# design 1

### Drive-strength map, design 1

The bar under the picture is 20 µm long.
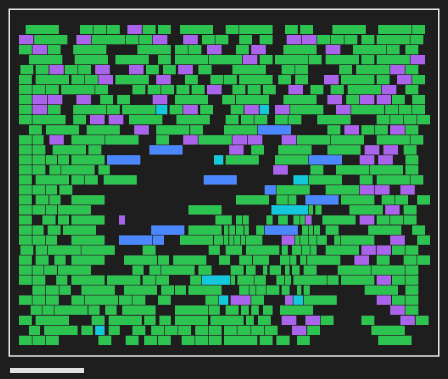
### Clock network drawn from the DEF, design 1

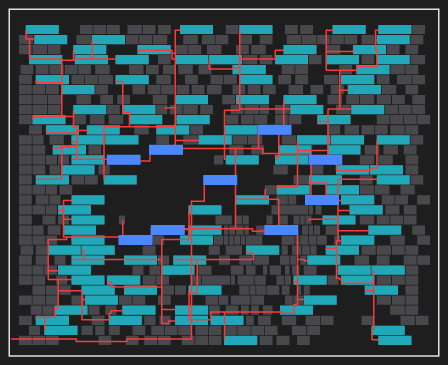
==> src/rtl/wb_host_bridge.sv <==
// wb_host_bridge: single-outstanding host request to Wishbone classic master.
//
// Ports
//   clk_i, rst_ni                 clock, async active-low reset
//   req_valid_i / req_ready_o     host request handshake
//   req_we_i, req_sel_i,
//   req_addr_i, req_wdata_i       request fields, latched on handshake
//   rsp_valid_o / rsp_ready_i     response handshake
//   rsp_rdata_o, rsp_err_o        response payload
//   wbm_*                         Wishbone classic master port
//
// state | meaning
// ------+---------------------------------------------------------
// IDLE  | ready for a host request, Wishbone bus idle
// BUS   | cyc/stb asserted, waiting for ack/err or timeout
// RESP  | response held on rsp_* until the host accepts it
module wb_host_bridge #(
  parameter int ADDR_W  = 32,
  parameter int DATA_W  = 32,
  parameter int TIMEOUT = 255
) (
  input  logic                clk_i,
  input  logic                rst_ni,
  input  logic                req_valid_i,
  output logic                req_ready_o,
  input  logic                req_we_i,
  input  logic [DATA_W/8-1:0] req_sel_i,
  input  logic [ADDR_W-1:0]   req_addr_i,
  input  logic [DATA_W-1:0]   req_wdata_i,
  output logic                rsp_valid_o,
  input  logic                rsp_ready_i,
  output logic [DATA_W-1:0]   rsp_rdata_o,
  output logic                rsp_err_o,
  output logic                wbm_cyc_o,
  output logic                wbm_stb_o,
  output logic                wbm_we_o,
  output logic [DATA_W/8-1:0] wbm_sel_o,
  output logic [ADDR_W-1:0]   wbm_adr_o,
  output logic [DATA_W-1:0]   wbm_dat_o,
  input  logic [DATA_W-1:0]   wbm_dat_i,
  input  logic                wbm_ack_i,
  input  logic                wbm_err_i
);

  localparam bit TO_EN = (TIMEOUT > 0);
  // A zero-width counter is not legal, so keep one bit when timeout is disabled.
  localparam int CNT_W = TO_EN ? $clog2(TIMEOUT + 1) : 1;
  localparam logic [CNT_W-1:0] TO_CNT = CNT_W'(TIMEOUT);

  typedef enum logic [1:0] {IDLE = 2'd0, BUS = 2'd1, RESP = 2'd2} state_t;

  state_t state_q, state_d;

  logic                we_q;
  logic [DATA_W/8-1:0] sel_q;
  logic [ADDR_W-1:0]   adr_q;
  logic [DATA_W-1:0]   dat_q;
  logic [DATA_W-1:0]   rdata_q;
  logic                err_q;
  logic [CNT_W-1:0]    cnt_q;

  logic             bus_done;
  logic             to_hit;
  logic [CNT_W-1:0] cnt_inc;

  assign bus_done = wbm_ack_i | wbm_err_i;
  assign cnt_inc  = cnt_q + CNT_W'(1);
  // Timeout fires on the edge where the count would reach TIMEOUT, so the
  // bus is held for exactly TIMEOUT cycles.
  assign to_hit   = TO_EN && !bus_done && (cnt_inc == TO_CNT);

  // state register
  always_ff @(posedge clk_i or negedge rst_ni) begin
    if (!rst_ni) state_q <= IDLE;
    else         state_q <= state_d;
  end

  // next-state logic
  always_comb begin
    state_d = state_q;
    case (state_q)
      IDLE:    if (req_valid_i) state_d = BUS;
      BUS:     if (bus_done || to_hit) state_d = RESP;
      RESP:    if (rsp_ready_i) state_d = IDLE;
      default: state_d = IDLE;
    endcase
  end

  // output logic
  always_comb begin
    req_ready_o = (state_q == IDLE);
    wbm_cyc_o   = (state_q == BUS);
    wbm_stb_o   = (state_q == BUS);
    rsp_valid_o = (state_q == RESP);
  end

  // request latch, response capture and timeout counter
  always_ff @(posedge clk_i or negedge rst_ni) begin
    if (!rst_ni) begin
      we_q    <= 1'b0;
      sel_q   <= '0;
      adr_q   <= '0;
      dat_q   <= '0;
      rdata_q <= '0;
      err_q   <= 1'b0;
      cnt_q   <= '0;
    end else begin
      case (state_q)
        IDLE: begin
          if (req_valid_i) begin
            we_q  <= req_we_i;
            sel_q <= req_sel_i;
            adr_q <= req_addr_i;
            dat_q <= req_wdata_i;
            cnt_q <= '0;
          end
        end
        BUS: begin
          if (bus_done) begin
            // err wins over ack; only a clean read ack returns data
            err_q   <= wbm_err_i;
            rdata_q <= (wbm_ack_i && !wbm_err_i && !we_q) ? wbm_dat_i : '0;
          end else begin
            if (cnt_q != {CNT_W{1'b1}}) cnt_q <= cnt_inc;
            if (to_hit) begin
              err_q   <= 1'b1;
              rdata_q <= '0;
            end
          end
        end
        RESP: begin
          if (rsp_ready_i) begin
            err_q   <= 1'b0;
            rdata_q <= '0;
          end
        end
        default: ;
      endcase
    end
  end

  assign wbm_we_o    = we_q;
  assign wbm_sel_o   = sel_q;
  assign wbm_adr_o   = adr_q;
  assign wbm_dat_o   = dat_q;
  assign rsp_rdata_o = rdata_q;
  assign rsp_err_o   = err_q;

endmodule

==> config.mk <==
export PLATFORM = sky130hd
export DESIGN_NAME = wb_host_bridge
export DESIGN_NICKNAME = d
export VERILOG_FILES = /design/src/rtl/wb_host_bridge.sv
export SDC_FILE = /design/constraint.sdc
export NUM_CORES = 1
export LEC_CHECK = 0
export ABC_CLOCK_PERIOD_IN_PS = 6000
export CORE_ASPECT_RATIO = 0.8
export CORE_MARGIN = 2
export CORE_UTILIZATION = 44
export DETAILED_ROUTE_END_ITERATION = 6
export MAX_ROUTING_LAYER = met4
export PLACE_DENSITY = 0.94
export SYNTH_ARGS = -nofsm -noshare
export SYNTH_HDL_FRONTEND = slang
export SYNTH_SLANG_ARGS = --single-unit
==> constraint.sdc <==
create_clock -name clk_i -period 6 [get_ports clk_i]
set_input_delay 0.9 -clock clk_i [delete_from_list [all_inputs] [get_ports clk_i]]
set_output_delay 0.9 -clock clk_i [all_outputs]
set_load 0.02 [all_outputs]
==> changes_impl.md <==
### Metrics

- Unique cell types: 35
- FA/HA/MAJ Cells, Area Fraction: 1.41%
- Flop2flop setup slack: 3.40 ns
- Sw power: 1.34 mW
- Final slew viol count: 0
- Main flop type: dfrtp_1
- DR DRC count: 0
- Main logic family: multiplexers
- Crit Reg-Reg Startpoint: cnt_q[0]
- Sink of the worst hold path: wbm_sel_o[3]
- CP Capture Point: wbm_stb_o
- Syn. warnings: 0
- XORs/XNORs by Area: 0.396%
- R2r worst-path depth: 6
- Setup bufs post-CTS: 0
- Ys cells: 296
- # nets final: 620
- Syn_nets: 408
- Hold slack final: a little over 0.5 ns
- Critical Path Sink Type: output port
- Synthesized area: 0.00442 mm²
- Root buf cell: clkbuf_16
- Share of the synthesized area in the top cell type: a little under two thirds
- First-pass GRT wire length: ~17 mm
- Met3 global-route usage: under 10%
- Combinational power: 1.85 mW
- Cell area leaders: dfrtp_1 63%, mux2_2 18%, a22o_1 6.5%
- Core Area: between 0.009 and 0.01 mm²
- Setup TNS: 0 ns
- Row count: 32
- RSZ-0062 raised after global routing: false
- Worst Setup SP: state_q[1]
- CTS H-tree lvls: 3
- Worst-Skew Late Latency: 0.33 ns
- FP Core Util: 45.5%
- Critical path fanouts, max: 8
- Outcome: complete, no violations
- Wire per inst: 17.2 µm
- IO Count: 213
- Int Power: between 2 and 2.5 mW
- First-pass DRT Iterations: 4
- Syn avg cell area: 14.9 µm²
- Slew @ Worst Pin: roughly 0.89 ns
- Crit start category: flip-flop
- Period utilisation layout: a little under half
About 'Drive-strength map' of design 1:
| size | colour | cells | share |
|---|---|---|---|
| _6 and larger | blue | 11 | 2.1% |
| _2 cells | purple | 74 | 14% |
| _0 and _1 cells | green | 418 | 82% |
| _3 and _4 cells | cyan | 9 | 1.8% |
layout overhead on the synthesized area: 56.8%
post-route cell area: 0.00694 mm²
final worst slack: 3.26 ns
Signal buffers: 215

About 'Clock network drawn from the DEF' of design 1:
[clock wires] red | length: 1,180 µm
[clock drivers] blue | count: 9
[flip-flops] cyan | count: 112
flops lie: spread over the die
routed clock nets: 10
Clk network pwr share: 14.9%
Worst Clk Skew: 0.00769 ns

## final cells by class
class,count,area [µm²],share of cell area [%]
Multi-Input combinational cell,166,1540,22.2
Sequential cell,112,2800,40.4
Clock buffer,9,225,3.25
Inverter,4,15.0,0.216
Timing Repair Buffer,215,2140,30.9
Tap cell,136,170,2.45
Clock inverter,6,43.8,0.631
## metrics by stage
step / total power [mW] / std cells / worst slack [ns]
2_1_floorplan: 2.25 / 296 / 3.79
3_3_place_gp: 3.07 / 633 / 3.17
3_5_place_dp: 3.15 / 633 / 3.08
4_1_cts: 3.70 / 648 / 3.25
5_1_grt: 3.85 / 648 / 3.17
6_report: 3.67 / 648 / 3.26
## registers in the layout (all words and copies together) (netlist names)
signal       cells
state_q          2
wbm_dat_o       32
wbm_adr_o       32
rsp_err_o        1
wbm_sel_o        4
rsp_rdata_o     32
cnt_q            8
wbm_we_o         1
## critical path: stages (launching register included)
cell             delay [ns]
dfrtp_1                0.40
inv_1                  0.10
ha_1                   0.32
clkdlybuf4s50_1        0.69

# design 2

### Sequential cells grouped by signal name, design 2

The bar under the picture is 20 µm long. Other sequential cells in the stronger grey, the rest of the logic in the fainter grey.
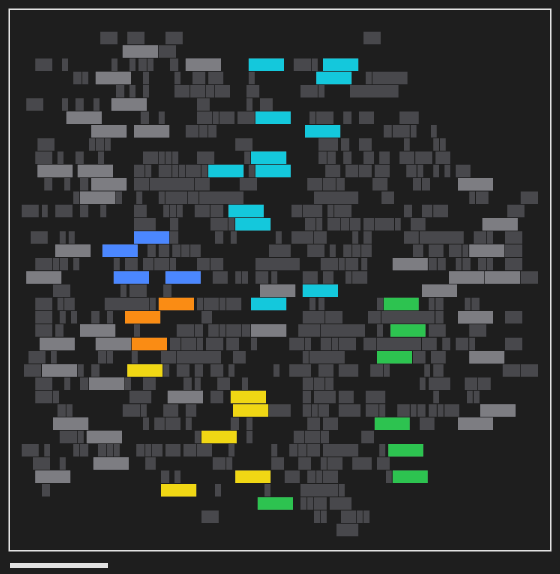
### Routed metal per tile, design 2

22 x 22 tiles, from dark blue (low) to red (high), scaled to the fullest tile. Values are wire area over tile area, all layers added.
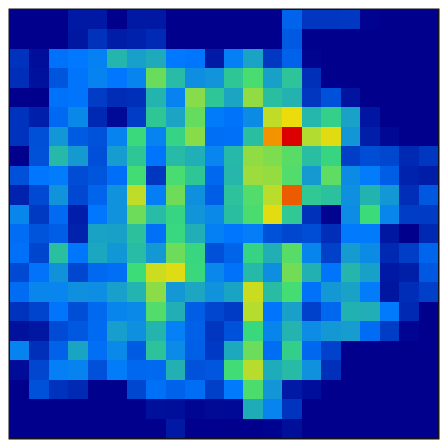
==> src/rtl/seq_signed_div_pkg.sv <==
// Shared types and constants for the sequential signed divider.
// LATENCY is the number of clock edges from start acceptance to valid.
package div_pkg;

    localparam int DEFAULT_WIDTH = 6;

    typedef enum logic [2:0] {
        IDLE,
        PREP,
        DIV,
        FIX,
        DONE
    } state_t;

    function automatic int latency_of(input int width);
        return 2 * width + 2;
    endfunction

    function automatic int clog2(input int value);
        int r;
        r = 0;
        for (int i = 0; i < 31; i++) begin
            if ((1 << i) < value) r = i + 1;
        end
        return r;
    endfunction

    function automatic int cnt_width(input int width);
        return clog2(2 * width);
    endfunction

    localparam int LATENCY = latency_of(DEFAULT_WIDTH);

endpackage

==> src/rtl/seq_signed_div_if.sv <==
// Start/valid handshake bundle between a requester (master) and the divider (slave).
interface seq_signed_div_if
    import div_pkg::*;
#(
    parameter int WIDTH = DEFAULT_WIDTH
) ();

    logic                 start;
    logic [2*WIDTH-1:0]   dividend;
    logic [WIDTH-1:0]     divisor;
    logic                 busy;
    logic                 valid;
    logic [WIDTH-1:0]     quotient;
    logic [WIDTH-1:0]     remainder;
    logic                 dz;
    logic                 ovf;

    modport master (
        output start, dividend, divisor,
        input  busy, valid, quotient, remainder, dz, ovf
    );

    modport slave (
        input  start, dividend, divisor,
        output busy, valid, quotient, remainder, dz, ovf
    );

endinterface

==> src/rtl/seq_signed_div_step.sv <==
// One restoring-division iteration: shift in the next dividend bit and
// subtract the divisor magnitude if it fits.
module div_restore_step
    import div_pkg::*;
#(
    parameter int WIDTH = DEFAULT_WIDTH
) (
    input  logic [WIDTH:0] rem_in,
    input  logic           bit_in,
    input  logic [WIDTH:0] dmag,
    output logic [WIDTH:0] rem_out,
    output logic           q_bit
);

    logic           borrow;
    logic [WIDTH:0] diff;

    // rem_in is always below dmag, so its top bit is zero and the shift never loses data
    assign {borrow, diff} = {rem_in, bit_in} - {1'b0, dmag};
    assign q_bit          = ~borrow;
    assign rem_out        = q_bit ? diff : {rem_in[WIDTH-1:0], bit_in};

endmodule

==> src/rtl/seq_signed_div.sv <==
// Multi-cycle truncating signed divider: 2*WIDTH-bit dividend by WIDTH-bit divisor,
// sign-magnitude restoring algorithm with a fixed start-to-valid latency.
module seq_signed_div
    import div_pkg::*;
#(
    parameter int WIDTH = DEFAULT_WIDTH
) (
    input  logic              clk,
    input  logic              rst_n,
    seq_signed_div_if.slave   bus
);

    localparam int CW = cnt_width(WIDTH);
    localparam logic [CW-1:0] LAST_STEP = CW'(2 * WIDTH - 1);

    state_t               state_q, state_d;
    logic                 busy_q, busy_d;
    logic                 valid_q, valid_d;
    logic [WIDTH-1:0]     res_quot_q, res_quot_d;
    logic [WIDTH-1:0]     res_rem_q, res_rem_d;
    logic                 dz_q, dz_d;
    logic                 ovf_q, ovf_d;
    logic [2*WIDTH-1:0]   dvd_q, dvd_d;
    logic [WIDTH-1:0]     dvs_q, dvs_d;
    logic [2*WIDTH-1:0]   acc_q, acc_d;
    logic [WIDTH:0]       prem_q, prem_d;
    logic [WIDTH:0]       dmag_q, dmag_d;
    logic                 sign_quot_q, sign_quot_d;
    logic                 sign_rem_q, sign_rem_d;
    logic [CW-1:0]        cnt_q, cnt_d;

    logic [WIDTH:0]       step_rem;
    logic                 step_qbit;
    logic [2*WIDTH-1:0]   quot_signed;
    logic [WIDTH-1:0]     rem_signed;
    logic [WIDTH:0]       quot_upper;
    logic                 quot_fits;

    div_restore_step #(.WIDTH(WIDTH)) u_step (
        .rem_in  (prem_q),
        .bit_in  (acc_q[2*WIDTH-1]),
        .dmag    (dmag_q),
        .rem_out (step_rem),
        .q_bit   (step_qbit)
    );

    assign quot_signed = sign_quot_q ? -acc_q : acc_q;
    assign rem_signed  = sign_rem_q ? -prem_q[WIDTH-1:0] : prem_q[WIDTH-1:0];
    // The quotient fits in WIDTH bits only if everything above the WIDTH-bit sign bit is a sign copy
    assign quot_upper  = quot_signed[2*WIDTH-1:WIDTH-1];
    assign quot_fits   = (&quot_upper) | ~(|quot_upper);

    always_comb begin
        state_d     = state_q;
        busy_d      = busy_q;
        valid_d     = 1'b0;
        res_quot_d  = res_quot_q;
        res_rem_d   = res_rem_q;
        dz_d        = dz_q;
        ovf_d       = ovf_q;
        dvd_d       = dvd_q;
        dvs_d       = dvs_q;
        acc_d       = acc_q;
        prem_d      = prem_q;
        dmag_d      = dmag_q;
        sign_quot_d = sign_quot_q;
        sign_rem_d  = sign_rem_q;
        cnt_d       = cnt_q;

        case (state_q)
            IDLE, DONE: begin
                state_d = IDLE;
                busy_d  = 1'b0;
                if (bus.start) begin
                    dvd_d   = bus.dividend;
                    dvs_d   = bus.divisor;
                    busy_d  = 1'b1;
                    state_d = PREP;
                end
            end
            PREP: begin
                // Unsigned 2*WIDTH-bit negation maps -2^(2W-1) onto its correct magnitude
                acc_d       = dvd_q[2*WIDTH-1] ? -dvd_q : dvd_q;
                dmag_d      = {1'b0, (dvs_q[WIDTH-1] ? -dvs_q : dvs_q)};
                sign_quot_d = dvd_q[2*WIDTH-1] ^ dvs_q[WIDTH-1];
                sign_rem_d  = dvd_q[2*WIDTH-1];
                prem_d      = '0;
                cnt_d       = '0;
                state_d     = DIV;
            end
            DIV: begin
                prem_d = step_rem;
                acc_d  = {acc_q[2*WIDTH-2:0], step_qbit};
                cnt_d  = cnt_q + CW'(1);
                if (cnt_q == LAST_STEP) state_d = FIX;
            end
            FIX: begin
                if (dvs_q == '0) begin
                    res_quot_d = '0;
                    res_rem_d  = '0;
                    dz_d       = 1'b1;
                    ovf_d      = 1'b0;
                end else begin
                    res_quot_d = quot_signed[WIDTH-1:0];
                    res_rem_d  = rem_signed;
                    dz_d       = 1'b0;
                    ovf_d      = ~quot_fits;
                end
                valid_d = 1'b1;
                busy_d  = 1'b0;
                state_d = DONE;
            end
            default: begin
                state_d = IDLE;
                busy_d  = 1'b0;
            end
        endcase
    end

    always_ff @(posedge clk) begin
        if (!rst_n) begin
            state_q     <= IDLE;
            busy_q      <= 1'b0;
            valid_q     <= 1'b0;
            res_quot_q  <= '0;
            res_rem_q   <= '0;
            dz_q        <= 1'b0;
            ovf_q       <= 1'b0;
            dvd_q       <= '0;
            dvs_q       <= '0;
            acc_q       <= '0;
            prem_q      <= '0;
            dmag_q      <= '0;
            sign_quot_q <= 1'b0;
            sign_rem_q  <= 1'b0;
            cnt_q       <= '0;
        end else begin
            state_q     <= state_d;
            busy_q      <= busy_d;
            valid_q     <= valid_d;
            res_quot_q  <= res_quot_d;
            res_rem_q   <= res_rem_d;
            dz_q        <= dz_d;
            ovf_q       <= ovf_d;
            dvd_q       <= dvd_d;
            dvs_q       <= dvs_d;
            acc_q       <= acc_d;
            prem_q      <= prem_d;
            dmag_q      <= dmag_d;
            sign_quot_q <= sign_quot_d;
            sign_rem_q  <= sign_rem_d;
            cnt_q       <= cnt_d;
        end
    end

    assign bus.busy      = busy_q;
    assign bus.valid     = valid_q;
    assign bus.quotient  = res_quot_q;
    assign bus.remainder = res_rem_q;
    assign bus.dz        = dz_q;
    assign bus.ovf       = ovf_q;

endmodule

==> src/flat_wrapper.sv <==
// flat-port wrapper written by rule: the top's interface ports become plain ports
module seq_signed_div_flat import div_pkg::*;
#(
    parameter int WIDTH = DEFAULT_WIDTH
)
  (clk, rst_n, bus_start, bus_dividend, bus_divisor, bus_busy, bus_valid, bus_quotient, bus_remainder, bus_dz, bus_ovf);
  seq_signed_div_if #(.WIDTH(WIDTH)) bus_i ();
  input  logic clk;
  input  logic rst_n;
  input wire logic [$bits(bus_i.start)-1:0] bus_start;
  input wire logic [$bits(bus_i.dividend)-1:0] bus_dividend;
  input wire logic [$bits(bus_i.divisor)-1:0] bus_divisor;
  output wire logic [$bits(bus_i.busy)-1:0] bus_busy;
  output wire logic [$bits(bus_i.valid)-1:0] bus_valid;
  output wire logic [$bits(bus_i.quotient)-1:0] bus_quotient;
  output wire logic [$bits(bus_i.remainder)-1:0] bus_remainder;
  output wire logic [$bits(bus_i.dz)-1:0] bus_dz;
  output wire logic [$bits(bus_i.ovf)-1:0] bus_ovf;
  assign bus_i.start = bus_start;
  assign bus_i.dividend = bus_dividend;
  assign bus_i.divisor = bus_divisor;
  assign bus_busy = bus_i.busy;
  assign bus_valid = bus_i.valid;
  assign bus_quotient = bus_i.quotient;
  assign bus_remainder = bus_i.remainder;
  assign bus_dz = bus_i.dz;
  assign bus_ovf = bus_i.ovf;
  seq_signed_div #(.WIDTH(WIDTH)) u_core (.clk(clk), .rst_n(rst_n), .bus(bus_i));
endmodule
==> config.mk <==
export PLATFORM = sky130hd
export DESIGN_NAME = seq_signed_div_flat
export DESIGN_NICKNAME = d
export VERILOG_FILES = /design/src/rtl/seq_signed_div_pkg.sv /design/src/rtl/seq_signed_div_if.sv /design/src/rtl/seq_signed_div_step.sv /design/src/rtl/seq_signed_div.sv /design/src/flat_wrapper.sv
export SDC_FILE = /design/constraint.sdc
export NUM_CORES = 1
export LEC_CHECK = 0
export CELL_PAD_IN_SITES_DETAIL_PLACEMENT = 0
export CELL_PAD_IN_SITES_GLOBAL_PLACEMENT = 2
export CORE_MARGIN = 2
export CORE_UTILIZATION = 34
export CTS_CLUSTER_SIZE = 10
export DETAILED_ROUTE_END_ITERATION = 8
export PLACE_DENSITY = 0.85
export SLEW_MARGIN = 25
export SYNTH_ARGS = -nofsm -noshare
export SYNTH_HDL_FRONTEND = slang
export SYNTH_HIERARCHICAL = 1
export SYNTH_SLANG_ARGS = --single-unit
==> constraint.sdc <==
create_clock -name clk -period 2.74 [get_ports clk]
set_input_delay 0.274 -clock clk [delete_from_list [all_inputs] [get_ports clk]]
set_output_delay 0.274 -clock clk [all_outputs]
set_load 0.01 [all_outputs]
==> changes_impl.md <==
### Metrics

- Outcome: complete, no violations
- Slew @ Worst Pin: 0.985 ns
- Critical Path Sink Type: flip-flop
- FA/HA/MAJ Cells, Area Fraction: 4.42%
- Cts repair resizes: 0
- Die Span Y: 110 µm
- Unique cell types: 65
- Critical path fanouts, max: 8
- Top Layout Cells: 70 x nand2_1, 68 x dfxtp_1, 56 x nor2_1
- DR DRC count: 0
- Final slew viol count: 0
- Syn. warnings: 6
- Clk network pwr share: between 40% and 50%
- Crit start category: flip-flop
- Post-synth EDFFs: 0
- Period utilisation layout: between 80% and 90%
- HPWL Detailed: about 6.4 mm
- Top Consumer: clock
- Sink of the worst hold path: u_core/dmag_q[5]
- Cells after Synth: 477
- Final hold vios: 0
- Grt total ovfl: 0
- Post-route antenna net violation count: 0
- Longest Clk Path Bufs: 2
- Root buf cell: clkbuf_16
- Final setup violation count: 0
- R2r worst-path depth: 10
- Largest registers: u_core/acc_q x12, u_core/dvd_q x12, u_core/prem_q x7
- Post-route cell area: 0.00460 mm²
- Initial antenna violation count: 0
- CP max stage cell: dfxtp_1
- Worst-Skew Late Latency: 0.33 ns
- Cts hold-fix bufs: 0
- # diodes: 0
- Core Area: 0.0109 mm²
- Iter 0 DRT Violations: between 150 and 200
- CTS clk-pin slew, worst paths: 0.06 ns
- Die outline width: 110 µm
- Mean number of vias per cell: 5.17
- Slew headroom: ~34%
- Main flop type: dfxtp_1
- Crit Reg-Reg Startpoint: u_core/acc_q[11]
- Simple share: about a quarter
- Filler instances: 1,148
- Vias in the first global route: 3,104
- Sw power: 812 µW
- Share of the synthesized area in the top cell type: 35.3%
- CTS Sinks: between 60 and 70
- IO Count: 37
- Syn_nets: roughly 510
- Cell area leaders: dfxtp_1 35%, nand2_1 6.8%, nor2_1 5.5%
- Largest net degree at the start of global routing: 67
- Hold Crit Start: u_core/dmag_q[5]
- Seq pwr share: 39.7%
- Worst Setup SP: u_core/acc_q[11]
- First-pass GRT wire length: roughly 15 mm
- Setup bufs post-CTS: 0
- First-pass DRT Iterations: 5
- Post-synth regs: 68
- RSZ-0062 raised after global routing: false
About 'Sequential cells grouped by signal name' of design 2:
| signal | colour | flops |
|---|---|---|
| u_core/prem_q | green | 7 |
| u_core/cnt_q | blue | 4 |
| u_core/state_q | orange | 3 |
| u_core/dmag_q | yellow | 6 |
| u_core/acc_q | cyan | 12 |
P_seq: 1.10 mW
Sequential Area: 0.00136 mm²
Final Util: 42.1%
Seq/total area: 29.6%

About 'Routed metal per tile' of design 2:
fullest tile: 0.53
tiles over half the peak: 8.9%
densest ninth of the die: centre
Total Wirelength: 9.06 mm
all-layer global routing usage: 15.1%
DR vias: 3,337
wire per inst: 14.0 µm

[metrics by stage]
stage               instances  setup slack, ns  utilization (%)  hold WS [ns]  total power [mW]
floorplan                 477            0.621                -         0.396              1.49
global placement          630            0.440             39.3         0.445              1.63
detailed placement        630            0.409             39.3         0.450              1.63
CTS                       646            0.382             42.1         0.458              2.82
global route              646            0.141             42.1         0.479              2.93
finish                    646            0.395             42.1         0.461              2.78
[metal layers]
metal  track usage (%)  routed length [µm]  vias to the layer above
li1                  -                   -                     1731
met1              21.5                4700                     1537
met2              23.4                3950                       64
met3              3.07                 328                        5
met4              4.00                  80                        0
met5                 0                   0                        -
[final cells by class]
cell class	instances	area, µm²	share of cell area, %
clock buffer	10	229	4.98
tap	140	175	3.81
sequential	68	1360	29.6
clock inverter	6	72.6	1.58
multi-input combinational	356	2250	48.8
inverter	22	82.6	1.79
timing repair buffer	44	433	9.41
[Yosys cell counts (all sizes together), types with 10 or more instances]
library cell / n
nand2b: 10
nor2: 57
clkbuf: 28
nand2: 70
a22oi: 16
ha: 12
a21oi: 39
nor3: 13
o21ai: 14
inv: 22
dfxtp: 68
xnor2: 22

# design 3

### Drive-strength map, design 3

The bar under the picture is 100 µm long.
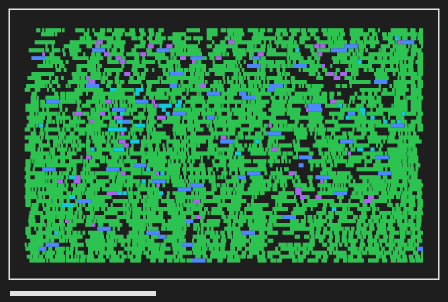
`src/rtl/fdma_test_pkg.sv`:
```
// Shared types and pattern helpers for the FDMA memory tester.
package fdma_test_pkg;

  typedef enum logic [2:0] {
    ST_IDLE, ST_WREQ, ST_WDATA, ST_RREQ, ST_RDATA, ST_NEXT, ST_DONE
  } state_e;

  typedef enum logic [1:0] {
    PAT_INC  = 2'd0,
    PAT_ADDR = 2'd1,
    PAT_WALK = 2'd2,
    PAT_LFSR = 2'd3
  } pat_e;

  // x^32 + x^22 + x^2 + x + 1, Fibonacci form shifting left: taps at bits 31, 21, 1, 0
  localparam logic [31:0] LFSR_TAPS = 32'h8020_0003;

  typedef struct packed {
    pat_e        mode;
    logic        sweep;
    logic [15:0] loops;
  } test_cfg_t;

  function automatic logic [31:0] lfsr_step(input logic [31:0] s);
    return {s[30:0], ^(s & LFSR_TAPS)};
  endfunction

  function automatic logic [31:0] pat_word(input pat_e mode, input logic [31:0] idx,
                                           input logic [31:0] addr, input logic [31:0] lfsr);
    logic [31:0] w;
    w = idx;
    case (mode)
      PAT_INC:  w = idx;
      PAT_ADDR: w = addr;
      PAT_WALK: w = 32'h1 << idx[4:0];
      PAT_LFSR: w = lfsr;
    endcase
    return w;
  endfunction

endpackage

```
`src/rtl/fdma_pat_gen.sv`:
```
// Beat pattern generator: registered DATA_W word, reloaded per burst and advanced per beat.
module fdma_pat_gen
  import fdma_test_pkg::*;
#(
  parameter int DATA_W = 128
) (
  input  logic              ui_clk,
  input  logic              fdma_rst,
  input  logic              load,
  input  logic [31:0]       seed_addr,
  input  pat_e              mode,
  input  logic              step,
  output logic [DATA_W-1:0] data
);
  localparam int          NUM_LANES  = DATA_W / 32;
  localparam logic [31:0] BEAT_BYTES = 32'(DATA_W / 8);

  logic [31:0] idx_q, idx_d, addr_q, addr_d, lfsr_q, lfsr_d, word;
  logic [NUM_LANES-1:0][31:0] lanes;
  logic [DATA_W-1:0] data_q, data_d;

  always_comb begin
    idx_d  = idx_q;
    addr_d = addr_q;
    lfsr_d = lfsr_q;
    if (load) begin
      idx_d  = '0;
      addr_d = seed_addr;
      lfsr_d = seed_addr | 32'h1;
    end else if (step) begin
      idx_d  = idx_q + 32'd1;
      addr_d = addr_q + BEAT_BYTES;
      lfsr_d = lfsr_step(lfsr_q);
    end
  end

  // Word is computed from the next state so the registered output already holds the upcoming beat.
  assign word = pat_word(mode, idx_d, addr_d, lfsr_d);

  for (genvar k = 0; k < NUM_LANES; k++) begin : g_lane
    assign lanes[k] = word ^ 32'(k);
  end

  // Hold the output between bursts so it never toggles outside a transfer.
  always_comb begin
    data_d = data_q;
    if (load || step) data_d = lanes;
  end

  always_ff @(posedge ui_clk or posedge fdma_rst) begin
    if (fdma_rst) begin
      idx_q  <= '0;
      addr_q <= '0;
      lfsr_q <= '0;
      data_q <= '0;
    end else begin
      idx_q  <= idx_d;
      addr_q <= addr_d;
      lfsr_q <= lfsr_d;
      data_q <= data_d;
    end
  end

  assign data = data_q;

endmodule

```
`src/rtl/fdma_mem_tester.sv`:
```
// FDMA master that sweeps a DDR region with write/read-back bursts and counts mismatching beats.
module fdma_mem_tester
  import fdma_test_pkg::*;
#(
  parameter int          DATA_W    = 128,
  parameter int          BURST_LEN = 512,
  parameter logic [31:0] MEM_BASE  = 32'h0000_0000,
  parameter logic [31:0] MEM_SIZE  = 32'h2000_0000,
  parameter int          ERR_CNT_W = 16
) (
  input  logic                 ui_clk,
  input  logic                 fdma_rst,
  input  logic                 start,
  input  logic                 stop,
  input  logic [1:0]           pat_mode,
  input  logic                 sweep_mode,
  input  logic [15:0]          loops,
  output logic [31:0]          fdma_waddr,
  output logic                 fdma_wareq,
  output logic [15:0]          fdma_wsize,
  input  logic                 fdma_wbusy,
  output logic [DATA_W-1:0]    fdma_wdata,
  input  logic                 fdma_wvalid,
  output logic                 fdma_wready,
  output logic [31:0]          fdma_raddr,
  output logic                 fdma_rareq,
  output logic [15:0]          fdma_rsize,
  input  logic                 fdma_rbusy,
  input  logic [DATA_W-1:0]    fdma_rdata,
  input  logic                 fdma_rvalid,
  output logic                 fdma_rready,
  output logic                 busy,
  output logic                 done,
  output logic                 pass,
  output logic [ERR_CNT_W-1:0] err_cnt,
  output logic [31:0]          first_err_addr,
  output logic [15:0]          pass_cnt
);
  localparam logic [31:0] BEAT_BYTES = 32'(DATA_W / 8);
  localparam logic [31:0] ADDR_INC   = 32'(BURST_LEN * DATA_W / 8);
  localparam logic [31:0] LAST_ADDR  = MEM_BASE + MEM_SIZE - ADDR_INC;

  if (DATA_W % 32 != 0) begin : g_bad_width
    $error("fdma_mem_tester: DATA_W must be a multiple of 32");
  end
  if (MEM_SIZE % ADDR_INC != 0) begin : g_bad_size
    $error("fdma_mem_tester: MEM_SIZE must be a multiple of ADDR_INC");
  end

  state_e               state_q, state_d;
  test_cfg_t            cfg_q, cfg_d;
  logic [31:0]          waddr_q, waddr_d, raddr_q, raddr_d, rbeat_addr_q, rbeat_addr_d;
  logic                 wareq_q, wareq_d, rareq_q, rareq_d;
  logic [15:0]          pass_cnt_q, pass_cnt_d, pass_next;
  logic [ERR_CNT_W-1:0] err_cnt_q, err_cnt_d;
  logic [31:0]          first_err_q, first_err_d;
  logic                 done_q, done_d, pass_q, pass_d, stop_q, stop_d;
  logic                 wgen_load, rgen_load, wgen_step, rgen_step, mismatch, wrap, loops_hit;
  logic [DATA_W-1:0]    rexp;

  assign busy      = !(state_q inside {ST_IDLE, ST_DONE});
  assign wgen_step = (state_q == ST_WDATA) && fdma_wvalid;
  assign rgen_step = (state_q == ST_RDATA) && fdma_rvalid;
  assign mismatch  = rgen_step && (fdma_rdata != rexp);
  assign wrap      = (raddr_q == LAST_ADDR);
  assign pass_next = pass_cnt_q + 16'd1;
  assign loops_hit = (cfg_q.loops != 16'd0) && (pass_next == cfg_q.loops);

  always_comb begin
    state_d      = state_q;
    cfg_d        = cfg_q;
    waddr_d      = waddr_q;
    raddr_d      = raddr_q;
    rbeat_addr_d = rbeat_addr_q;
    wareq_d      = 1'b0;
    rareq_d      = 1'b0;
    pass_cnt_d   = pass_cnt_q;
    err_cnt_d    = err_cnt_q;
    first_err_d  = first_err_q;
    done_d       = done_q;
    pass_d       = pass_q;
    stop_d       = stop_q | (stop & busy);
    wgen_load    = 1'b0;
    rgen_load    = 1'b0;
    case (state_q)
      ST_IDLE, ST_DONE: begin
        if (start) begin
          cfg_d.mode  = pat_e'(pat_mode);
          cfg_d.sweep = sweep_mode;
          cfg_d.loops = loops;
          waddr_d     = MEM_BASE;
          raddr_d     = MEM_BASE;
          pass_cnt_d  = '0;
          err_cnt_d   = '0;
          first_err_d = '0;
          done_d      = 1'b0;
          pass_d      = 1'b0;
          stop_d      = 1'b0;
          state_d     = ST_WREQ;
        end
      end
      ST_WREQ: begin
        if (wareq_q && fdma_wbusy) begin
          wgen_load = 1'b1;
          state_d   = ST_WDATA;
        end else begin
          wareq_d = !fdma_wbusy;
        end
      end
      ST_WDATA: begin
        if (!fdma_wbusy) begin
          if (!cfg_q.sweep) begin
            raddr_d = waddr_q;
            state_d = ST_RREQ;
          end else if (waddr_q == LAST_ADDR) begin
            waddr_d = MEM_BASE;
            raddr_d = MEM_BASE;
            state_d = ST_RREQ;
          end else begin
            waddr_d = waddr_q + ADDR_INC;
            state_d = ST_WREQ;
          end
        end
      end
      ST_RREQ: begin
        if (rareq_q && fdma_rbusy) begin
          rgen_load    = 1'b1;
          rbeat_addr_d = raddr_q;
          state_d      = ST_RDATA;
        end else begin
          rareq_d = !fdma_rbusy;
        end
      end
      ST_RDATA: begin
        if (rgen_step) rbeat_addr_d = rbeat_addr_q + BEAT_BYTES;
        if (mismatch) begin
          if (err_cnt_q != '1) err_cnt_d = err_cnt_q + 1'b1;
          if (err_cnt_q == '0) first_err_d = rbeat_addr_q;
        end
        if (!fdma_rbusy) state_d = ST_NEXT;
      end
      ST_NEXT: begin
        raddr_d = wrap ? MEM_BASE : raddr_q + ADDR_INC;
        if (!cfg_q.sweep) waddr_d = raddr_d;
        if (wrap) pass_cnt_d = pass_next;
        // A sweep only honours stop once the whole region has been read back.
        if ((wrap && loops_hit) || (stop_q && (!cfg_q.sweep || wrap))) begin
          done_d  = 1'b1;
          pass_d  = (err_cnt_q == '0);
          state_d = ST_DONE;
        end else if (cfg_q.sweep && !wrap) begin
          state_d = ST_RREQ;
        end else begin
          state_d = ST_WREQ;
        end
      end
      default: state_d = ST_IDLE;
    endcase
  end

  always_ff @(posedge ui_clk or posedge fdma_rst) begin
    if (fdma_rst) begin
      state_q      <= ST_IDLE;
      cfg_q        <= '0;
      waddr_q      <= '0;
      raddr_q      <= '0;
      rbeat_addr_q <= '0;
      wareq_q      <= 1'b0;
      rareq_q      <= 1'b0;
      pass_cnt_q   <= '0;
      err_cnt_q    <= '0;
      first_err_q  <= '0;
      done_q       <= 1'b0;
      pass_q       <= 1'b0;
      stop_q       <= 1'b0;
    end else begin
      state_q      <= state_d;
      cfg_q        <= cfg_d;
      waddr_q      <= waddr_d;
      raddr_q      <= raddr_d;
      rbeat_addr_q <= rbeat_addr_d;
      wareq_q      <= wareq_d;
      rareq_q      <= rareq_d;
      pass_cnt_q   <= pass_cnt_d;
      err_cnt_q    <= err_cnt_d;
      first_err_q  <= first_err_d;
      done_q       <= done_d;
      pass_q       <= pass_d;
      stop_q       <= stop_d;
    end
  end

  fdma_pat_gen #(.DATA_W(DATA_W)) u_wgen (
    .ui_clk    (ui_clk),
    .fdma_rst  (fdma_rst),
    .load      (wgen_load),
    .seed_addr (waddr_q),
    .mode      (cfg_q.mode),
    .step      (wgen_step),
    .data      (fdma_wdata)
  );

  fdma_pat_gen #(.DATA_W(DATA_W)) u_rgen (
    .ui_clk    (ui_clk),
    .fdma_rst  (fdma_rst),
    .load      (rgen_load),
    .seed_addr (raddr_q),
    .mode      (cfg_q.mode),
    .step      (rgen_step),
    .data      (rexp)
  );

  assign fdma_waddr     = waddr_q;
  assign fdma_wareq     = wareq_q;
  assign fdma_wsize     = 16'(BURST_LEN);
  assign fdma_wready    = 1'b1;
  assign fdma_raddr     = raddr_q;
  assign fdma_rareq     = rareq_q;
  assign fdma_rsize     = 16'(BURST_LEN);
  assign fdma_rready    = 1'b1;
  assign done           = done_q;
  assign pass           = pass_q;
  assign err_cnt        = err_cnt_q;
  assign first_err_addr = first_err_q;
  assign pass_cnt       = pass_cnt_q;

endmodule
```
`config.mk`:
```
export PLATFORM = sky130hd
export DESIGN_NAME = fdma_mem_tester
export DESIGN_NICKNAME = d
export VERILOG_FILES = /design/src/rtl/fdma_test_pkg.sv /design/src/rtl/fdma_pat_gen.sv /design/src/rtl/fdma_mem_tester.sv
export SDC_FILE = /design/constraint.sdc
export NUM_CORES = 1
export LEC_CHECK = 0
export ABC_CLOCK_PERIOD_IN_PS = 24400
export CAP_MARGIN = 0
export CORE_ASPECT_RATIO = 0.6
export CORE_MARGIN = 10
export CORE_UTILIZATION = 58
export CTS_CLUSTER_SIZE = 24
export DETAILED_ROUTE_END_ITERATION = 16
export PLACE_DENSITY_LB_ADDON = 0.2
export SYNTH_ARGS = -nofsm -noshare
export SYNTH_HDL_FRONTEND = slang
export SYNTH_SLANG_ARGS = --single-unit
```
`constraint.sdc`:
```
create_clock -name ui_clk -period 24.4 [get_ports ui_clk]
set_input_delay 3.66 -clock ui_clk [delete_from_list [all_inputs] [get_ports ui_clk]]
set_output_delay 3.66 -clock ui_clk [all_outputs]
set_load 0.05 [all_outputs]
```
==> changes_impl.md <==
### Metrics

- Main flop type: dfrtp_1
- Worst-Skew Late Latency: 0.56 ns
- Hold Crit Start: u_wgen.addr_q[3]
- Slew @ Worst Pin: 1.45 ns
- Crit path max-delay family: simple AND/OR/NAND/NOR gates
- Post-synth EDFFs: 0
- Max-Cap Viols: 0
- FMAX: 0.143 GHz
- Final setup violation count: 0
- Sequential Area: roughly 0.011 mm²
- Simple share: 21.4%
- Tally of OpenROAD warnings: 33
- First-pass GRT wire length: 150 mm
- Hold slack final: 0.484 ns
- Main logic family: simple AND/OR/NAND/NOR gates
- Post-synth ARST share: 100%
- Outcome: complete, no violations
- FA/HA/MAJ Cells, Area Fraction: less than 1%
- DR vias: 25,500
- Critical Path AT: 7.50 ns
- Slew headroom: 2.79%
- Mux share: 1.09%
- Cts hold-fix bufs: 0
- CTS clk-pin slew, worst paths: ~0.06 ns
- Longest Clk Path Bufs: 3
- Cts bufs inserted: 43
- Top cell excl fill/tap: dfrtp_1
- Cts repair resizes: 0
- Critical path fanouts, max: 39
- Root buf cell: clkbuf_16
- CTS Sinks: ~450
- Sink of the worst hold path: u_wgen.addr_q[3]
- Die outline width: 293 µm
- Placed Cells: 3,701
- RSZ-0062 raised after global routing: false
- Vias in the first global route: 23,900
- Cell area leaders: dfrtp_1 43%, nand2_1 5.3%, xor2_1 3.8%
- Post-synthesis sequential area ratio: a little over two fifths
- Initial antenna violation count: 6
- Synthesized area: approximately 0.026 mm²
- CP Data Required Time: 24.90 ns
- Ys cells: a little under 3,000
- XORs/XNORs by Area: 7.38%
- Count leader, synth: dfrtp_1
- Total power draw: 3.49 mW
- P_leak: between 10 and 15 nW
- Post-synth regs: 447
- Die ar.: about 0.054 mm²
Notes on 'Drive-strength map' of design 3 above:
| size | colour | cells | share |
|---|---|---|---|
| _6 and larger | blue | 58 | 1.8% |
| _0 and _1 cells | green | 3,029 | 95% |
| _3 and _4 cells | cyan | 45 | 1.4% |
| _2 cells | purple | 64 | 2.0% |
layout overhead on the synthesized area: 18.9%
post-route cell area: 0.0309 mm²
Signal buffers: 444
final worst slack: 17.40 ns

[cell type report]
type	instances	area share, %
repair buffers	444	14.2
diodes	4	0.0324
clock inverters	10	0.276
multi-input cells	2174	42.1
well taps	579	2.35
clock buffers	64	4.10
inverters	57	0.717
flip-flops and latches	447	36.2
[where the power goes]
group	switching (mW)	leakage, nW	total (mW)	internal [mW]
Clock	0.297	0.667	0.666	0.369
Sequential	0.260	5.87	1.19	0.928
Combinational	1.11	6.12	1.64	0.531
[routing by layer]
metal	routed length (µm)	GRT usage (%)	vias up	part of all wire, %
li1	-	-	10900	-
met1	40500	49.7	12500	41
met2	41500	50.2	1890	42
met3	14900	14.5	219	15
met4	2430	8.22	2	2.4
met5	115	1.53	-	0.12
[state kept, by name (all words and copies together), names as in the netlist, 32 cells and up]
name	cells
u_rgen.data	34
u_wgen.data	34
fdma_raddr	32
fdma_waddr	32
first_err_addr	32
rbeat_addr_q	32
u_rgen.addr_q	32
u_rgen.idx_q	32
u_rgen.lfsr_q	32
u_wgen.addr_q	32
u_wgen.idx_q	32
u_wgen.lfsr_q	32

# design 4

[src/rtl/lc3b_mem_arbiter_pkg.sv]
// lc3b_mem_arbiter_pkg
// Shared types for the LC-3b two-port memory arbiter: word and mask types,
// FSM state and port enums, the latched request bundle and the grant-selection
// helper. No ports (package).
package lc3b_mem_arbiter_pkg;

  typedef logic [15:0] lc3b_word;
  typedef logic [1:0]  lc3b_mem_wmask;

  typedef enum logic [1:0] {
    IDLE    = 2'd0,
    SERVE_A = 2'd1,
    SERVE_B = 2'd2
  } lc3b_arb_state;

  typedef enum logic {
    PORT_A = 1'b0,
    PORT_B = 1'b1
  } lc3b_arb_port;

  typedef struct packed {
    logic          read;
    logic          write;
    lc3b_word      address;
    lc3b_word      wdata;
    lc3b_mem_wmask wmask;
  } lc3b_arb_req;

  localparam lc3b_arb_req REQ_NONE = '{
    read: 1'b0, write: 1'b0, address: 16'h0000, wdata: 16'h0000, wmask: 2'b00
  };

  // A lone pending port wins; on a tie the port that did not win last time wins.
  function automatic lc3b_arb_port pick_port(input logic pend_a, input logic pend_b,
                                             input lc3b_arb_port last);
    lc3b_arb_port p;
    p = PORT_A;
    if (pend_a && pend_b) begin
      if (last == PORT_A) p = PORT_B;
      else                p = PORT_A;
    end else if (pend_b) begin
      p = PORT_B;
    end else begin
      p = PORT_A;
    end
    return p;
  endfunction

endpackage

[src/rtl/lc3b_mem_arbiter_if.sv]
// lc3b_mem_arbiter_if
// One memory port: request strobes, address, write data and byte mask flow
// from master to slave; the one-cycle response and read data flow back.
//   master: the side issuing requests (datapath port, or the arbiter downstream)
//   slave : the side serving requests (arbiter upstream, or physical memory)
interface lc3b_mem_arbiter_if;
  import lc3b_mem_arbiter_pkg::*;

  logic          read;
  logic          write;
  lc3b_word      address;
  lc3b_word      wdata;
  lc3b_mem_wmask wmask;
  logic          resp;
  lc3b_word      rdata;

  modport master (output read, write, address, wdata, wmask, input  resp, rdata);
  modport slave  (input  read, write, address, wdata, wmask, output resp, rdata);

endinterface

[src/rtl/arb_req_reg.sv]
// arb_req_reg
// Holds the granted request so the downstream port sees stable values for the
// whole transaction, independent of what the requester does meanwhile.
//   clk, reset    : clock, asynchronous active-high reset
//   load          : capture req_in (grant cycle)
//   clear_strobes : drop read/write after the downstream response
//   req_in        : request bundle of the port being granted
//   req_q         : registered request bundle, drives the downstream port
module arb_req_reg
  import lc3b_mem_arbiter_pkg::*;
(
  input  logic        clk,
  input  logic        reset,
  input  logic        load,
  input  logic        clear_strobes,
  input  lc3b_arb_req req_in,
  output lc3b_arb_req req_q
);

  lc3b_arb_req req_r;

  // Request register: load on grant, strobes cleared on completion, else hold.
  always_ff @(posedge clk or posedge reset) begin
    if (reset) begin
      req_r <= REQ_NONE;
    end else if (load) begin
      req_r <= req_in;
    end else if (clear_strobes) begin
      req_r.read  <= 1'b0;
      req_r.write <= 1'b0;
    end else begin
      req_r <= req_r;
    end
  end

  assign req_q = req_r;

endmodule

[src/rtl/lc3b_mem_arbiter.sv]
// lc3b_mem_arbiter
// Serialises the LC-3b instruction port (A) and data port (B) onto one
// downstream memory port, one transaction at a time, alternating on ties.
//   clk, reset : clock, asynchronous active-high reset
//   port_a     : instruction-fetch requester (slave side)
//   port_b     : data requester (slave side)
//   pmem       : downstream memory (master side)
module lc3b_mem_arbiter
  import lc3b_mem_arbiter_pkg::*;
(
  input  logic                clk,
  input  logic                reset,
  lc3b_mem_arbiter_if.slave   port_a,
  lc3b_mem_arbiter_if.slave   port_b,
  lc3b_mem_arbiter_if.master  pmem
);

  lc3b_arb_state state_r;
  lc3b_arb_state next_state_s;
  lc3b_arb_port  last_grant_r;
  lc3b_arb_port  grant_s;
  logic          load_s;
  logic          clear_s;
  logic          pend_a_s;
  logic          pend_b_s;
  lc3b_arb_req   req_a_s;
  lc3b_arb_req   req_b_s;
  lc3b_arb_req   req_in_s;
  lc3b_arb_req   req_s;

  assign pend_a_s = port_a.read | port_a.write;
  assign pend_b_s = port_b.read | port_b.write;

  assign req_a_s = '{read: port_a.read, write: port_a.write, address: port_a.address,
                     wdata: port_a.wdata, wmask: port_a.wmask};
  assign req_b_s = '{read: port_b.read, write: port_b.write, address: port_b.address,
                     wdata: port_b.wdata, wmask: port_b.wmask};

  // Next-state and grant decode; only IDLE looks at the requesters.
  always_comb begin
    next_state_s = state_r;
    grant_s      = last_grant_r;
    load_s       = 1'b0;
    clear_s      = 1'b0;
    req_in_s     = REQ_NONE;
    case (state_r)
      IDLE: begin
        if (pend_a_s || pend_b_s) begin
          grant_s = pick_port(pend_a_s, pend_b_s, last_grant_r);
          load_s  = 1'b1;
          if (grant_s == PORT_B) begin
            next_state_s = SERVE_B;
            req_in_s     = req_b_s;
          end else begin
            next_state_s = SERVE_A;
            req_in_s     = req_a_s;
          end
        end else begin
          next_state_s = IDLE;
        end
      end
      SERVE_A, SERVE_B: begin
        // Downstream cannot abort, so only its response ends a transaction.
        if (pmem.resp) begin
          next_state_s = IDLE;
          clear_s      = 1'b1;
        end else begin
          next_state_s = state_r;
        end
      end
      default: begin
        next_state_s = IDLE;
      end
    endcase
  end

  // FSM state and most-recent-grant registers.
  always_ff @(posedge clk or posedge reset) begin
    if (reset) begin
      state_r      <= IDLE;
      last_grant_r <= PORT_A;
    end else begin
      state_r <= next_state_s;
      if (load_s) begin
        last_grant_r <= grant_s;
      end else begin
        last_grant_r <= last_grant_r;
      end
    end
  end

  arb_req_reg u_req_reg (
    .clk           (clk),
    .reset         (reset),
    .load          (load_s),
    .clear_strobes (clear_s),
    .req_in        (req_in_s),
    .req_q         (req_s)
  );

  // Downstream port is driven purely from the request register.
  assign pmem.read    = req_s.read;
  assign pmem.write   = req_s.write;
  assign pmem.address = req_s.address;
  assign pmem.wdata   = req_s.wdata;
  assign pmem.wmask   = req_s.wmask;

  // Response routed only to the port being served; read data is shared.
  assign port_a.resp  = pmem.resp & (state_r == SERVE_A);
  assign port_b.resp  = pmem.resp & (state_r == SERVE_B);
  assign port_a.rdata = pmem.rdata;
  assign port_b.rdata = pmem.rdata;

endmodule

[src/flat_wrapper.sv]
// flat-port wrapper written by rule: the top's interface ports become plain ports
module lc3b_mem_arbiter_flat import lc3b_mem_arbiter_pkg::*;
  (clk, reset, port_a_read, port_a_write, port_a_address, port_a_wdata, port_a_wmask, port_a_resp, port_a_rdata, port_b_read, port_b_write, port_b_address, port_b_wdata, port_b_wmask, port_b_resp, port_b_rdata, pmem_read, pmem_write, pmem_address, pmem_wdata, pmem_wmask, pmem_resp, pmem_rdata);
  lc3b_mem_arbiter_if port_a_i ();
  lc3b_mem_arbiter_if port_b_i ();
  lc3b_mem_arbiter_if pmem_i ();
  input  logic clk;
  input  logic reset;
  input wire logic [$bits(port_a_i.read)-1:0] port_a_read;
  input wire logic [$bits(port_a_i.write)-1:0] port_a_write;
  input wire logic [$bits(port_a_i.address)-1:0] port_a_address;
  input wire logic [$bits(port_a_i.wdata)-1:0] port_a_wdata;
  input wire logic [$bits(port_a_i.wmask)-1:0] port_a_wmask;
  output wire logic [$bits(port_a_i.resp)-1:0] port_a_resp;
  output wire logic [$bits(port_a_i.rdata)-1:0] port_a_rdata;
  input wire logic [$bits(port_b_i.read)-1:0] port_b_read;
  input wire logic [$bits(port_b_i.write)-1:0] port_b_write;
  input wire logic [$bits(port_b_i.address)-1:0] port_b_address;
  input wire logic [$bits(port_b_i.wdata)-1:0] port_b_wdata;
  input wire logic [$bits(port_b_i.wmask)-1:0] port_b_wmask;
  output wire logic [$bits(port_b_i.resp)-1:0] port_b_resp;
  output wire logic [$bits(port_b_i.rdata)-1:0] port_b_rdata;
  output wire logic [$bits(pmem_i.read)-1:0] pmem_read;
  output wire logic [$bits(pmem_i.write)-1:0] pmem_write;
  output wire logic [$bits(pmem_i.address)-1:0] pmem_address;
  output wire logic [$bits(pmem_i.wdata)-1:0] pmem_wdata;
  output wire logic [$bits(pmem_i.wmask)-1:0] pmem_wmask;
  input wire logic [$bits(pmem_i.resp)-1:0] pmem_resp;
  input wire logic [$bits(pmem_i.rdata)-1:0] pmem_rdata;
  assign port_a_i.read = port_a_read;
  assign port_a_i.write = port_a_write;
  assign port_a_i.address = port_a_address;
  assign port_a_i.wdata = port_a_wdata;
  assign port_a_i.wmask = port_a_wmask;
  assign port_a_resp = port_a_i.resp;
  assign port_a_rdata = port_a_i.rdata;
  assign port_b_i.read = port_b_read;
  assign port_b_i.write = port_b_write;
  assign port_b_i.address = port_b_address;
  assign port_b_i.wdata = port_b_wdata;
  assign port_b_i.wmask = port_b_wmask;
  assign port_b_resp = port_b_i.resp;
  assign port_b_rdata = port_b_i.rdata;
  assign pmem_read = pmem_i.read;
  assign pmem_write = pmem_i.write;
  assign pmem_address = pmem_i.address;
  assign pmem_wdata = pmem_i.wdata;
  assign pmem_wmask = pmem_i.wmask;
  assign pmem_i.resp = pmem_resp;
  assign pmem_i.rdata = pmem_rdata;
  lc3b_mem_arbiter u_core (.clk(clk), .reset(reset), .port_a(port_a_i), .port_b(port_b_i), .pmem(pmem_i));
endmodule
[config.mk]
export PLATFORM = sky130hd
export DESIGN_NAME = lc3b_mem_arbiter_flat
export DESIGN_NICKNAME = d
export VERILOG_FILES = /design/src/rtl/lc3b_mem_arbiter_pkg.sv /design/src/rtl/lc3b_mem_arbiter_if.sv /design/src/rtl/arb_req_reg.sv /design/src/rtl/lc3b_mem_arbiter.sv /design/src/flat_wrapper.sv
export SDC_FILE = /design/constraint.sdc
export NUM_CORES = 1
export LEC_CHECK = 0
export CORE_ASPECT_RATIO = 0.9
export CORE_MARGIN = 3
export CORE_UTILIZATION = 37
export DETAILED_ROUTE_END_ITERATION = 8
export GPL_TIMING_DRIVEN = 1
export MAX_ROUTING_LAYER = met4
export PLACE_DENSITY = 0.8
export RECOVER_POWER = 50
export SYNTH_ARGS = -nofsm -noshare
export SYNTH_HDL_FRONTEND = slang
export SYNTH_HIERARCHICAL = 1
export SYNTH_SLANG_ARGS = --single-unit
[constraint.sdc]
create_clock -name clk -period 2.3 [get_ports clk]
set_input_delay 0.46 -clock clk [delete_from_list [all_inputs] [get_ports clk]]
set_output_delay 0.46 -clock clk [all_outputs]
set_load 0.005 [all_outputs]
### Clock network drawn from the DEF, design 4

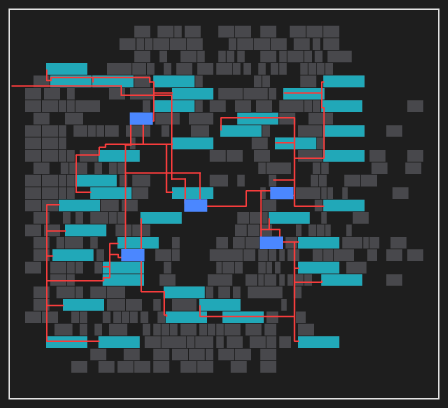
[flip-flops] cyan | count: 39
[clock wires] red | length: 512 µm
[clock drivers] blue | count: 5
routed clock nets: 6
Worst Clk Skew: 0.00787 ns
Worst-Skew Late Latency: 0.29 ns
clk pwr: 451 µW
Clk network pwr share: 11.9%

==> changes_impl.md <==
### Metrics

- Grt total ovfl: 0
- Routed length on met3: 439 µm
- Crit Reg-Reg Startpoint: u_core/state_r[0]
- Post-synth ARST share: 100%
- Post-synth EDFFs: 0
- Mean number of vias per cell: 5.13
- Filler instances: 586
- Final hold vios: 0
- Leading cell kind: buffers
- Hold slack final: between 0.5 and 0.6 ns
- Critical path fanouts, max: 4
- Top Consumer: combinational cells
- Worst Setup SP: pmem_resp
- Largest net degree at the start of global routing: 36
- # nets final: about 440
- Setup TNS: 0 ns
- First-pass DRT Iterations: 6
- Vias in the first global route: 2,391
- Combinational share of cell area: 32.8%
- GR met2 Demand/Resource: between 30 and 40%
- Post-synth top cells: 39 x dfrtp_1, 37 x o21ai_0, 35 x nand3_1, 33 x a21oi_1, 32 x buf_4
- Final cell count without fillers: ~440
- Combinational power: between 2 and 2.5 mW
- Outcome: complete, no violations
- CP max stage cell: clkdlybuf4s50_1
- Post-synthesis sequential area ratio: 38.0%
- Initial antenna violation count: 0
- Int Power: 2.45 mW
- Switching share of power: 35.5%
- DR DRC count: 0
- FP Core Util: slightly below 40%
- Core Area: 0.00666 mm²
- Wire per inst: 16.4 µm
- CTS H-tree lvls: 2
- Main flop type: dfrtp_1
- Die ar.: approximately 0.008 mm²
- Row count: 28
- Syn. warnings: 6
- Post-route antenna net violation count: 0
- Period utilisation layout: around nine tenths
- Total power draw: around 3.8 mW
- Met1 Usage GRT: 23.1%
- DR vias: 2,257
- All-layer global routing usage: 18.6%
- Post-route cell area: 0.00363 mm²
### Sequential cells grouped by signal name, design 4

The bar under the picture is 20 µm long. Other sequential cells in the stronger grey, the rest of the logic in the fainter grey.
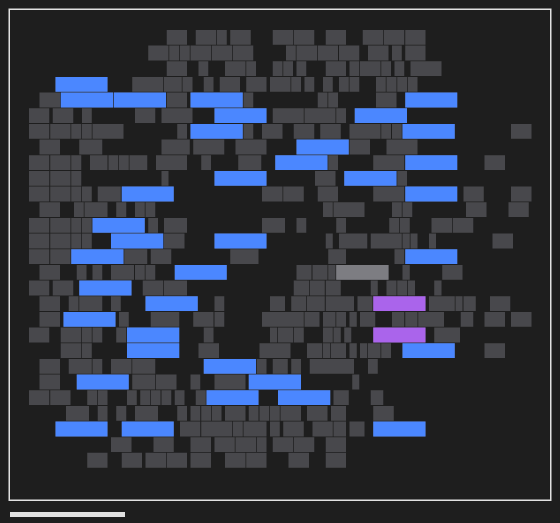
| signal | colour | flops |
|---|---|---|
| u_core/state_r | purple | 2 |
| u_core/u_req_reg/req_q | blue | 36 |
not coloured: 1
Sequential Area: 976 µm²
Final Util: 54.5%
Seq/total area: 26.9%
P_seq: 1.12 mW

[cell usage in the layout, fill, tap and decap left out, types with 4 or more instances in the layout]
cell / netlist / routed
mux2_4: 18 / 18
clkbuf_8: 0 / 5
clkdlybuf4s50_1: 0 / 108
mux2_2: 16 / 16
buf_4: 32 / 12
nand2_1: 6 / 6
nand3_1: 35 / 35
dfrtp_1: 39 / 39
inv_1: 6 / 6
o21ai_0: 37 / 37
a21oi_1: 33 / 33
dlygate4sd3_1: 0 / 4
[worst register-to-register path, stage by stage (launching register included)]
cell	delay, ns
dfrtp_1	0.41
inv_1	0.09
ha_1	0.31
o31ai_4	0.14
inv_2	0.10
buf_4	0.22
mux2_2	0.36
[logic make-up (layout without fill, tap and decap cells)]
group / count (synthesis) / count (layout) / share of synthesized area (%)
AND-OR/OR-AND: 80 / 80 / 17.2
adder cells (fa/ha/maj): 3 / 3 / 1.46
buffers and inverters: 60 / 142 / 15.7
flip-flops: 39 / 39 / 38.0
multiplexers: 34 / 34 / 17.6
AND/OR/NAND/NOR: 52 / 52 / 10.0
[state kept, by name, summed over array words and instances (netlist names)]
| register | flops |
|---|---|
| u_core/u_req_reg/req_q | 36 |
| u_core/state_r | 2 |
| u_core/last_grant_r | 1 |

# design 5

### src/rtl/defuzz_centroid.sv
// Centroid defuzzifier: accumulates sum(mu*s) and sum(mu) per frame, then divides with a
// 9-bit restoring divider. Optional macro DEFUZZ_ROUND_EN rounds instead of truncating.
module defuzz_centroid #(
  parameter int MAX_TERMS = 16
) (
  input  logic       clk,
  input  logic       rst_n,
  input  logic       in_valid,
  output logic       in_ready,
  input  logic [15:0] in_mu,
  input  logic [7:0] in_s,
  input  logic       in_last,
  output logic       out_valid,
  input  logic       out_ready,
  output logic [7:0] out_y,
  output logic       out_zero,
  output logic       out_ovf
);
  localparam int LG = $clog2(MAX_TERMS);
  localparam int NW = 24 + LG;
  localparam int DW = 15 + LG;
  localparam int RW = NW + 1;

  typedef enum logic [1:0] {ACC, DIV, DONE} state_t;
  state_t state_q, state_d;

  logic signed [NW-1:0] num_q;
  logic [DW-1:0]        den_q;
  logic [LG:0]          cnt_q;
  logic                 ovf_q;
  logic [3:0]           step_q;
  logic [RW-1:0]        rem_q, dsh_q;
  logic [7:0]           q_q;
  logic [7:0]           y_q;
  logic                 zero_q;

  logic                 accept;
  logic signed [23:0]   mu_x, s_x, prod;
  logic [NW-1:0]        num_u, num_abs;
  logic                 ge;
  logic [RW-1:0]        rem_nx;
  logic [8:0]           q9, mag_r;
  logic [7:0]           y_fin;

  assign in_ready  = (state_q == ACC);
  assign out_valid = (state_q == DONE);
  assign out_y     = y_q;
  assign out_zero  = zero_q;
  assign out_ovf   = ovf_q;
  assign accept    = in_valid && in_ready;

  // Product of Q1.15 and Q7.0 always fits 24 signed bits
  assign mu_x = {8'd0, in_mu};
  assign s_x  = {{16{in_s[7]}}, in_s};
  assign prod = mu_x * s_x;

  assign num_u   = num_q;
  assign num_abs = num_u[NW-1] ? (~num_u + {{(NW-1){1'b0}}, 1'b1}) : num_u;

  assign ge     = (rem_q >= dsh_q);
  assign rem_nx = ge ? (rem_q - dsh_q) : rem_q;
  assign q9     = {q_q, ge};

`ifdef DEFUZZ_ROUND_EN
  assign mag_r = {1'b0, q9[8:1]} + {8'd0, q9[0]};
`else
  assign mag_r = {1'b0, q9[8:1]};
`endif

  always_comb begin
    y_fin = 8'd0;
    if (den_q == '0)              y_fin = 8'd0;
    else if (num_u[NW-1]) begin
      if (mag_r >= 9'd128)        y_fin = 8'h80;
      else                        y_fin = ~mag_r[7:0] + 8'd1;
    end else if (mag_r > 9'd127)  y_fin = 8'h7F;
    else                          y_fin = mag_r[7:0];
  end

  always_comb begin
    state_d = state_q;
    case (state_q)
      ACC:     if (accept && in_last) state_d = DIV;
      DIV:     if (step_q == 4'd9)    state_d = DONE;
      DONE:    if (out_ready)         state_d = ACC;
      default:                        state_d = ACC;
    endcase
  end

  always_ff @(posedge clk or negedge rst_n) begin
    if (!rst_n) state_q <= ACC;
    else        state_q <= state_d;
  end

  always_ff @(posedge clk or negedge rst_n) begin
    if (!rst_n) begin
      num_q  <= '0;
      den_q  <= '0;
      cnt_q  <= '0;
      ovf_q  <= 1'b0;
      step_q <= '0;
      rem_q  <= '0;
      dsh_q  <= '0;
      q_q    <= '0;
      y_q    <= '0;
      zero_q <= 1'b0;
    end else begin
      case (state_q)
        ACC: begin
          step_q <= '0;
          if (accept) begin
            // Beats past MAX_TERMS are consumed but only flag overflow
            if (cnt_q == (LG+1)'(MAX_TERMS)) ovf_q <= 1'b1;
            else begin
              num_q <= num_q + {{LG{prod[23]}}, prod};
              den_q <= den_q + {{LG{1'b0}}, in_mu[14:0]};
              cnt_q <= cnt_q + 1'b1;
            end
          end
        end
        DIV: begin
          step_q <= step_q + 4'd1;
          if (step_q == 4'd0) begin
            // Dividend carries one fraction bit; divisor starts at weight 2^8
            rem_q <= {num_abs, 1'b0};
            dsh_q <= {2'b00, den_q, 8'd0};
            q_q   <= '0;
          end else begin
            rem_q <= rem_nx;
            dsh_q <= dsh_q >> 1;
            q_q   <= {q_q[6:0], ge};
            if (step_q == 4'd9) begin
              y_q    <= y_fin;
              zero_q <= (den_q == '0);
            end
          end
        end
        DONE: begin
          if (out_ready) begin
            num_q  <= '0;
            den_q  <= '0;
            cnt_q  <= '0;
            ovf_q  <= 1'b0;
            y_q    <= '0;
            zero_q <= 1'b0;
          end
        end
        default: ;
      endcase
    end
  end
endmodule

### config.mk
export PLATFORM = sky130hd
export DESIGN_NAME = defuzz_centroid
export DESIGN_NICKNAME = d
export VERILOG_FILES = /design/src/rtl/defuzz_centroid.sv
export SDC_FILE = /design/constraint.sdc
export NUM_CORES = 1
export LEC_CHECK = 0
export ABC_AREA = 1
export CAP_MARGIN = 5
export CORE_MARGIN = 1.5
export CORE_UTILIZATION = 43
export CTS_BUF_LIST = sky130_fd_sc_hd__clkbuf_4 sky130_fd_sc_hd__clkbuf_8 sky130_fd_sc_hd__clkbuf_16
export CTS_CLUSTER_SIZE = 14
export DETAILED_ROUTE_END_ITERATION = 7
export GPL_ROUTABILITY_DRIVEN = 0
export PLACE_DENSITY = 0.58
export SYNTH_ARGS = -nofsm -noshare
export SYNTH_HDL_FRONTEND = slang
export SYNTH_SLANG_ARGS = --single-unit
export TNS_END_PERCENT = 100
### constraint.sdc
create_clock -name clk -period 4.4 [get_ports clk]
set_input_delay 0.44 -clock clk [delete_from_list [all_inputs] [get_ports clk]]
set_output_delay 0.44 -clock clk [all_outputs]
set_load 0.02 [all_outputs]
### Placement view, design 5

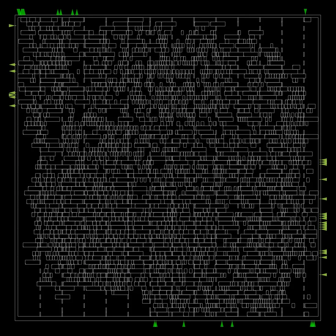
final cell count without fillers: 2,972
Core Area: 0.0354 mm²
# Taps: 461
Seq/total area: 16.2%

### Routed metal per tile, design 5

38 x 38 tiles, from dark blue (low) to red (high), scaled to the fullest tile. Values are wire area over tile area, all layers added.
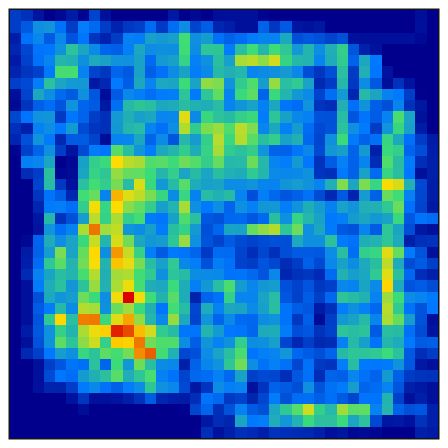
tiles over half the peak: 11%
nearly empty tiles: 11%
emptiest ninth of the die: upper right
fullest tile: 0.84
DR vias: 15,800
Total Wirelength: 51.4 mm

==> changes_impl.md <==
### Metrics

- HPWL Detailed: 38.1 mm
- Setup TNS: -14.16 ns
- Aoi share: 14.2%
- Row count: 69
- First-pass GRT wire length: 80.3 mm
- Max-Cap Viols: 0
- Met3 global-route usage: 5.17%
- Unique cell types: about 52
- Post-DP Area: 0.0177 mm²
- Reg with most FFs: rem_q
- XORs/XNORs by Area: around 1.7%
- Combinational share of cell area: 57.7%
- Simple share: 27.0%
- Sequential Area: 0.00330 mm²
- Outcome: finished with violations
- Mux share: 0%
- CTS tree: done
- Post-synthesis sequential area ratio: between 20% and 30%
- Period utilisation layout: 121%
- Syn avg cell area: 6.74 µm²
- Flop count: between 100 and 150
- Crit path max-delay family: adder cells
- FP Core Util: 43.4%
- CP Data Required Time: 4.73 ns
- Setup bufs post-CTS: 34
- Failing checks: negative setup slack
- Final worst slack: -0.905 ns
- Critical path fanouts, max: 8
- Tally of OpenROAD warnings: 33
- Flop2flop setup slack: 1.67 ns
- Met1 Usage GRT: 38.6%
- Slew headroom: 47.4%
- Final setup violation count: 20
- Cts repair resizes: slightly above 300
- CLK BUF: 19
- Comb_multi_in: 1,622
synth_stat cells (all sizes together) (2+ instances only):
library cell / number / area [µm²]
a21o: 6 / 45.0
o221ai: 18 / 158
ha: 133 / 1660
xor2: 18 / 158
a21boi: 6 / 45.0
fa: 88 / 1760
nor3: 25 / 130
nand4: 26 / 163
and3: 2 / 12.5
nand3: 148 / 766
buf: 23 / 156
nand3b: 5 / 37.5
clkbuf: 46 / 174
inv: 457 / 1720
o211ai: 3 / 22.5
o22ai: 33 / 206
nor2: 177 / 692
o31ai: 9 / 67.6
and2: 2 / 12.5
a31oi: 7 / 43.8
a21oi: 136 / 684
xnor2: 12 / 105
dfrtp: 132 / 3300
nor4: 5 / 31.3
o21a: 2 / 15.0
nand2: 584 / 2230
or2: 9 / 56.3
o21bai: 7 / 52.6
o21ai: 150 / 762
a211oi: 4 / 30.0
how the worst max path moves through the flow:
stage                          from        end  slack (ns)
final                     in_mu[10]  num_q[23]       -0.90
after global routing      in_mu[10]  num_q[27]       -1.09
after CTS                 in_mu[10]  num_q[26]       -0.83
after detailed placement    in_s[7]  num_q[26]       -1.94
after global placement      in_s[7]  num_q[26]       -1.92
after floorplan             in_s[0]  num_q[23]       -0.76

# design 6

[config.mk]
export PLATFORM = sky130hd
export DESIGN_NAME = inst_fetch_flat
export DESIGN_NICKNAME = d
export VERILOG_FILES = /design/src/rtl/inst_fetch_if.sv /design/src/rtl/inst_fetch.sv /design/src/flat_wrapper.sv
export SDC_FILE = /design/constraint.sdc
export NUM_CORES = 1
export LEC_CHECK = 0
export ABC_AREA = 0
export CORE_UTILIZATION = 38
export DETAILED_ROUTE_END_ITERATION = 8
export MAX_ROUTING_LAYER = met4
export PLACE_DENSITY = 0.72
export RECOVER_POWER = 25
export SLEW_MARGIN = 40
export SYNTH_ARGS = -nofsm -noshare
export SYNTH_HDL_FRONTEND = slang
export SYNTH_SLANG_ARGS = --single-unit
[constraint.sdc]
create_clock -name clk_i -period 1.95 [get_ports clk_i]
set_clock_uncertainty 0.05 [all_clocks]
set_input_delay 0.585 -clock clk_i [delete_from_list [all_inputs] [get_ports clk_i]]
set_output_delay 0.585 -clock clk_i [all_outputs]
set_load 0.01 [all_outputs]
[src/rtl/inst_fetch_if.sv]
// rtl/inst_fetch_if.sv - Fetch-unit control/status bundle between decoder/ALU side and the PC sequencer
//
// master: drives start, branch_rel, taken, target, halt; observes prog_ctr, instr_valid, done, instr_count
// slave : the fetch sequencer (inst_fetch)
interface inst_fetch_if #(
  parameter int PC_W  = 10,
  parameter int OFF_W = 8
);
  logic             start;
  logic             branch_rel;
  logic             taken;
  logic [OFF_W-1:0] target;
  logic             halt;
  logic [PC_W-1:0]  prog_ctr;
  logic             instr_valid;
  logic             done;
  logic [15:0]      instr_count;

  modport master (
    output start, branch_rel, taken, target, halt,
    input  prog_ctr, instr_valid, done, instr_count
  );

  modport slave (
    input  start, branch_rel, taken, target, halt,
    output prog_ctr, instr_valid, done, instr_count
  );
endinterface

[src/rtl/inst_fetch.sv]
// rtl/inst_fetch.sv - Program-counter sequencer with IDLE/RUN/DONE control and relative branches
//
// Ports:
//   clk_i   - clock, all state on rising edge
//   rst_ni  - asynchronous active-low reset
//   bus     - inst_fetch_if.slave (start, branch_rel, taken, target, halt in;
//             prog_ctr, instr_valid, done, instr_count out)
// Optional: define INST_FETCH_COUNT_EN to build the retired-instruction counter;
//           otherwise instr_count is tied to zero.
module inst_fetch #(
  parameter int PC_W  = 10,
  parameter int OFF_W = 8
) (
  input  logic          clk_i,
  input  logic          rst_ni,
  inst_fetch_if.slave   bus
);
  typedef enum logic [1:0] {
    IDLE = 2'd0,
    RUN  = 2'd1,
    DONE = 2'd2
  } state_t;

  state_t          state_q, state_d;
  logic [PC_W-1:0] pc_q, pc_d;
  logic [PC_W-1:0] offset_ext;

  // Sign-extend the branch offset; the add then wraps naturally modulo 2^PC_W.
  assign offset_ext = PC_W'($signed(bus.target));

  always_comb begin
    state_d = state_q;
    pc_d    = pc_q;
    unique case (state_q)
      IDLE, DONE: begin
        if (bus.start) begin
          state_d = RUN;
          pc_d    = '0;
        end
      end
      RUN: begin
        // Halt wins over a taken branch; PC stays on the halt instruction.
        if (bus.halt) begin
          state_d = DONE;
        end else if (bus.branch_rel && bus.taken) begin
          pc_d = pc_q + offset_ext;
        end else begin
          pc_d = pc_q + PC_W'(1);
        end
      end
      default: begin
        state_d = IDLE;
        pc_d    = '0;
      end
    endcase
  end

  always_ff @(posedge clk_i or negedge rst_ni) begin
    if (!rst_ni) begin
      state_q <= IDLE;
      pc_q    <= '0;
    end else begin
      state_q <= state_d;
      pc_q    <= pc_d;
    end
  end

  assign bus.prog_ctr    = pc_q;
  assign bus.instr_valid = (state_q == RUN);
  assign bus.done        = (state_q == DONE);

`ifdef INST_FETCH_COUNT_EN
  logic [15:0] cnt_q, cnt_d;

  // Cleared on entry to RUN, counts non-halt RUN cycles, saturates at all-ones.
  always_comb begin
    cnt_d = cnt_q;
    if ((state_q != RUN) && bus.start) begin
      cnt_d = '0;
    end else if ((state_q == RUN) && !bus.halt && (cnt_q != 16'hFFFF)) begin
      cnt_d = cnt_q + 16'd1;
    end
  end

  always_ff @(posedge clk_i or negedge rst_ni) begin
    if (!rst_ni) begin
      cnt_q <= '0;
    end else begin
      cnt_q <= cnt_d;
    end
  end

  assign bus.instr_count = cnt_q;
`else
  assign bus.instr_count = '0;
`endif
endmodule

[src/flat_wrapper.sv]
// flat-port wrapper written by rule: the top's interface ports become plain ports
module inst_fetch_flat 
#(
  parameter int PC_W  = 10,
  parameter int OFF_W = 8
)
  (clk_i, rst_ni, bus_start, bus_branch_rel, bus_taken, bus_target, bus_halt, bus_prog_ctr, bus_instr_valid, bus_done, bus_instr_count);
  inst_fetch_if #(.PC_W(PC_W), .OFF_W(OFF_W)) bus_i ();
  input  logic clk_i;
  input  logic rst_ni;
  input wire logic [$bits(bus_i.start)-1:0] bus_start;
  input wire logic [$bits(bus_i.branch_rel)-1:0] bus_branch_rel;
  input wire logic [$bits(bus_i.taken)-1:0] bus_taken;
  input wire logic [$bits(bus_i.target)-1:0] bus_target;
  input wire logic [$bits(bus_i.halt)-1:0] bus_halt;
  output wire logic [$bits(bus_i.prog_ctr)-1:0] bus_prog_ctr;
  output wire logic [$bits(bus_i.instr_valid)-1:0] bus_instr_valid;
  output wire logic [$bits(bus_i.done)-1:0] bus_done;
  output wire logic [$bits(bus_i.instr_count)-1:0] bus_instr_count;
  assign bus_i.start = bus_start;
  assign bus_i.branch_rel = bus_branch_rel;
  assign bus_i.taken = bus_taken;
  assign bus_i.target = bus_target;
  assign bus_i.halt = bus_halt;
  assign bus_prog_ctr = bus_i.prog_ctr;
  assign bus_instr_valid = bus_i.instr_valid;
  assign bus_done = bus_i.done;
  assign bus_instr_count = bus_i.instr_count;
  inst_fetch #(.PC_W(PC_W), .OFF_W(OFF_W)) u_core (.clk_i(clk_i), .rst_ni(rst_ni), .bus(bus_i));
endmodule
### Placement view, design 6

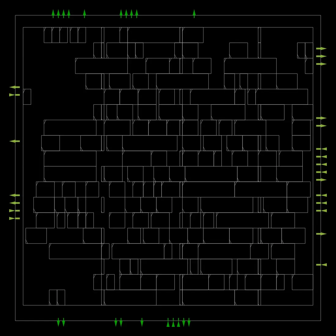
filler instances: 211
flop count: 12

==> changes_impl.md <==
### Metrics

- Worst Path Buf+Inv: 4
- Hold Crit Start: u_core.bus.prog_ctr[5]
- Minimum clock period: 2.15 ns
- CTS Sinks: 12
- Post-synth top cells: 16 x buf_4, 12 x dfrtp_1, 10 x o21ai_0, 9 x ha_1, 9 x nand2_1
- Slew @ Worst Pin: 0.720 ns
- Layout overhead on the synthesized area: 57.2%
- CTS tree: done
- Grt total ovfl: 0
- P_leak: 0.783 nW
- XORs/XNORs by Area: 4.29%
- Post-DP Area: 0.00145 mm²
- Synthesized area: 0.00102 mm²
- Outcome: finished with violations
- Failing checks: negative setup slack
- Final worst slack: -0.199 ns
- Critical path fanouts, max: 2
- R2r worst-path depth: 10
- WHS Path Cells: 2
- Final setup violation count: 5
- Mean number of vias per cell: 4.80
- Post-route antenna net violation count: 0
- Syn avg cell area: 9.19 µm²
- Total Wirelength: 2.62 mm
- Hold slack final: 0.477 ns
- Initial antenna violation count: 0
- Vias in the first global route: 890
- CTS H-tree lvls: 1
==> metrics by stage <==
step / setup WS [ns] / power, mW
floorplan: -0.242 / 0.554
global placement: -0.933 / 0.739
detailed placement: -0.956 / 0.747
CTS: -0.261 / 0.927
global route: -0.284 / 1.01
finish: -0.199 / 0.945
==> layout by cell type (no fill, tap or decap), drive strengths merged, types with 5 or more instances in the layout <==
cell type / instances
dlygate4sd2: 8
inv: 5
buf: 27
o21ai: 11
ha: 9
and3: 6
conb: 16
nand2: 9
clkdlybuf4s50: 10
dfrtp: 12
==> power by group <==
part | switching, mW | internal (mW) | total, mW
Clock | 0.0953 | 0.0718 | 0.167
Combinational | 0.210 | 0.249 | 0.459
Sequential | 0.0344 | 0.284 | 0.319
Total | 0.340 | 0.606 | 0.945
==> sequential cells by signal, summed over array words and instances (netlist names) <==
signal               count
u_core.bus.prog_ctr     10
u_core.state_q           2
==> per-layer routing <==
metal / wire length [µm] / vias up
li1: - / 463
met1: 1180 / 420
met2: 1300 / 29
met3: 107 / 5
met4: 31 / 0
met5: 0 / -

# design 7

### Placement view, design 7

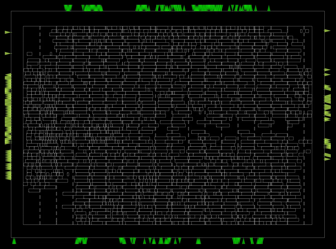
`config.mk`:
```
export PLATFORM = sky130hd
export DESIGN_NAME = cache_ctrl
export DESIGN_NICKNAME = d
export VERILOG_FILES = /design/src/rtl/cache_ctrl.sv
export SDC_FILE = /design/constraint.sdc
export NUM_CORES = 1
export LEC_CHECK = 0
export CAP_MARGIN = 20
export CORE_ASPECT_RATIO = 0.7
export CORE_MARGIN = 10
export CORE_UTILIZATION = 57
export DETAILED_ROUTE_END_ITERATION = 8
export GPL_TIMING_DRIVEN = 0
export PLACE_DENSITY = 0.83
export SLEW_MARGIN = 10
export SYNTH_ARGS = -nofsm -noshare
export SYNTH_HDL_FRONTEND = slang
export SYNTH_SLANG_ARGS = --single-unit
```
`constraint.sdc`:
```
create_clock -name clk -period 5.4 [get_ports clk]
set_input_delay 1.08 -clock clk [delete_from_list [all_inputs] [get_ports clk]]
set_output_delay 1.08 -clock clk [all_outputs]
set_load 0.01 [all_outputs]
```
`src/rtl/cache_ctrl.sv`:
```
// cache_ctrl: direct-mapped, write-through data cache controller with one-word
// lines. Sequences lookup, read-miss refill, write-through and flush, stalls the
// pipeline while memory traffic is outstanding, and keeps saturating counters.
//
// state  | meaning
// IDLE   | lookup; load hits return data with no stall, flushes are applied
// REFILL | read-miss line fill from main memory, waiting for mem_ack
// WRITE  | write-through of a store to main memory, waiting for mem_ack
// DONE   | store retires (stall released); cpu_req ignored for this cycle
module cache_ctrl #(
  parameter int SET_WIDTH = 3,
  parameter int CNT_WIDTH = 16
) (
  input  logic                 clk,
  input  logic                 rst_n,
  input  logic                 cpu_req,
  input  logic                 cpu_we,
  input  logic [31:0]          cpu_addr,
  input  logic [31:0]          cpu_wdata,
  output logic [31:0]          cpu_rdata,
  output logic                 cpu_stall,
  input  logic                 flush,
  output logic                 mem_req,
  output logic                 mem_we,
  output logic [31:0]          mem_addr,
  output logic [31:0]          mem_wdata,
  input  logic [31:0]          mem_rdata,
  input  logic                 mem_ack,
  output logic [CNT_WIDTH-1:0] hit_cnt,
  output logic [CNT_WIDTH-1:0] miss_cnt
);

  localparam int LINES = 1 << SET_WIDTH;
  localparam int TAG_W = 30 - SET_WIDTH;

  typedef enum logic [1:0] {IDLE, REFILL, WRITE, DONE} state_t;

  state_t                 state;
  logic [LINES-1:0]       valid;
  logic [TAG_W-1:0]       tag_arr  [LINES];
  logic [31:0]            data_arr [LINES];
  logic                   lat_hit;
  logic                   flush_pend;
  logic                   refill_just_done;

  logic [SET_WIDTH-1:0]   index;
  logic [TAG_W-1:0]       tag;
  logic [SET_WIDTH-1:0]   lat_index;
  logic [TAG_W-1:0]       lat_tag;
  logic                   hit;
  logic                   flush_eff;
  logic                   refill_we;
  logic                   store_we;
  logic                   unused_addr_lsb;

  // Byte offset is irrelevant for word accesses.
  assign unused_addr_lsb = ^cpu_addr[1:0];

  assign index     = cpu_addr[SET_WIDTH+1:2];
  assign tag       = cpu_addr[31:SET_WIDTH+2];
  // The latched memory address doubles as the pending line's index/tag.
  assign lat_index = mem_addr[SET_WIDTH+1:2];
  assign lat_tag   = mem_addr[31:SET_WIDTH+2];

  assign hit       = valid[index] && (tag_arr[index] == tag);
  assign flush_eff = flush | flush_pend;
  assign cpu_rdata = hit ? data_arr[index] : 32'h0;

  assign cpu_stall = ((state == IDLE) && cpu_req && (cpu_we || !hit || flush_eff))
                     || (state == REFILL) || (state == WRITE);

  // Array writes only happen on an ack edge; reset forces IDLE so an abandoned
  // transaction can never write.
  assign refill_we = (state == REFILL) && mem_ack;
  assign store_we  = (state == WRITE) && mem_ack && lat_hit;

  // Tag/data arrays: no reset, qualified by the valid bits instead.
  always_ff @(posedge clk) begin
    if (refill_we) begin
      data_arr[lat_index] <= mem_rdata;
      tag_arr[lat_index]  <= lat_tag;
    end else if (store_we) begin
      data_arr[lat_index] <= mem_wdata;
    end
  end

  // Controller FSM, memory interface registers, valid bits and counters.
  always_ff @(posedge clk or negedge rst_n) begin
    if (!rst_n) begin
      state            <= IDLE;
      valid            <= '0;
      mem_req          <= 1'b0;
      mem_we           <= 1'b0;
      mem_addr         <= 32'h0;
      mem_wdata        <= 32'h0;
      lat_hit          <= 1'b0;
      flush_pend       <= 1'b0;
      refill_just_done <= 1'b0;
      hit_cnt          <= '0;
      miss_cnt         <= '0;
    end else begin
      case (state)
        IDLE: begin
          refill_just_done <= 1'b0;
          if (flush_eff) begin
            // Any simultaneous request is stalled and re-evaluated next cycle.
            valid      <= '0;
            flush_pend <= 1'b0;
          end else if (cpu_req) begin
            if (!cpu_we) begin
              if (hit) begin
                // The replayed load after a refill was already counted as a miss.
                if (!refill_just_done && (hit_cnt != '1))
                  hit_cnt <= hit_cnt + CNT_WIDTH'(1);
              end else begin
                mem_addr <= {cpu_addr[31:2], 2'b00};
                mem_req  <= 1'b1;
                mem_we   <= 1'b0;
                state    <= REFILL;
                if (miss_cnt != '1)
                  miss_cnt <= miss_cnt + CNT_WIDTH'(1);
              end
            end else begin
              mem_addr  <= {cpu_addr[31:2], 2'b00};
              mem_wdata <= cpu_wdata;
              lat_hit   <= hit;
              mem_req   <= 1'b1;
              mem_we    <= 1'b1;
              state     <= WRITE;
            end
          end
        end
        REFILL: begin
          if (flush)
            flush_pend <= 1'b1;
          if (mem_ack) begin
            valid[lat_index] <= 1'b1;
            mem_req          <= 1'b0;
            refill_just_done <= 1'b1;
            state            <= IDLE;
          end
        end
        WRITE: begin
          if (flush)
            flush_pend <= 1'b1;
          if (mem_ack) begin
            mem_req <= 1'b0;
            mem_we  <= 1'b0;
            state   <= DONE;
          end
        end
        DONE: begin
          if (flush)
            flush_pend <= 1'b1;
          state <= IDLE;
        end
        default: state <= IDLE;
      endcase
    end
  end

endmodule

```
==> changes_impl.md <==
### Metrics

- Logic area: 0.00631 mm²
- IO buf count: 225
- Initial antenna violation count: 1
- VDD IR max: 0.255 mV
- CP Depth: 14
- Signal buffers: 310
- Layout overhead on the synthesized area: 22.6%
- CP Data Required Time: between 4 and 5 ns
- Syn avg cell area: 18.3 µm²
- Mean number of vias per cell: 6.15
- Final hold vios: 0
- Post-route antenna net violation count: 0
- Critical Path Sink Type: output port
- Post-synth EDFFs: 472
- PD cells: ~400 mW/mm²
- Top Consumer: registers
- Worst Path Buf+Inv: 5
- Combinational share of cell area: 22.0%
- # nets final: roughly 1,700
- Cells after Synth: ~1,300
- Root buf cell: clkbuf_16
- Count leader, synth: edfxtp_1
- Top cell excl fill/tap: edfxtp_1
- Iter 0 DRT Violations: 1,249
- CTS H-tree lvls: 2
- IO Count: ~230
- FP Core Util: 58.3%
- Die Span Y: 189 µm
- Final slew viol count: 0
- Flop2flop setup slack: 1.77 ns
- Outcome: complete, no violations
- Tally of OpenROAD warnings: 31
- Worst Setup SP: cpu_addr[3]
- Pre-CTS setup slack: -2.20 ns
- Longest Clk Path Bufs: 3
- Crit Reg-Reg Startpoint: tag_arr[7][0]
- ClkCell Share: 5.78%
- Switching share of power: about a quarter
- Post-synth ARST share: 18.8%
- Setup bufs post-CTS: 7
- Int Power: 8.47 mW
- WL met1: around 23 mm
- DR vias: 13,300
- Clk pwr: 3.60 mW
- Total power draw: between 10 and 15 mW
About 'Placement view' of design 7:
row count: 61
Seq/total area: 59.0%
final cell count without fillers: 2,161
Final Util: 71.5%

[cell families after synthesis]
kind of cell,share of synthesized area (%)
mux,17.7
simple gates,4.13
xor+xnor,1.72
fa+ha+maj,0.321
compound gates,2.30
flops,72.3
buf+inv,1.47
other cells,0.0160
[flip-flops by register name (all words and copies together), names as in the netlist]
signal and flops:
data_arr 256, tag_arr 216, mem_wdata 32, mem_addr 30, hit_cnt 16, miss_cnt 16, valid 8, state 2
flush_pend 1, lat_hit 1, mem_req 1, mem_we 1, refill_just_done 1
[per-stage QoR]
step | cell area (µm²) | TNS (ns) | std cells | hold slack (ns)
detailed placement | 26800 | -101.30 | 2054 | 0.475
floorplan | 23400 | 0 | 1277 | 0.457
CTS | 28600 | 0 | 2160 | 0.471
finish | 28700 | 0 | 2161 | 0.469
global placement | 26300 | -276.45 | 2037 | 0.473
global route | 28700 | 0 | 2161 | 0.480
[routing by layer]
| metal | vias up | GRT usage (%) |
|---|---|---|
| met4 | 0 | 6.50 |
| met2 | 640 | 36.0 |
| li1 | 5649 | - |
| met1 | 6899 | 32.0 |
| met5 | - | 0 |
| met3 | 102 | 6.31 |

# design 8

[config.mk]
export PLATFORM = sky130hd
export DESIGN_NAME = cp0_wb
export DESIGN_NICKNAME = d
export VERILOG_FILES = /design/src/rtl/cp0_pkg.sv /design/src/rtl/cp0_timer.sv /design/src/rtl/cp0_wb.sv
export SDC_FILE = /design/constraint.sdc
export NUM_CORES = 1
export LEC_CHECK = 0
export CORE_ASPECT_RATIO = 0.5
export CORE_UTILIZATION = 25
export CTS_CLUSTER_SIZE = 20
export DETAILED_ROUTE_END_ITERATION = 10
export GPL_ROUTABILITY_DRIVEN = 0
export PLACE_DENSITY = 0.6
export SLEW_MARGIN = 25
export SYNTH_ARGS = -nofsm -noshare
export SYNTH_HDL_FRONTEND = slang
export SYNTH_HIERARCHICAL = 1
export SYNTH_SLANG_ARGS = --single-unit
[constraint.sdc]
create_clock -name clk -period 4.6 [get_ports clk]
set_input_delay 0.92 -clock clk [delete_from_list [all_inputs] [get_ports clk]]
set_output_delay 0.92 -clock clk [all_outputs]
set_load 0.02 [all_outputs]
[src/rtl/cp0_pkg.sv]
// Shared CP0 definitions: register indices, field positions, constants and ExcCodes.
// Optional timer support is enabled by defining CP0_TIMER_EN.
package cp0_pkg;

  localparam logic [4:0] SEL_COUNT   = 5'd9;
  localparam logic [4:0] SEL_COMPARE = 5'd11;
  localparam logic [4:0] SEL_SR      = 5'd12;
  localparam logic [4:0] SEL_CAUSE   = 5'd13;
  localparam logic [4:0] SEL_EPC     = 5'd14;
  localparam logic [4:0] SEL_PRID    = 5'd15;

  localparam int SR_IE         = 0;
  localparam int SR_EXL        = 1;
  localparam int SR_IM_LSB     = 10;
  localparam int SR_IM_MSB     = 15;
  localparam int CAUSE_BD      = 31;
  localparam int CAUSE_IP_LSB  = 10;
  localparam int CAUSE_IP_MSB  = 15;
  localparam int CAUSE_EXC_LSB = 2;
  localparam int CAUSE_EXC_MSB = 6;

  localparam logic [31:0] PRID_VALUE = 32'h4C41_0001;
  localparam logic [31:0] EXC_VECTOR = 32'h0000_4180;

  typedef enum logic [4:0] {
    EXC_INT  = 5'd0,
    EXC_ADEL = 5'd4,
    EXC_ADES = 5'd5,
    EXC_RI   = 5'd10,
    EXC_OV   = 5'd12
  } exc_code_e;

endpackage

[src/rtl/cp0_timer.sv]
// Count/Compare timer with a sticky match flag (TI) cleared by any Compare write.
module cp0_timer (
  input  logic        clk,
  input  logic        reset,
  input  logic        compare_we,
  input  logic [31:0] wdata,
  output logic [31:0] count,
  output logic [31:0] compare,
  output logic        ti
);

  // NOTE: sequential state uses non-blocking assignments so every register
  // samples the pre-edge values of its neighbours.
  always_ff @(posedge clk) begin
    if (reset) begin
      count   <= '0;
      compare <= '0;
      ti      <= 1'b0;
    end else begin
      count <= count + 32'd1;
      if (compare_we) begin
        compare <= wdata;
        ti      <= 1'b0;
      end else if (count == compare) begin
        ti <= 1'b1;
      end
    end
  end

endmodule

[src/rtl/cp0_wb.sv]
// Write-back stage CP0: SR/Cause/EPC/PRId, exception/interrupt arbitration, ERET, MTC0.
// Define CP0_TIMER_EN to add Count(9)/Compare(11) and the timer interrupt on IP[15].
module cp0_wb
  import cp0_pkg::*;
(
  input  logic        clk,
  input  logic        reset,
  input  logic [31:2] PC_in,
  input  logic        exc_in,
  input  logic [6:2]  ExcCode_in,
  input  logic        BD_in,
  input  logic        eret_in,
  input  logic        mtc0_in,
  input  logic [4:0]  sel,
  input  logic [31:0] wdata,
  input  logic [5:0]  hw_int,
  output logic [31:0] rdata,
  output logic        exc_req,
  output logic [31:2] epc_out,
  output logic [31:2] exc_vec
);

  logic [5:0]  im;
  logic        exl;
  logic        ie;
  logic        bd;
  logic [5:0]  ip_q;
  logic [4:0]  exc_code;
  logic [31:2] epc;

  logic [5:0]  ip;
  logic        int_req;
  logic        wr_en;
  logic        ti;
  logic [31:0] count;
  logic [31:0] compare;

  // Writes only land when no exception is taken in the same cycle.
  assign wr_en = mtc0_in & ~exc_req & ~eret_in;

`ifdef CP0_TIMER_EN
  cp0_timer u_timer (
    .clk        (clk),
    .reset      (reset),
    .compare_we (wr_en && sel == SEL_COMPARE),
    .wdata      (wdata),
    .count      (count),
    .compare    (compare),
    .ti         (ti)
  );
`else
  assign ti      = 1'b0;
  assign count   = '0;
  assign compare = '0;
`endif

  assign ip      = {ip_q[5] | ti, ip_q[4:0]};
  assign int_req = (|(ip & im)) & ie & ~exl;
  // Gated by reset so the pipeline is never flushed while state is being cleared.
  assign exc_req = ~reset & (int_req | (exc_in & ~exl));
  assign epc_out = epc;
  assign exc_vec = EXC_VECTOR[31:2];

  always_ff @(posedge clk) begin
    if (reset) begin
      im       <= '0;
      exl      <= 1'b0;
      ie       <= 1'b0;
      bd       <= 1'b0;
      ip_q     <= '0;
      exc_code <= '0;
      epc      <= '0;
    end else begin
      ip_q <= hw_int;
      if (exc_req) begin
        exl      <= 1'b1;
        bd       <= BD_in;
        epc      <= BD_in ? PC_in - 30'd1 : PC_in;
        exc_code <= int_req ? EXC_INT : ExcCode_in;
      end else if (eret_in) begin
        exl <= 1'b0;
      end else if (wr_en) begin
        if (sel == SEL_SR) begin
          im  <= wdata[SR_IM_MSB:SR_IM_LSB];
          exl <= wdata[SR_EXL];
          ie  <= wdata[SR_IE];
        end else if (sel == SEL_EPC) begin
          epc <= wdata[31:2];
        end
      end
    end
  end

  // NOTE: rdata defaults to 0 before the case so no path infers a latch.
  always_comb begin
    rdata = '0;
    case (sel)
      SEL_SR: begin
        rdata[SR_IM_MSB:SR_IM_LSB] = im;
        rdata[SR_EXL]              = exl;
        rdata[SR_IE]               = ie;
      end
      SEL_CAUSE: begin
        rdata[CAUSE_BD]                        = bd;
        rdata[CAUSE_IP_MSB:CAUSE_IP_LSB]       = ip;
        rdata[CAUSE_EXC_MSB:CAUSE_EXC_LSB]     = exc_code;
      end
      SEL_EPC:     rdata = {epc, 2'b00};
      SEL_PRID:    rdata = PRID_VALUE;
      SEL_COUNT:   rdata = count;
      SEL_COMPARE: rdata = compare;
      default:     rdata = '0;
    endcase
  end

endmodule

### Drive-strength map, design 8

The bar under the picture is 50 µm long.
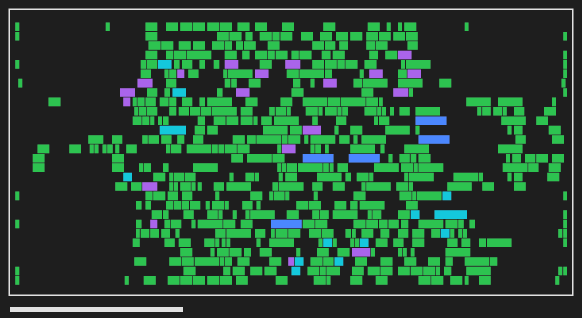
| size | colour | cells | share |
|---|---|---|---|
| _6 and larger | blue | 5 | 0.95% |
| _3 and _4 cells | cyan | 13 | 2.5% |
| _0 and _1 cells | green | 491 | 93% |
| _2 cells | purple | 19 | 3.6% |
Signal buffers: 155
layout overhead on the synthesized area: 51.5%
final worst slack: 0.527 ns
post-route cell area: 0.00489 mm²

### Sequential cells grouped by signal name, design 8

The bar under the picture is 50 µm long. Other sequential cells in the stronger grey, the rest of the logic in the fainter grey.
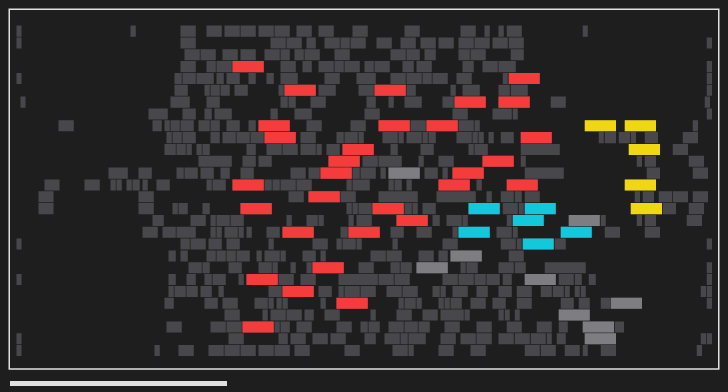
| signal | colour | flops |
|---|---|---|
| exc_code | yellow | 5 |
| im | cyan | 6 |
| epc_out | red | 30 |
Final Util: 40.1%
P_seq: 483 µW

==> changes_impl.md <==
### Metrics

- Largest net degree at the start of global routing: 49
- XORs/XNORs by Area: ~6.5%
- Critical Path AT: 3.15 ns
- Hold Crit Start: bd
- CTS H-tree lvls: 2
- Worst Clk Skew: approximately 0.0049 ns
- Worst Setup SP: sel[0]
- Setup TNS: 0 ns
- Sink of the worst hold path: bd
- Syn avg cell area: 8.22 µm²
- Tally of OpenROAD warnings: 26
- CP most frequent cell: clkdlybuf4s50_1
- Period utilisation layout: 88.5%
- Max incr delay on CP: ~0.60 ns
- Total Wirelength: 12.0 mm
- Cell area leaders: dfxtp_1 31%, buf_4 7.0%, nor2_1 4.9%
- Final setup violation count: 0
- Syn. warnings: 6
- Slew @ Worst Pin: 0.804 ns
- Post-synth regs: 50
- First-pass GRT wire length: 17.6 mm
- Outcome: complete, no violations
- Crit start category: primary input
- Met1 Usage GRT: 24.9%
==> worst max-delay path, delay by kind of cell <==
family                 cells  cell delay, ns
AOI/OAI and AO/OA          1            0.15
buffers and inverters      3            1.33
and+or+nand+nor            2            0.74
==> state kept, by name, summed over array words and instances (netlist names) <==
register,flops
bd,1
epc_out,30
ip,6
exl,1
exc_code,5
im,6
ie,1
==> area by class of cell <==
| type | count | area, µm² | share of cell area [%] |
|---|---|---|---|
| Multi-Input combinational cell | 305 | 1990 | 40.6 |
| Timing Repair Buffer | 155 | 1520 | 31.1 |
| Sequential cell | 50 | 1000 | 20.4 |
| Tap cell | 165 | 206 | 4.22 |
| Clock buffer | 7 | 133 | 2.71 |
| Inverter | 11 | 41.3 | 0.844 |
==> metrics by stage <==
stage                     instances  setup slack (ns)  instance area, µm²  total power, mW
after floorplan                 421              1.57                3340            0.637
after global routing            693             0.420                4890             1.18
after global placement          686             0.626                4760            0.782
final                           693             0.527                4890             1.13
after detailed placement        686             0.555                4760            0.783
after CTS                       693             0.554                4890             1.14

# design 9

**src/rtl/mem_access_unit.sv**
```systemverilog
// mem_access_unit: MEM-stage data-memory handshake, branch resolution and MEM/WB register.
module mem_access_unit #(
  parameter int TIMEOUT = 15
) (
  input  logic        clk,
  input  logic        clr,
  input  logic        MEMwreg,
  input  logic        MEMm2reg,
  input  logic        MEMwmem,
  input  logic [4:0]  MEMwn,
  input  logic [31:0] MEMaluResult,
  input  logic [31:0] MEMdi,
  input  logic [1:0]  MEMjumpType,
  input  logic [31:0] MEMjumpPc,
  input  logic        MEMzero,
  output logic        dmReq,
  output logic        dmWe,
  output logic [31:0] dmAddr,
  output logic [31:0] dmWdata,
  input  logic [31:0] dmRdata,
  input  logic        dmAck,
  output logic        stall,
  output logic        redirect,
  output logic [31:0] redirectPc,
  output logic        WBwreg,
  output logic [4:0]  WBwn,
  output logic [31:0] WBdata,
  output logic        alignErr,
  output logic        busErr
);
  typedef enum logic [1:0] {IDLE, WAIT, DONE} state_t;
  localparam logic [7:0] LIMIT = 8'(TIMEOUT - 1);
  state_t state;
  logic [7:0] count;
  logic abort;
  logic [31:0] loadBuf;
  logic access, aligned, misalign, taken;
  assign access = MEMwmem | MEMm2reg;
  assign aligned = MEMaluResult[1:0] == 2'b00;
  assign misalign = state == IDLE && access && !aligned;
  assign stall = state == WAIT || (state == IDLE && access && aligned);
  // reset forces the error pulses low even though state already reads IDLE
  assign alignErr = misalign && !clr;
  assign busErr = state == DONE && abort;
  assign taken = (MEMjumpType == 2'b01 && MEMzero) || (MEMjumpType == 2'b10 && !MEMzero) || MEMjumpType == 2'b11;
  assign redirect = taken && !stall;
  assign redirectPc = MEMjumpPc;
  always_ff @(posedge clk or posedge clr) begin
    if (clr) begin
      state <= IDLE;
      count <= '0;
      abort <= 1'b0;
      loadBuf <= '0;
      dmReq <= 1'b0;
      dmWe <= 1'b0;
      dmAddr <= '0;
      dmWdata <= '0;
      WBwreg <= 1'b0;
      WBwn <= '0;
      WBdata <= '0;
    end else begin
      WBwreg <= stall ? 1'b0 : MEMwreg && !misalign && !busErr;
      WBwn <= stall ? 5'd0 : MEMwn;
      WBdata <= stall ? 32'd0 : (MEMm2reg ? loadBuf : MEMaluResult);
      case (state)
        IDLE: if (access && aligned) begin
          state <= WAIT;
          dmReq <= 1'b1;
          dmWe <= MEMwmem;
          dmAddr <= {MEMaluResult[31:2], 2'b00};
          dmWdata <= MEMdi;
          count <= '0;
          abort <= 1'b0;
        end
        WAIT: if (dmAck) begin
          loadBuf <= dmRdata;
          dmReq <= 1'b0;
          state <= DONE;
        end else if (count == LIMIT) begin
          abort <= 1'b1;
          loadBuf <= '0;
          dmReq <= 1'b0;
          state <= DONE;
        end else begin
          count <= count + 8'd1;
        end
        default: state <= IDLE;
      endcase
    end
  end
endmodule

```
**config.mk**
```make
export PLATFORM = sky130hd
export DESIGN_NAME = mem_access_unit
export DESIGN_NICKNAME = d
export VERILOG_FILES = /design/src/rtl/mem_access_unit.sv
export SDC_FILE = /design/constraint.sdc
export NUM_CORES = 1
export LEC_CHECK = 0
export ABC_CLOCK_PERIOD_IN_PS = 9100
export CORE_MARGIN = 1.5
export CORE_UTILIZATION = 40
export DETAILED_ROUTE_END_ITERATION = 8
export PLACE_DENSITY = 0.79
export SLEW_MARGIN = 0
export SYNTH_ARGS = -nofsm -noshare
export SYNTH_HDL_FRONTEND = slang
export SYNTH_SLANG_ARGS = --single-unit
```
**constraint.sdc**
```tcl
create_clock -name clk -period 9.1 [get_ports clk]
set_input_delay 1.82 -clock clk [delete_from_list [all_inputs] [get_ports clk]]
set_output_delay 1.82 -clock clk [all_outputs]
set_load 0.1 [all_outputs]
```
### Drive-strength map, design 9

The bar under the picture is 20 µm long.
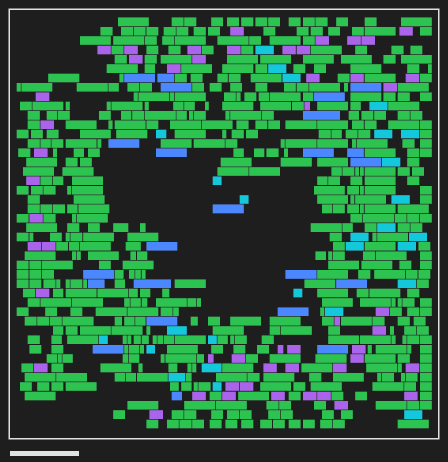
| size | colour | cells | share |
|---|---|---|---|
| _0 and _1 cells | green | 522 | 84% |
| _2 cells | purple | 51 | 8.2% |
| _6 and larger | blue | 23 | 3.7% |
| _3 and _4 cells | cyan | 27 | 4.3% |
layout overhead on the synthesized area: 44.7%
final worst slack: 2.00 ns
Signal buffers: 219

==> changes_impl.md <==
### Metrics

- Combinational power: 1.42 mW
- Unique cell types: 33
- Critical Path Sink Type: output port
- Main logic family: multiplexers
- Cell area leaders: dfrtp_1 61%, mux2_2 9.0%, mux2i_1 5.6%
- Post-synth regs: 145
- Slew headroom: 30.8%
- Post-synth ARST share: 100%
- Post-synth EDFFs: 0
- Wire per inst: 17.1 µm
- Crit start category: primary input
- Count leader, synth: dfrtp_1
- DR DRC count: 0
- CP Depth: 7
- Outcome: complete, no violations
- Worst Clk Skew: ~0.0095 ns
- CP Capture Point: redirect
- Logic area: 0.00188 mm²
- Post-route antenna net violation count: 0
- Setup TNS: 0 ns
- Max-Cap Viols: 0
- FA/HA/MAJ Cells, Area Fraction: 0.424%
- Die ar.: 0.0155 mm²
- Switching share of power: between 40 and 50%
- Int Power: 1.61 mW
- CTS H-tree lvls: 4
- First-pass GRT wire length: 22.4 mm
- XORs/XNORs by Area: 0.445%
- Worst r2r dst: WBdata[0]
- Post-synthesis sequential area ratio: between 60 and 70%
- Top Consumer: combinational cells
- Total power draw: 3.00 mW
- CP max stage cell: clkdlybuf4s50_1
- FMAX: 0.141 GHz
- Cells after Synth: 430
### Clock network drawn from the DEF, design 9

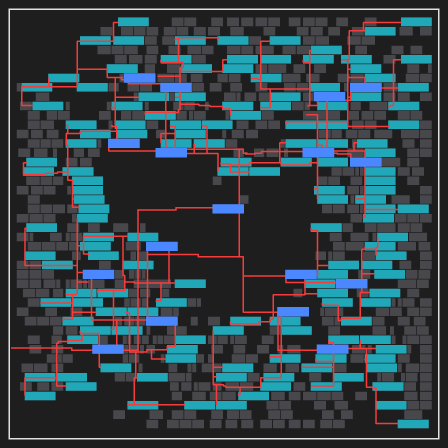
[flip-flops] cyan | count: 145
[clock drivers] blue | count: 17
[clock wires] red | length: 1,680 µm
flops lie: spread over the die
Worst-Skew Late Latency: 0.41 ns
Clk network pwr share: 22.5%

## registers in the layout, indices dropped and copies added, names as in the netlist
name,cells
WBdata,32
dmWdata,32
loadBuf,32
dmAddr,30
count,8
WBwn,5
state,2
WBwreg,1
abort,1
dmReq,1
dmWe,1
## metal layers
layer / wire, µm / part of all wire (%) / GRT usage (%)
met4: 220 / 1.6 / 6.83
met5: 0 / 0 / 0
met2: 6990 / 51 / 30.9
met1: 5660 / 41 / 22.0
met3: 941 / 6.8 / 6.31
## area by class of cell
type,count,share of cell area [%]
timing repair buffer,219,25.5
multi-input combinational,216,22.0
clock buffer,23,5.60
clock inverter,9,1.25
sequential,145,42.5
tap,184,2.70
inverter,11,0.542
## cell usage in the layout, fill, tap and decap left out, types with 4 or more instances in the layout
| master | instances |
|---|---|
| clkbuf_16 | 17 |
| a22o_1 | 33 |
| mux2_2 | 47 |
| dfrtp_1 | 145 |
| nand3_1 | 4 |
| inv_1 | 10 |
| nor2_1 | 44 |
| mux2i_1 | 33 |
| mux2_4 | 16 |
| nor3b_1 | 4 |
| clkdlybuf4s50_1 | 214 |
| buf_4 | 4 |

# design 10

### Sequential cells grouped by signal name, design 10

The bar under the picture is 10 µm long. Other sequential cells in the stronger grey, the rest of the logic in the fainter grey.
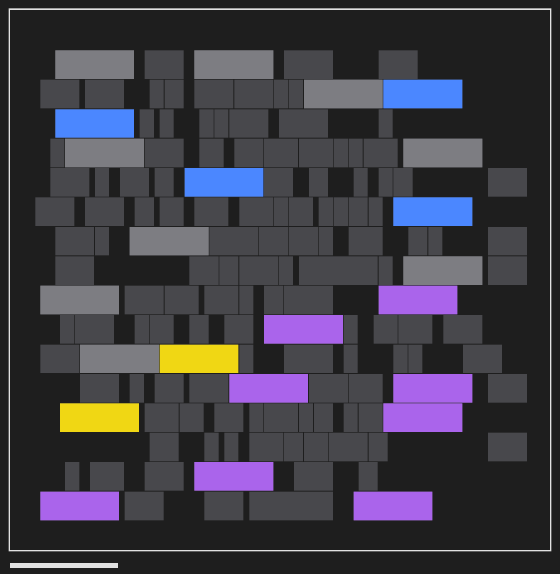
### Routed metal per tile, design 10

10 x 10 tiles, from dark blue (low) to red (high), scaled to the fullest tile. Values are wire area over tile area, all layers added.
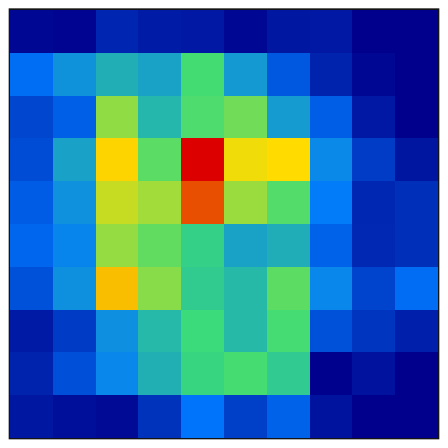
==> src/rtl/addsub_pkg.sv <==
// Shared types and constants for the add/subtract accumulator and its adder core.
package addsub_pkg;

    typedef enum logic [1:0] {
        IDLE = 2'd0,
        EXEC = 2'd1,
        DONE = 2'd2
    } state_t;

    localparam logic OP_ADD = 1'b0;
    localparam logic OP_SUB = 1'b1;

    localparam int CNT_W = 8;

endpackage : addsub_pkg

==> src/rtl/addsub_core.sv <==
// Combinational W-bit two's complement add/subtract: s = x + (y ^ {W{sub}}) + sub,
// with the carry out of bit W-1 and the signed-overflow flag.
module addsub_core #(
    parameter int W = 4
) (
    input  logic [W-1:0] x,
    input  logic [W-1:0] y,
    input  logic         sub,
    output logic [W-1:0] s,
    output logic         cout,
    output logic         ovf
);

    logic [W-1:0] w_y_eff;
    logic [W:0]   w_sum;

    assign w_y_eff = y ^ {W{sub}};
    assign w_sum   = {1'b0, x} + {1'b0, w_y_eff} + {{W{1'b0}}, sub};

    assign s    = w_sum[W-1:0];
    assign cout = w_sum[W];
    // Overflow uses the effective operand so subtract is judged as x + ~y + 1.
    assign ovf  = (x[W-1] == w_y_eff[W-1]) && (w_sum[W-1] != x[W-1]);

endmodule : addsub_core

==> src/rtl/addsub_accumulator.sv <==
// Handshaked accumulator: IDLE -> EXEC -> DONE per command, result and flags registered.
// Optional build macro ADDSUB_SAT_EN clamps the accumulator on signed overflow.
module addsub_accumulator
    import addsub_pkg::*;
#(
    parameter int W = 4
) (
    input  logic             clk,
    input  logic             rst,
    input  logic             in_valid,
    output logic             in_ready,
    input  logic             op,
    input  logic             load,
    input  logic [W-1:0]     operand,
    output logic [W-1:0]     acc,
    output logic             carry,
    output logic             ovf,
    output logic             out_valid,
    output logic [CNT_W-1:0] op_count
);

    state_t           r_state;
    state_t           w_state_next;
    logic             w_accept;
    logic             w_exec;

    logic             r_op;
    logic             r_load;
    logic [W-1:0]     r_operand;

    logic [W-1:0]     r_acc;
    logic             r_carry;
    logic             r_ovf;
    logic             r_out_valid;
    logic [CNT_W-1:0] r_op_count;

    logic [W-1:0]     w_sum;
    logic             w_cout;
    logic             w_ovf;
    logic [W-1:0]     w_acc_next;
    logic             w_carry_next;
    logic             w_ovf_next;

    // ---------------------------------------------------------------- FSM
    always_ff @(posedge clk) begin
        // NOTE: state is written with <= so every register samples pre-edge values.
        if (rst) r_state <= IDLE;
        else     r_state <= w_state_next;
    end

    always_comb begin
        // NOTE: defaults first, so no path through this block leaves a latch behind.
        w_state_next = r_state;
        w_accept     = 1'b0;
        unique case (r_state)
            IDLE: begin
                if (in_valid) begin
                    w_accept     = 1'b1;
                    w_state_next = EXEC;
                end
            end
            EXEC:    w_state_next = DONE;
            DONE:    w_state_next = IDLE;
            default: w_state_next = IDLE;
        endcase
    end

    assign in_ready = (r_state == IDLE);
    assign w_exec   = (r_state == EXEC);

    // ------------------------------------------------------ command capture
    always_ff @(posedge clk) begin
        if (rst) begin
            r_op      <= OP_ADD;
            r_load    <= 1'b0;
            r_operand <= '0;
        end else if (w_accept) begin
            r_op      <= op;
            r_load    <= load;
            r_operand <= operand;
        end
    end

    addsub_core #(
        .W (W)
    ) u_core (
        .x    (r_acc),
        .y    (r_operand),
        .sub  (r_op == OP_SUB),
        .s    (w_sum),
        .cout (w_cout),
        .ovf  (w_ovf)
    );

    // ------------------------------------------------------- result select
    always_comb begin
        w_acc_next   = w_sum;
        w_carry_next = w_cout;
        w_ovf_next   = w_ovf;
`ifdef ADDSUB_SAT_EN
        // Clamp toward the sign of x; the flags still describe the raw sum.
        if (w_ovf) begin
            w_acc_next = r_acc[W-1] ? {1'b1, {(W-1){1'b0}}} : {1'b0, {(W-1){1'b1}}};
        end
`endif
        if (r_load) begin
            w_acc_next   = r_operand;
            w_carry_next = 1'b0;
            w_ovf_next   = 1'b0;
        end
    end

    // ------------------------------------------ accumulator, flags, counter
    always_ff @(posedge clk) begin
        if (rst) begin
            r_acc       <= '0;
            r_carry     <= 1'b0;
            r_ovf       <= 1'b0;
            r_out_valid <= 1'b0;
            r_op_count  <= '0;
        end else begin
            r_out_valid <= w_exec;
            if (w_exec) begin
                r_acc      <= w_acc_next;
                r_carry    <= w_carry_next;
                r_ovf      <= w_ovf_next;
                r_op_count <= r_op_count + CNT_W'(1);
            end
        end
    end

    assign acc       = r_acc;
    assign carry     = r_carry;
    assign ovf       = r_ovf;
    assign out_valid = r_out_valid;
    assign op_count  = r_op_count;

endmodule : addsub_accumulator

==> config.mk <==
export PLATFORM = sky130hd
export DESIGN_NAME = addsub_accumulator
export DESIGN_NICKNAME = d
export VERILOG_FILES = /design/src/rtl/addsub_pkg.sv /design/src/rtl/addsub_core.sv /design/src/rtl/addsub_accumulator.sv
export SDC_FILE = /design/constraint.sdc
export NUM_CORES = 1
export LEC_CHECK = 0
export CORE_MARGIN = 2
export CORE_UTILIZATION = 52
export DETAILED_ROUTE_END_ITERATION = 7
export GPL_ROUTABILITY_DRIVEN = 0
export PLACE_DENSITY = 0.82
export RECOVER_POWER = 50
export SYNTH_ARGS = -nofsm -noshare
export SYNTH_HDL_FRONTEND = slang
export SYNTH_SLANG_ARGS = --single-unit
==> constraint.sdc <==
create_clock -name clk -period 3.45 [get_ports clk]
set_input_delay 1.035 -clock clk [delete_from_list [all_inputs] [get_ports clk]]
set_output_delay 1.035 -clock clk [all_outputs]
set_load 0.03 [all_outputs]
==> changes_impl.md <==
### Metrics

- Grt total ovfl: 0
- DR vias: roughly 950
- Period utilisation layout: a little over 70%
- Outcome: complete, no violations
- Cts hold-fix bufs: 0
- Vias in the first global route: 939
- Row count: 16
- Syn avg cell area: around 9.1 µm²
- Initial antenna violation count: 0
- First-pass GRT wire length: 4.06 mm
- CP max stage cell: clkdlybuf4s50_1
- FP Core Util: ~55%
- Main logic family: simple AND/OR/NAND/NOR gates
- RSZ-0062 raised after global routing: false
- WHS Path Cells: 2
- IO buf count: 24
- Combinational share of cell area: 42.6%
- Post-DP Area: 0.00136 mm²
- Unique cell types: 33
Notes on 'Sequential cells grouped by signal name' of design 10 above:
| signal | colour | flops |
|---|---|---|
| acc | blue | 4 |
| r_state | yellow | 2 |
| op_count | purple | 8 |
not coloured: 9
Final Util: 69.6%
Seq/total area: 33.4%
P_seq: 289 µW

Notes on 'Routed metal per tile' of design 10 above:
nearly empty tiles: 12%
emptiest ninth of the die: upper right
mean over tiles: 0.15
fullest tile: 0.53
all-layer global routing usage: 21.5%
Total Wirelength: 2.35 mm

-- critical path: cells and delay by family (launching register included) --
kind / cells / cell delay [ns]
buf+inv: 1 / 0.67
flops: 1 / 0.37
simple gates: 1 / 0.11
-- sequential cells by signal, indices dropped and copies added, names as in the netlist --
register,cells
op_count,8
acc,4
ovf,1
r_state,2
r_op,1
carry,1
out_valid,1
r_operand,4
r_load,1
-- final timing paths --
check             startpoint  endpoint  slack, ns
hold / removal         carry     carry       0.46
setup reg to reg        r_op    acc[3]       1.67
setup / recovery  r_state[0]  in_ready       0.95
hold reg to reg        carry     carry       0.46
-- report_power, final --
group | internal (mW) | switching [mW]
registers | 0.276 | 0.0130
logic | 0.0444 | 0.0511
clock network | 0.0452 | 0.0821
-- per-layer routing --
| metal | vias up | track usage (%) | share of wire, % |
|---|---|---|---|
| li1 | 458 | - | - |
| met1 | 458 | 26.7 | 46 |
| met2 | 27 | 35.6 | 49 |
| met3 | 4 | 3.64 | 3.5 |
| met4 | 0 | 11.1 | 1.6 |
| met5 | - | 0 | 0 |

# design 11

### Sequential cells grouped by signal name, design 11

The bar under the picture is 20 µm long. Other sequential cells in the stronger grey, the rest of the logic in the fainter grey.
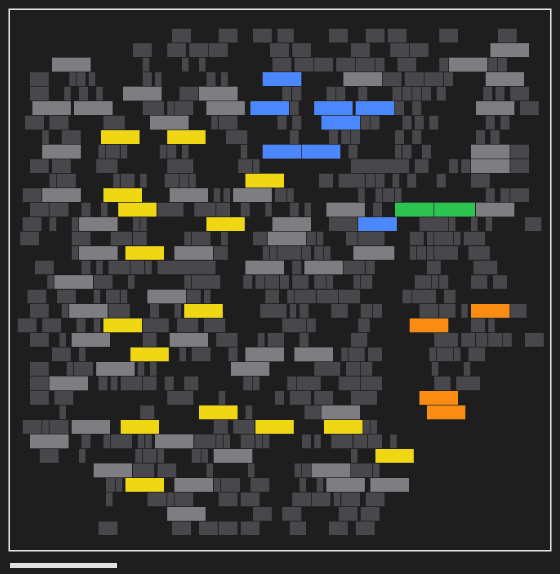
### Placement view, design 11

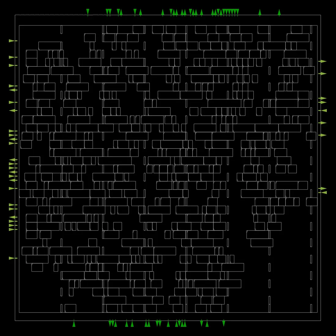
### Drive-strength map, design 11

The bar under the picture is 20 µm long.
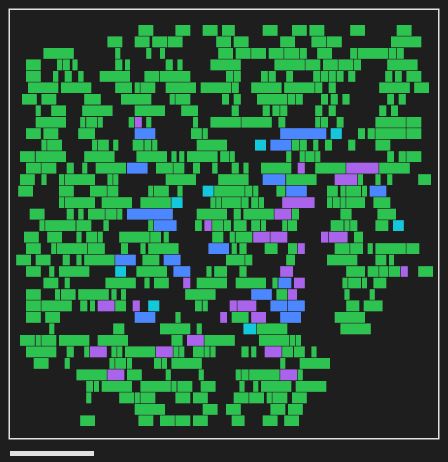
$ cat src/rtl/dmgplus_rom_arbiter_pkg.sv
// Shared types for the cartridge ROM arbiter: cart cycle states and bus owner codes.
package dmgplus_rom_arbiter_pkg;

    localparam int ADDR_W = 16;
    localparam int DATA_W = 8;
    localparam int CNT_W  = 4;

    typedef enum logic [1:0] {
        ST_IDLE    = 2'd0,
        ST_SETUP   = 2'd1,
        ST_STROBE  = 2'd2,
        ST_RECOVER = 2'd3
    } cyc_state_t;

    typedef enum logic {
        OWN_CPU = 1'b0,
        OWN_SPL = 1'b1
    } owner_t;

endpackage

$ cat src/rtl/dmgplus_cart_cycle.sv
// One cart read cycle: SETUP, ACCESS_CYCLES of STROBE, RECOVER. Drives the cart pins.
// It pulses capture on the last strobe cycle so the owner latches cart data at that edge.
module dmgplus_cart_cycle
    import dmgplus_rom_arbiter_pkg::*;
#(
    parameter int ACCESS_CYCLES = 2
) (
    input  logic              clk_8m,
    input  logic              rst,
    input  logic              start,
    input  logic [ADDR_W-1:0] addr,
    output logic [ADDR_W-1:0] cart_addr,
    output logic              cart_cs_n,
    output logic              cart_rd_n,
    output logic              capture,
    output logic              idle
);

    cyc_state_t       state, state_nxt;
    logic [CNT_W-1:0] cnt, cnt_nxt;

    always_ff @(posedge clk_8m) begin
        if (rst) begin
            state     <= ST_IDLE;
            cnt       <= '0;
            cart_addr <= '0;
        end else begin
            state <= state_nxt;
            cnt   <= cnt_nxt;
            // Address is held through RECOVER and until the next grant.
            if (start && state == ST_IDLE) begin
                cart_addr <= addr;
            end
        end
    end

    // NOTE: every output of this block is given a default first so no path can infer a latch.
    always_comb begin
        state_nxt = state;
        cnt_nxt   = cnt;
        cart_cs_n = 1'b1;
        cart_rd_n = 1'b1;
        capture   = 1'b0;
        idle      = 1'b0;
        unique case (state)
            ST_IDLE: begin
                idle = 1'b1;
                if (start) begin
                    state_nxt = ST_SETUP;
                    cnt_nxt   = '0;
                end
            end
            ST_SETUP: begin
                cart_cs_n = 1'b0;
                state_nxt = ST_STROBE;
            end
            ST_STROBE: begin
                cart_cs_n = 1'b0;
                cart_rd_n = 1'b0;
                if (cnt == CNT_W'(ACCESS_CYCLES - 1)) begin
                    capture   = 1'b1;
                    state_nxt = ST_RECOVER;
                end else begin
                    cnt_nxt = cnt + 1'b1;
                end
            end
            ST_RECOVER: begin
                state_nxt = ST_IDLE;
            end
            default: state_nxt = ST_IDLE;
        endcase
    end

endmodule

$ cat src/rtl/dmgplus_rom_arbiter.sv
// Shares the cartridge ROM bus between the splash generator and the CPU core.
// Holds the request latches, fixed-priority arbiter with SPL anti-starvation, and read data registers.
module dmgplus_rom_arbiter
    import dmgplus_rom_arbiter_pkg::*;
#(
    parameter int ACCESS_CYCLES = 2,
    parameter int SPL_STARVE    = 4
) (
    input  logic              clk_8m,
    input  logic              rst,
    input  logic              spl_en,
    input  logic [ADDR_W-1:0] spl_addr,
    input  logic              spl_rd,
    output logic              spl_bsy,
    output logic [DATA_W-1:0] spl_data,
    input  logic [ADDR_W-1:0] cpu_addr,
    input  logic              cpu_rd,
    output logic              cpu_bsy,
    output logic [DATA_W-1:0] cpu_data,
    output logic [ADDR_W-1:0] cart_addr,
    output logic              cart_cs_n,
    output logic              cart_rd_n,
    input  logic [DATA_W-1:0] cart_din
);

    logic              pend_cpu, pend_spl;
    logic              act_cpu, act_spl;
    logic [ADDR_W-1:0] addr_cpu, addr_spl;
    owner_t            owner;
    logic [CNT_W-1:0]  starve_cnt;

    logic accept_cpu, accept_spl, spl_live;
    logic grant_cpu, grant_spl, start;
    logic capture, idle;

    assign accept_cpu = cpu_rd & ~pend_cpu & ~act_cpu;
    assign accept_spl = spl_rd & spl_en & ~pend_spl & ~act_spl;
    assign spl_live   = pend_spl & spl_en;

    // CPU wins unless SPL has waited out SPL_STARVE consecutive CPU grants.
    assign grant_spl = idle & spl_live & (~pend_cpu | (starve_cnt == CNT_W'(SPL_STARVE)));
    assign grant_cpu = idle & pend_cpu & ~grant_spl;
    assign start     = grant_cpu | grant_spl;

    assign cpu_bsy = accept_cpu | pend_cpu | act_cpu;
    assign spl_bsy = spl_en & (accept_spl | pend_spl | act_spl);

    dmgplus_cart_cycle #(
        .ACCESS_CYCLES(ACCESS_CYCLES)
    ) u_cart_cycle (
        .clk_8m   (clk_8m),
        .rst      (rst),
        .start    (start),
        .addr     (grant_spl ? addr_spl : addr_cpu),
        .cart_addr(cart_addr),
        .cart_cs_n(cart_cs_n),
        .cart_rd_n(cart_rd_n),
        .capture  (capture),
        .idle     (idle)
    );

    // NOTE: sequential state uses non-blocking assignments only, so every read sees pre-edge values.
    always_ff @(posedge clk_8m) begin
        if (rst) begin
            pend_cpu   <= 1'b0;
            pend_spl   <= 1'b0;
            act_cpu    <= 1'b0;
            act_spl    <= 1'b0;
            addr_cpu   <= '0;
            addr_spl   <= '0;
            owner      <= OWN_CPU;
            starve_cnt <= '0;
            cpu_data   <= '0;
            spl_data   <= '0;
        end else begin
            if (accept_cpu) begin
                pend_cpu <= 1'b1;
                addr_cpu <= cpu_addr;
            end else if (grant_cpu) begin
                pend_cpu <= 1'b0;
            end

            if (!spl_en) begin
                pend_spl <= 1'b0;
            end else if (accept_spl) begin
                pend_spl <= 1'b1;
                addr_spl <= spl_addr;
            end else if (grant_spl) begin
                pend_spl <= 1'b0;
            end

            if (grant_cpu)    act_cpu <= 1'b1;
            else if (capture) act_cpu <= 1'b0;
            if (grant_spl)    act_spl <= 1'b1;
            else if (capture) act_spl <= 1'b0;

            if (start) begin
                owner <= grant_spl ? OWN_SPL : OWN_CPU;
            end

            // A locked-out SPL still finishes its pin cycle but never sees the data.
            if (capture) begin
                if (owner == OWN_CPU)  cpu_data <= cart_din;
                else if (spl_en)       spl_data <= cart_din;
            end

            if (grant_spl || !spl_live) starve_cnt <= '0;
            else if (grant_cpu)         starve_cnt <= starve_cnt + 1'b1;
        end
    end

endmodule

$ cat config.mk
export PLATFORM = sky130hd
export DESIGN_NAME = dmgplus_rom_arbiter
export DESIGN_NICKNAME = d
export VERILOG_FILES = /design/src/rtl/dmgplus_rom_arbiter_pkg.sv /design/src/rtl/dmgplus_cart_cycle.sv /design/src/rtl/dmgplus_rom_arbiter.sv
export SDC_FILE = /design/constraint.sdc
export NUM_CORES = 1
export LEC_CHECK = 0
export ABC_CLOCK_PERIOD_IN_PS = 2000
export CAP_MARGIN = 20
export CORE_UTILIZATION = 35
export CTS_CLUSTER_DIAMETER = 150
export CTS_CLUSTER_SIZE = 16
export DETAILED_ROUTE_END_ITERATION = 7
export GPL_TIMING_DRIVEN = 0
export HOLD_SLACK_MARGIN = 0.06
export PLACE_DENSITY_LB_ADDON = 0.1
export SKIP_LAST_GASP = 1
export SLEW_MARGIN = 20
export SYNTH_ARGS = -nofsm -noshare
export SYNTH_HDL_FRONTEND = slang
export SYNTH_SLANG_ARGS = --single-unit
$ cat constraint.sdc
create_clock -name clk_8m -period 2 [get_ports clk_8m]
set_input_delay 0.4 -clock clk_8m [delete_from_list [all_inputs] [get_ports clk_8m]]
set_output_delay 0.4 -clock clk_8m [all_outputs]
set_load 0.01 [all_outputs]
==> changes_impl.md <==
### Metrics

- Longest Clk Path Bufs: 2
- GR met2 Demand/Resource: 31.6%
- Iter 0 DRT Violations: 114
- Clk network pwr share: 27.1%
- Root buf cell: clkbuf_8
- Synthesized area: 0.00346 mm²
- Yosys chip area: 0.00346 mm²
- Placed Cells: 596
- Worst-Skew Late Latency: 0.35 ns
- HPWL Detailed: around 6.6 mm
- CLK BUF: 9
- Post-synth ARST share: 0%
- DR vias: approximately 3,100
- Hold slack final: 0.459 ns
- R2r worst-path depth: 7
- Main logic family: AND-OR/OR-AND gates
- CTS tree: done
- Signal buf overhead: between 20% and 30%
- Critical path fanouts, max: 19
- Outcome: complete, no violations
- FMAX: about 0.52 GHz
- Period utilisation layout: 97.1%
- ClkCell Share: about 4.7%
- Filler instances: 940
- Slew @ Worst Pin: around 0.59 ns
- Comb_multi_in: 267
- Combinational power: 1.58 mW
- Inverters: 10
- P_seq: 1.93 mW
- Cts repair resizes: 7
- Die outline width: 101 µm
- First-pass DRT Iterations: 4
- Main flop type: dfxtp_1
- Syn. warnings: 0
- CP Data Required Time: 1.60 ns
- Pre-CTS setup slack: -0.131 ns
- Flop2flop setup slack: 0.25 ns
- Combinational share of cell area: 35.3%
- Post-synthesis sequential area ratio: 45.7%
- Total Wirelength: 9.25 mm
Notes on 'Sequential cells grouped by signal name' of design 11 above:
| signal | colour | flops |
|---|---|---|
| u_cart_cycle.cart_addr | yellow | 16 |
| u_cart_cycle.cnt | orange | 4 |
| cpu_data | blue | 8 |
| u_cart_cycle.state | green | 2 |
not coloured: 49
Sequential Area: 0.00158 mm²
Final Util: 49.2%

Notes on 'Placement view' of design 11 above:
row count: 35
flop count: 79

Notes on 'Drive-strength map' of design 11 above:
| size | colour | cells | share |
|---|---|---|---|
| _0 and _1 cells | green | 426 | 88% |
| _2 cells | purple | 29 | 6.0% |
| _6 and larger | blue | 19 | 3.9% |
| _3 and _4 cells | cyan | 8 | 1.7% |
post-route cell area: 0.00463 mm²
Signal buffers: 110
layout overhead on the synthesized area: 33.9%

## synth_stat cells (2+ instances only)
cell type  count
o221a_2        8
a21oi_1       40
and2_1         2
inv_1         10
nand2_1       41
o221a_1        9
buf_1          3
o211ai_1       2
nand2b_1       2
buf_2          8
nor3b_1        2
buf_4          7
o21ai_0       17
nand3_1       19
o32ai_1        2
dfxtp_1       79
nand4bb_1      2
a211oi_1      16
mux2i_1       17
clkbuf_1       7
ha_1           6
buf_6          5
or3_1          2
nor2_1        53
## worst max-delay path: stages (launching register included)
cell and delay, ns:
dfxtp_2 0.36, buf_8 0.17, or3_1 0.37, dlygate4sd2_1 0.29
## worst max-delay path by stage
| stage | end | slack [ns] | cells past startpoint |
|---|---|---|---|
| detailed placement | owner | -0.13 | 5 |
| finish | cpu_bsy | 0.06 | 3 |
| floorplan | u_cart_cycle.cart_addr[10] | 0.53 | 8 |
| global placement | owner | -0.10 | 5 |
| CTS | cpu_bsy | 0.01 | 3 |
| global route | cpu_bsy | 0.03 | 3 |


==> layout pictures side by side <==
Drive-strength map.
shot_01.png
The bar under the picture is 20 µm long.
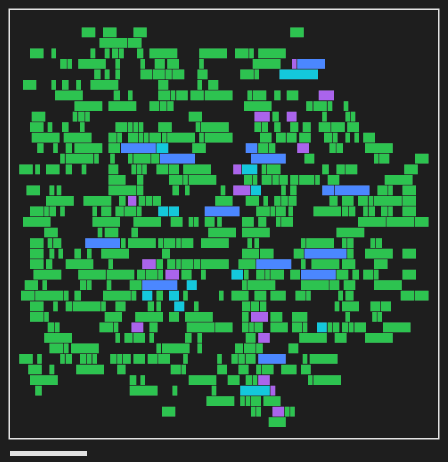
shot_02.png
The bar under the picture is 20 µm long.
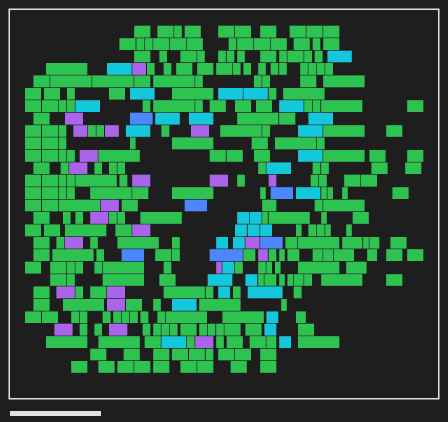
shot_03.png
The bar under the picture is 100 µm long.
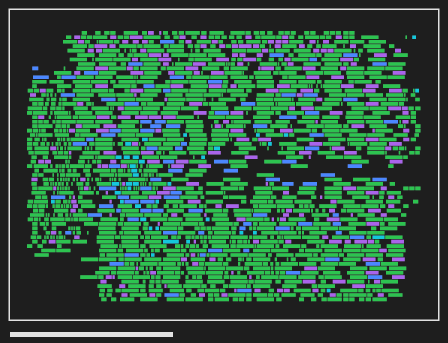
shot_04.png
The bar under the picture is 20 µm long.
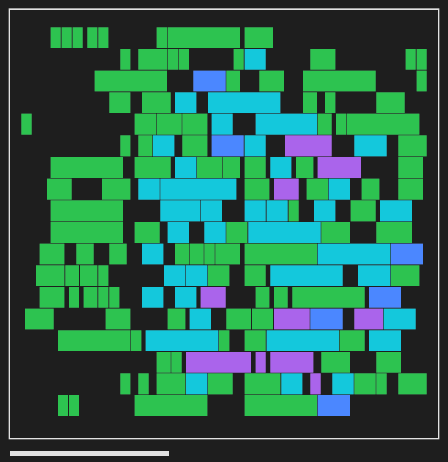
shot_05.png
The bar under the picture is 50 µm long.
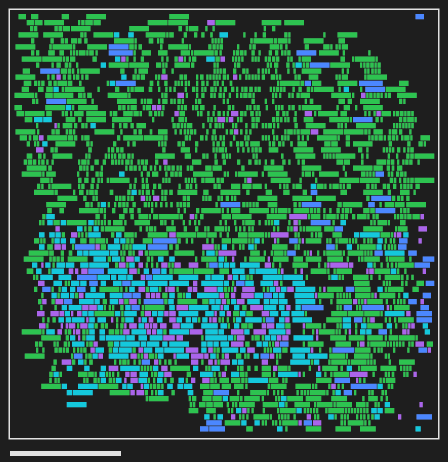
shot_06.png
The bar under the picture is 10 µm long.
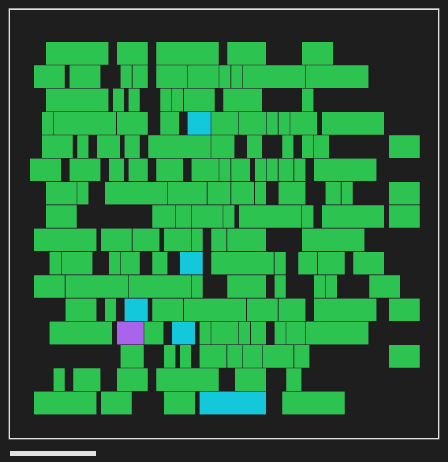
design 4: shot_02.png
design 6: shot_04.png
design 5: shot_05.png
design 2: shot_01.png
design 7: shot_03.png
design 10: shot_06.png


## Gallery

Sequential cells grouped by signal name.
Plate I
The bar under the picture is 20 µm long. Other sequential cells in the stronger grey, the rest of the logic in the fainter grey.
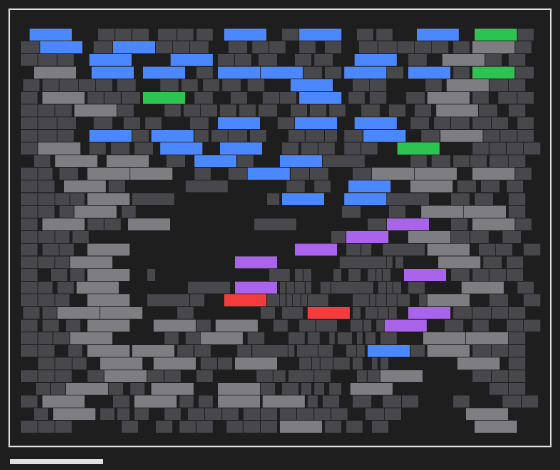
Plate II
The bar under the picture is 100 µm long. Other sequential cells in the stronger grey, the rest of the logic in the fainter grey.
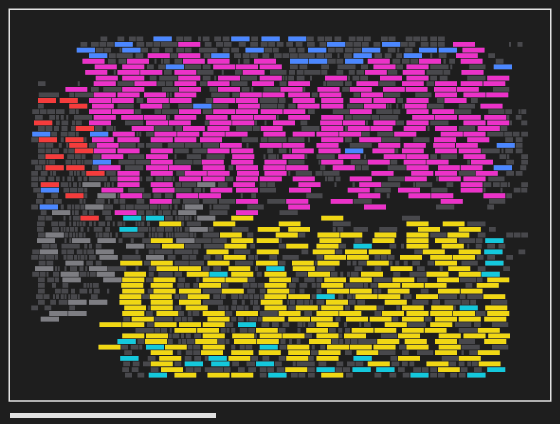
Plate III
The bar under the picture is 20 µm long. Other cells in grey.
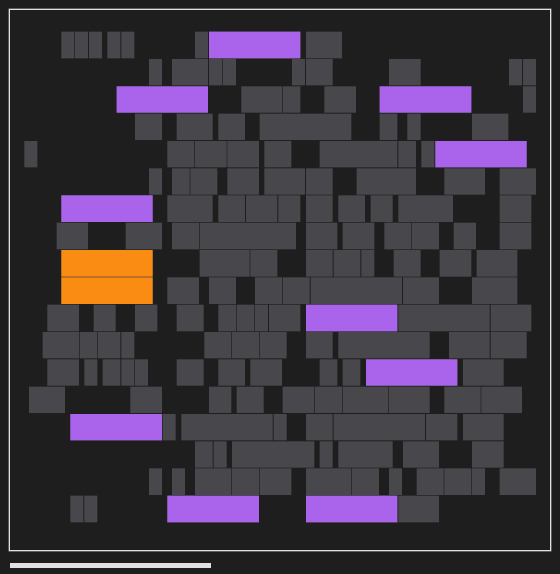
Plate IV
The bar under the picture is 50 µm long. Other sequential cells in the stronger grey, the rest of the logic in the fainter grey.
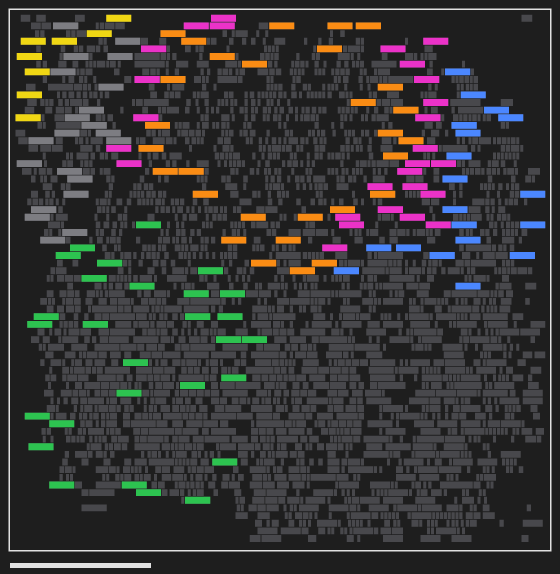
Plate V
The bar under the picture is 20 µm long. Other sequential cells in the stronger grey, the rest of the logic in the fainter grey.
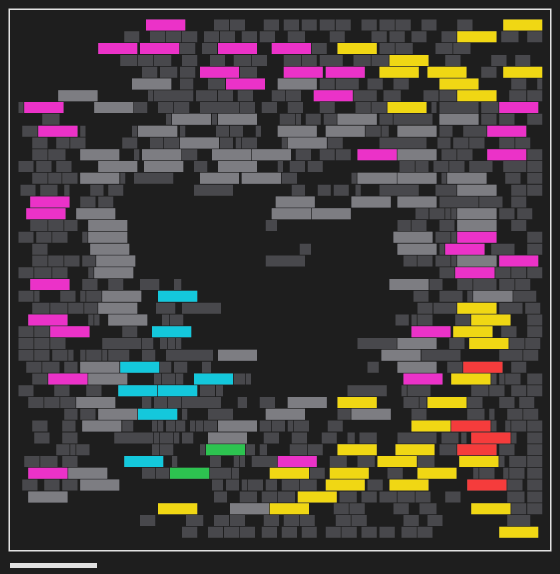
Plate IV: design 5
Plate V: design 9
Plate II: design 7
Plate I: design 1
Plate III: design 6
- fewest sequential cells: Plate III
- fewest cells: Plate III

Power is estimated from default activity; no workload was simulated.
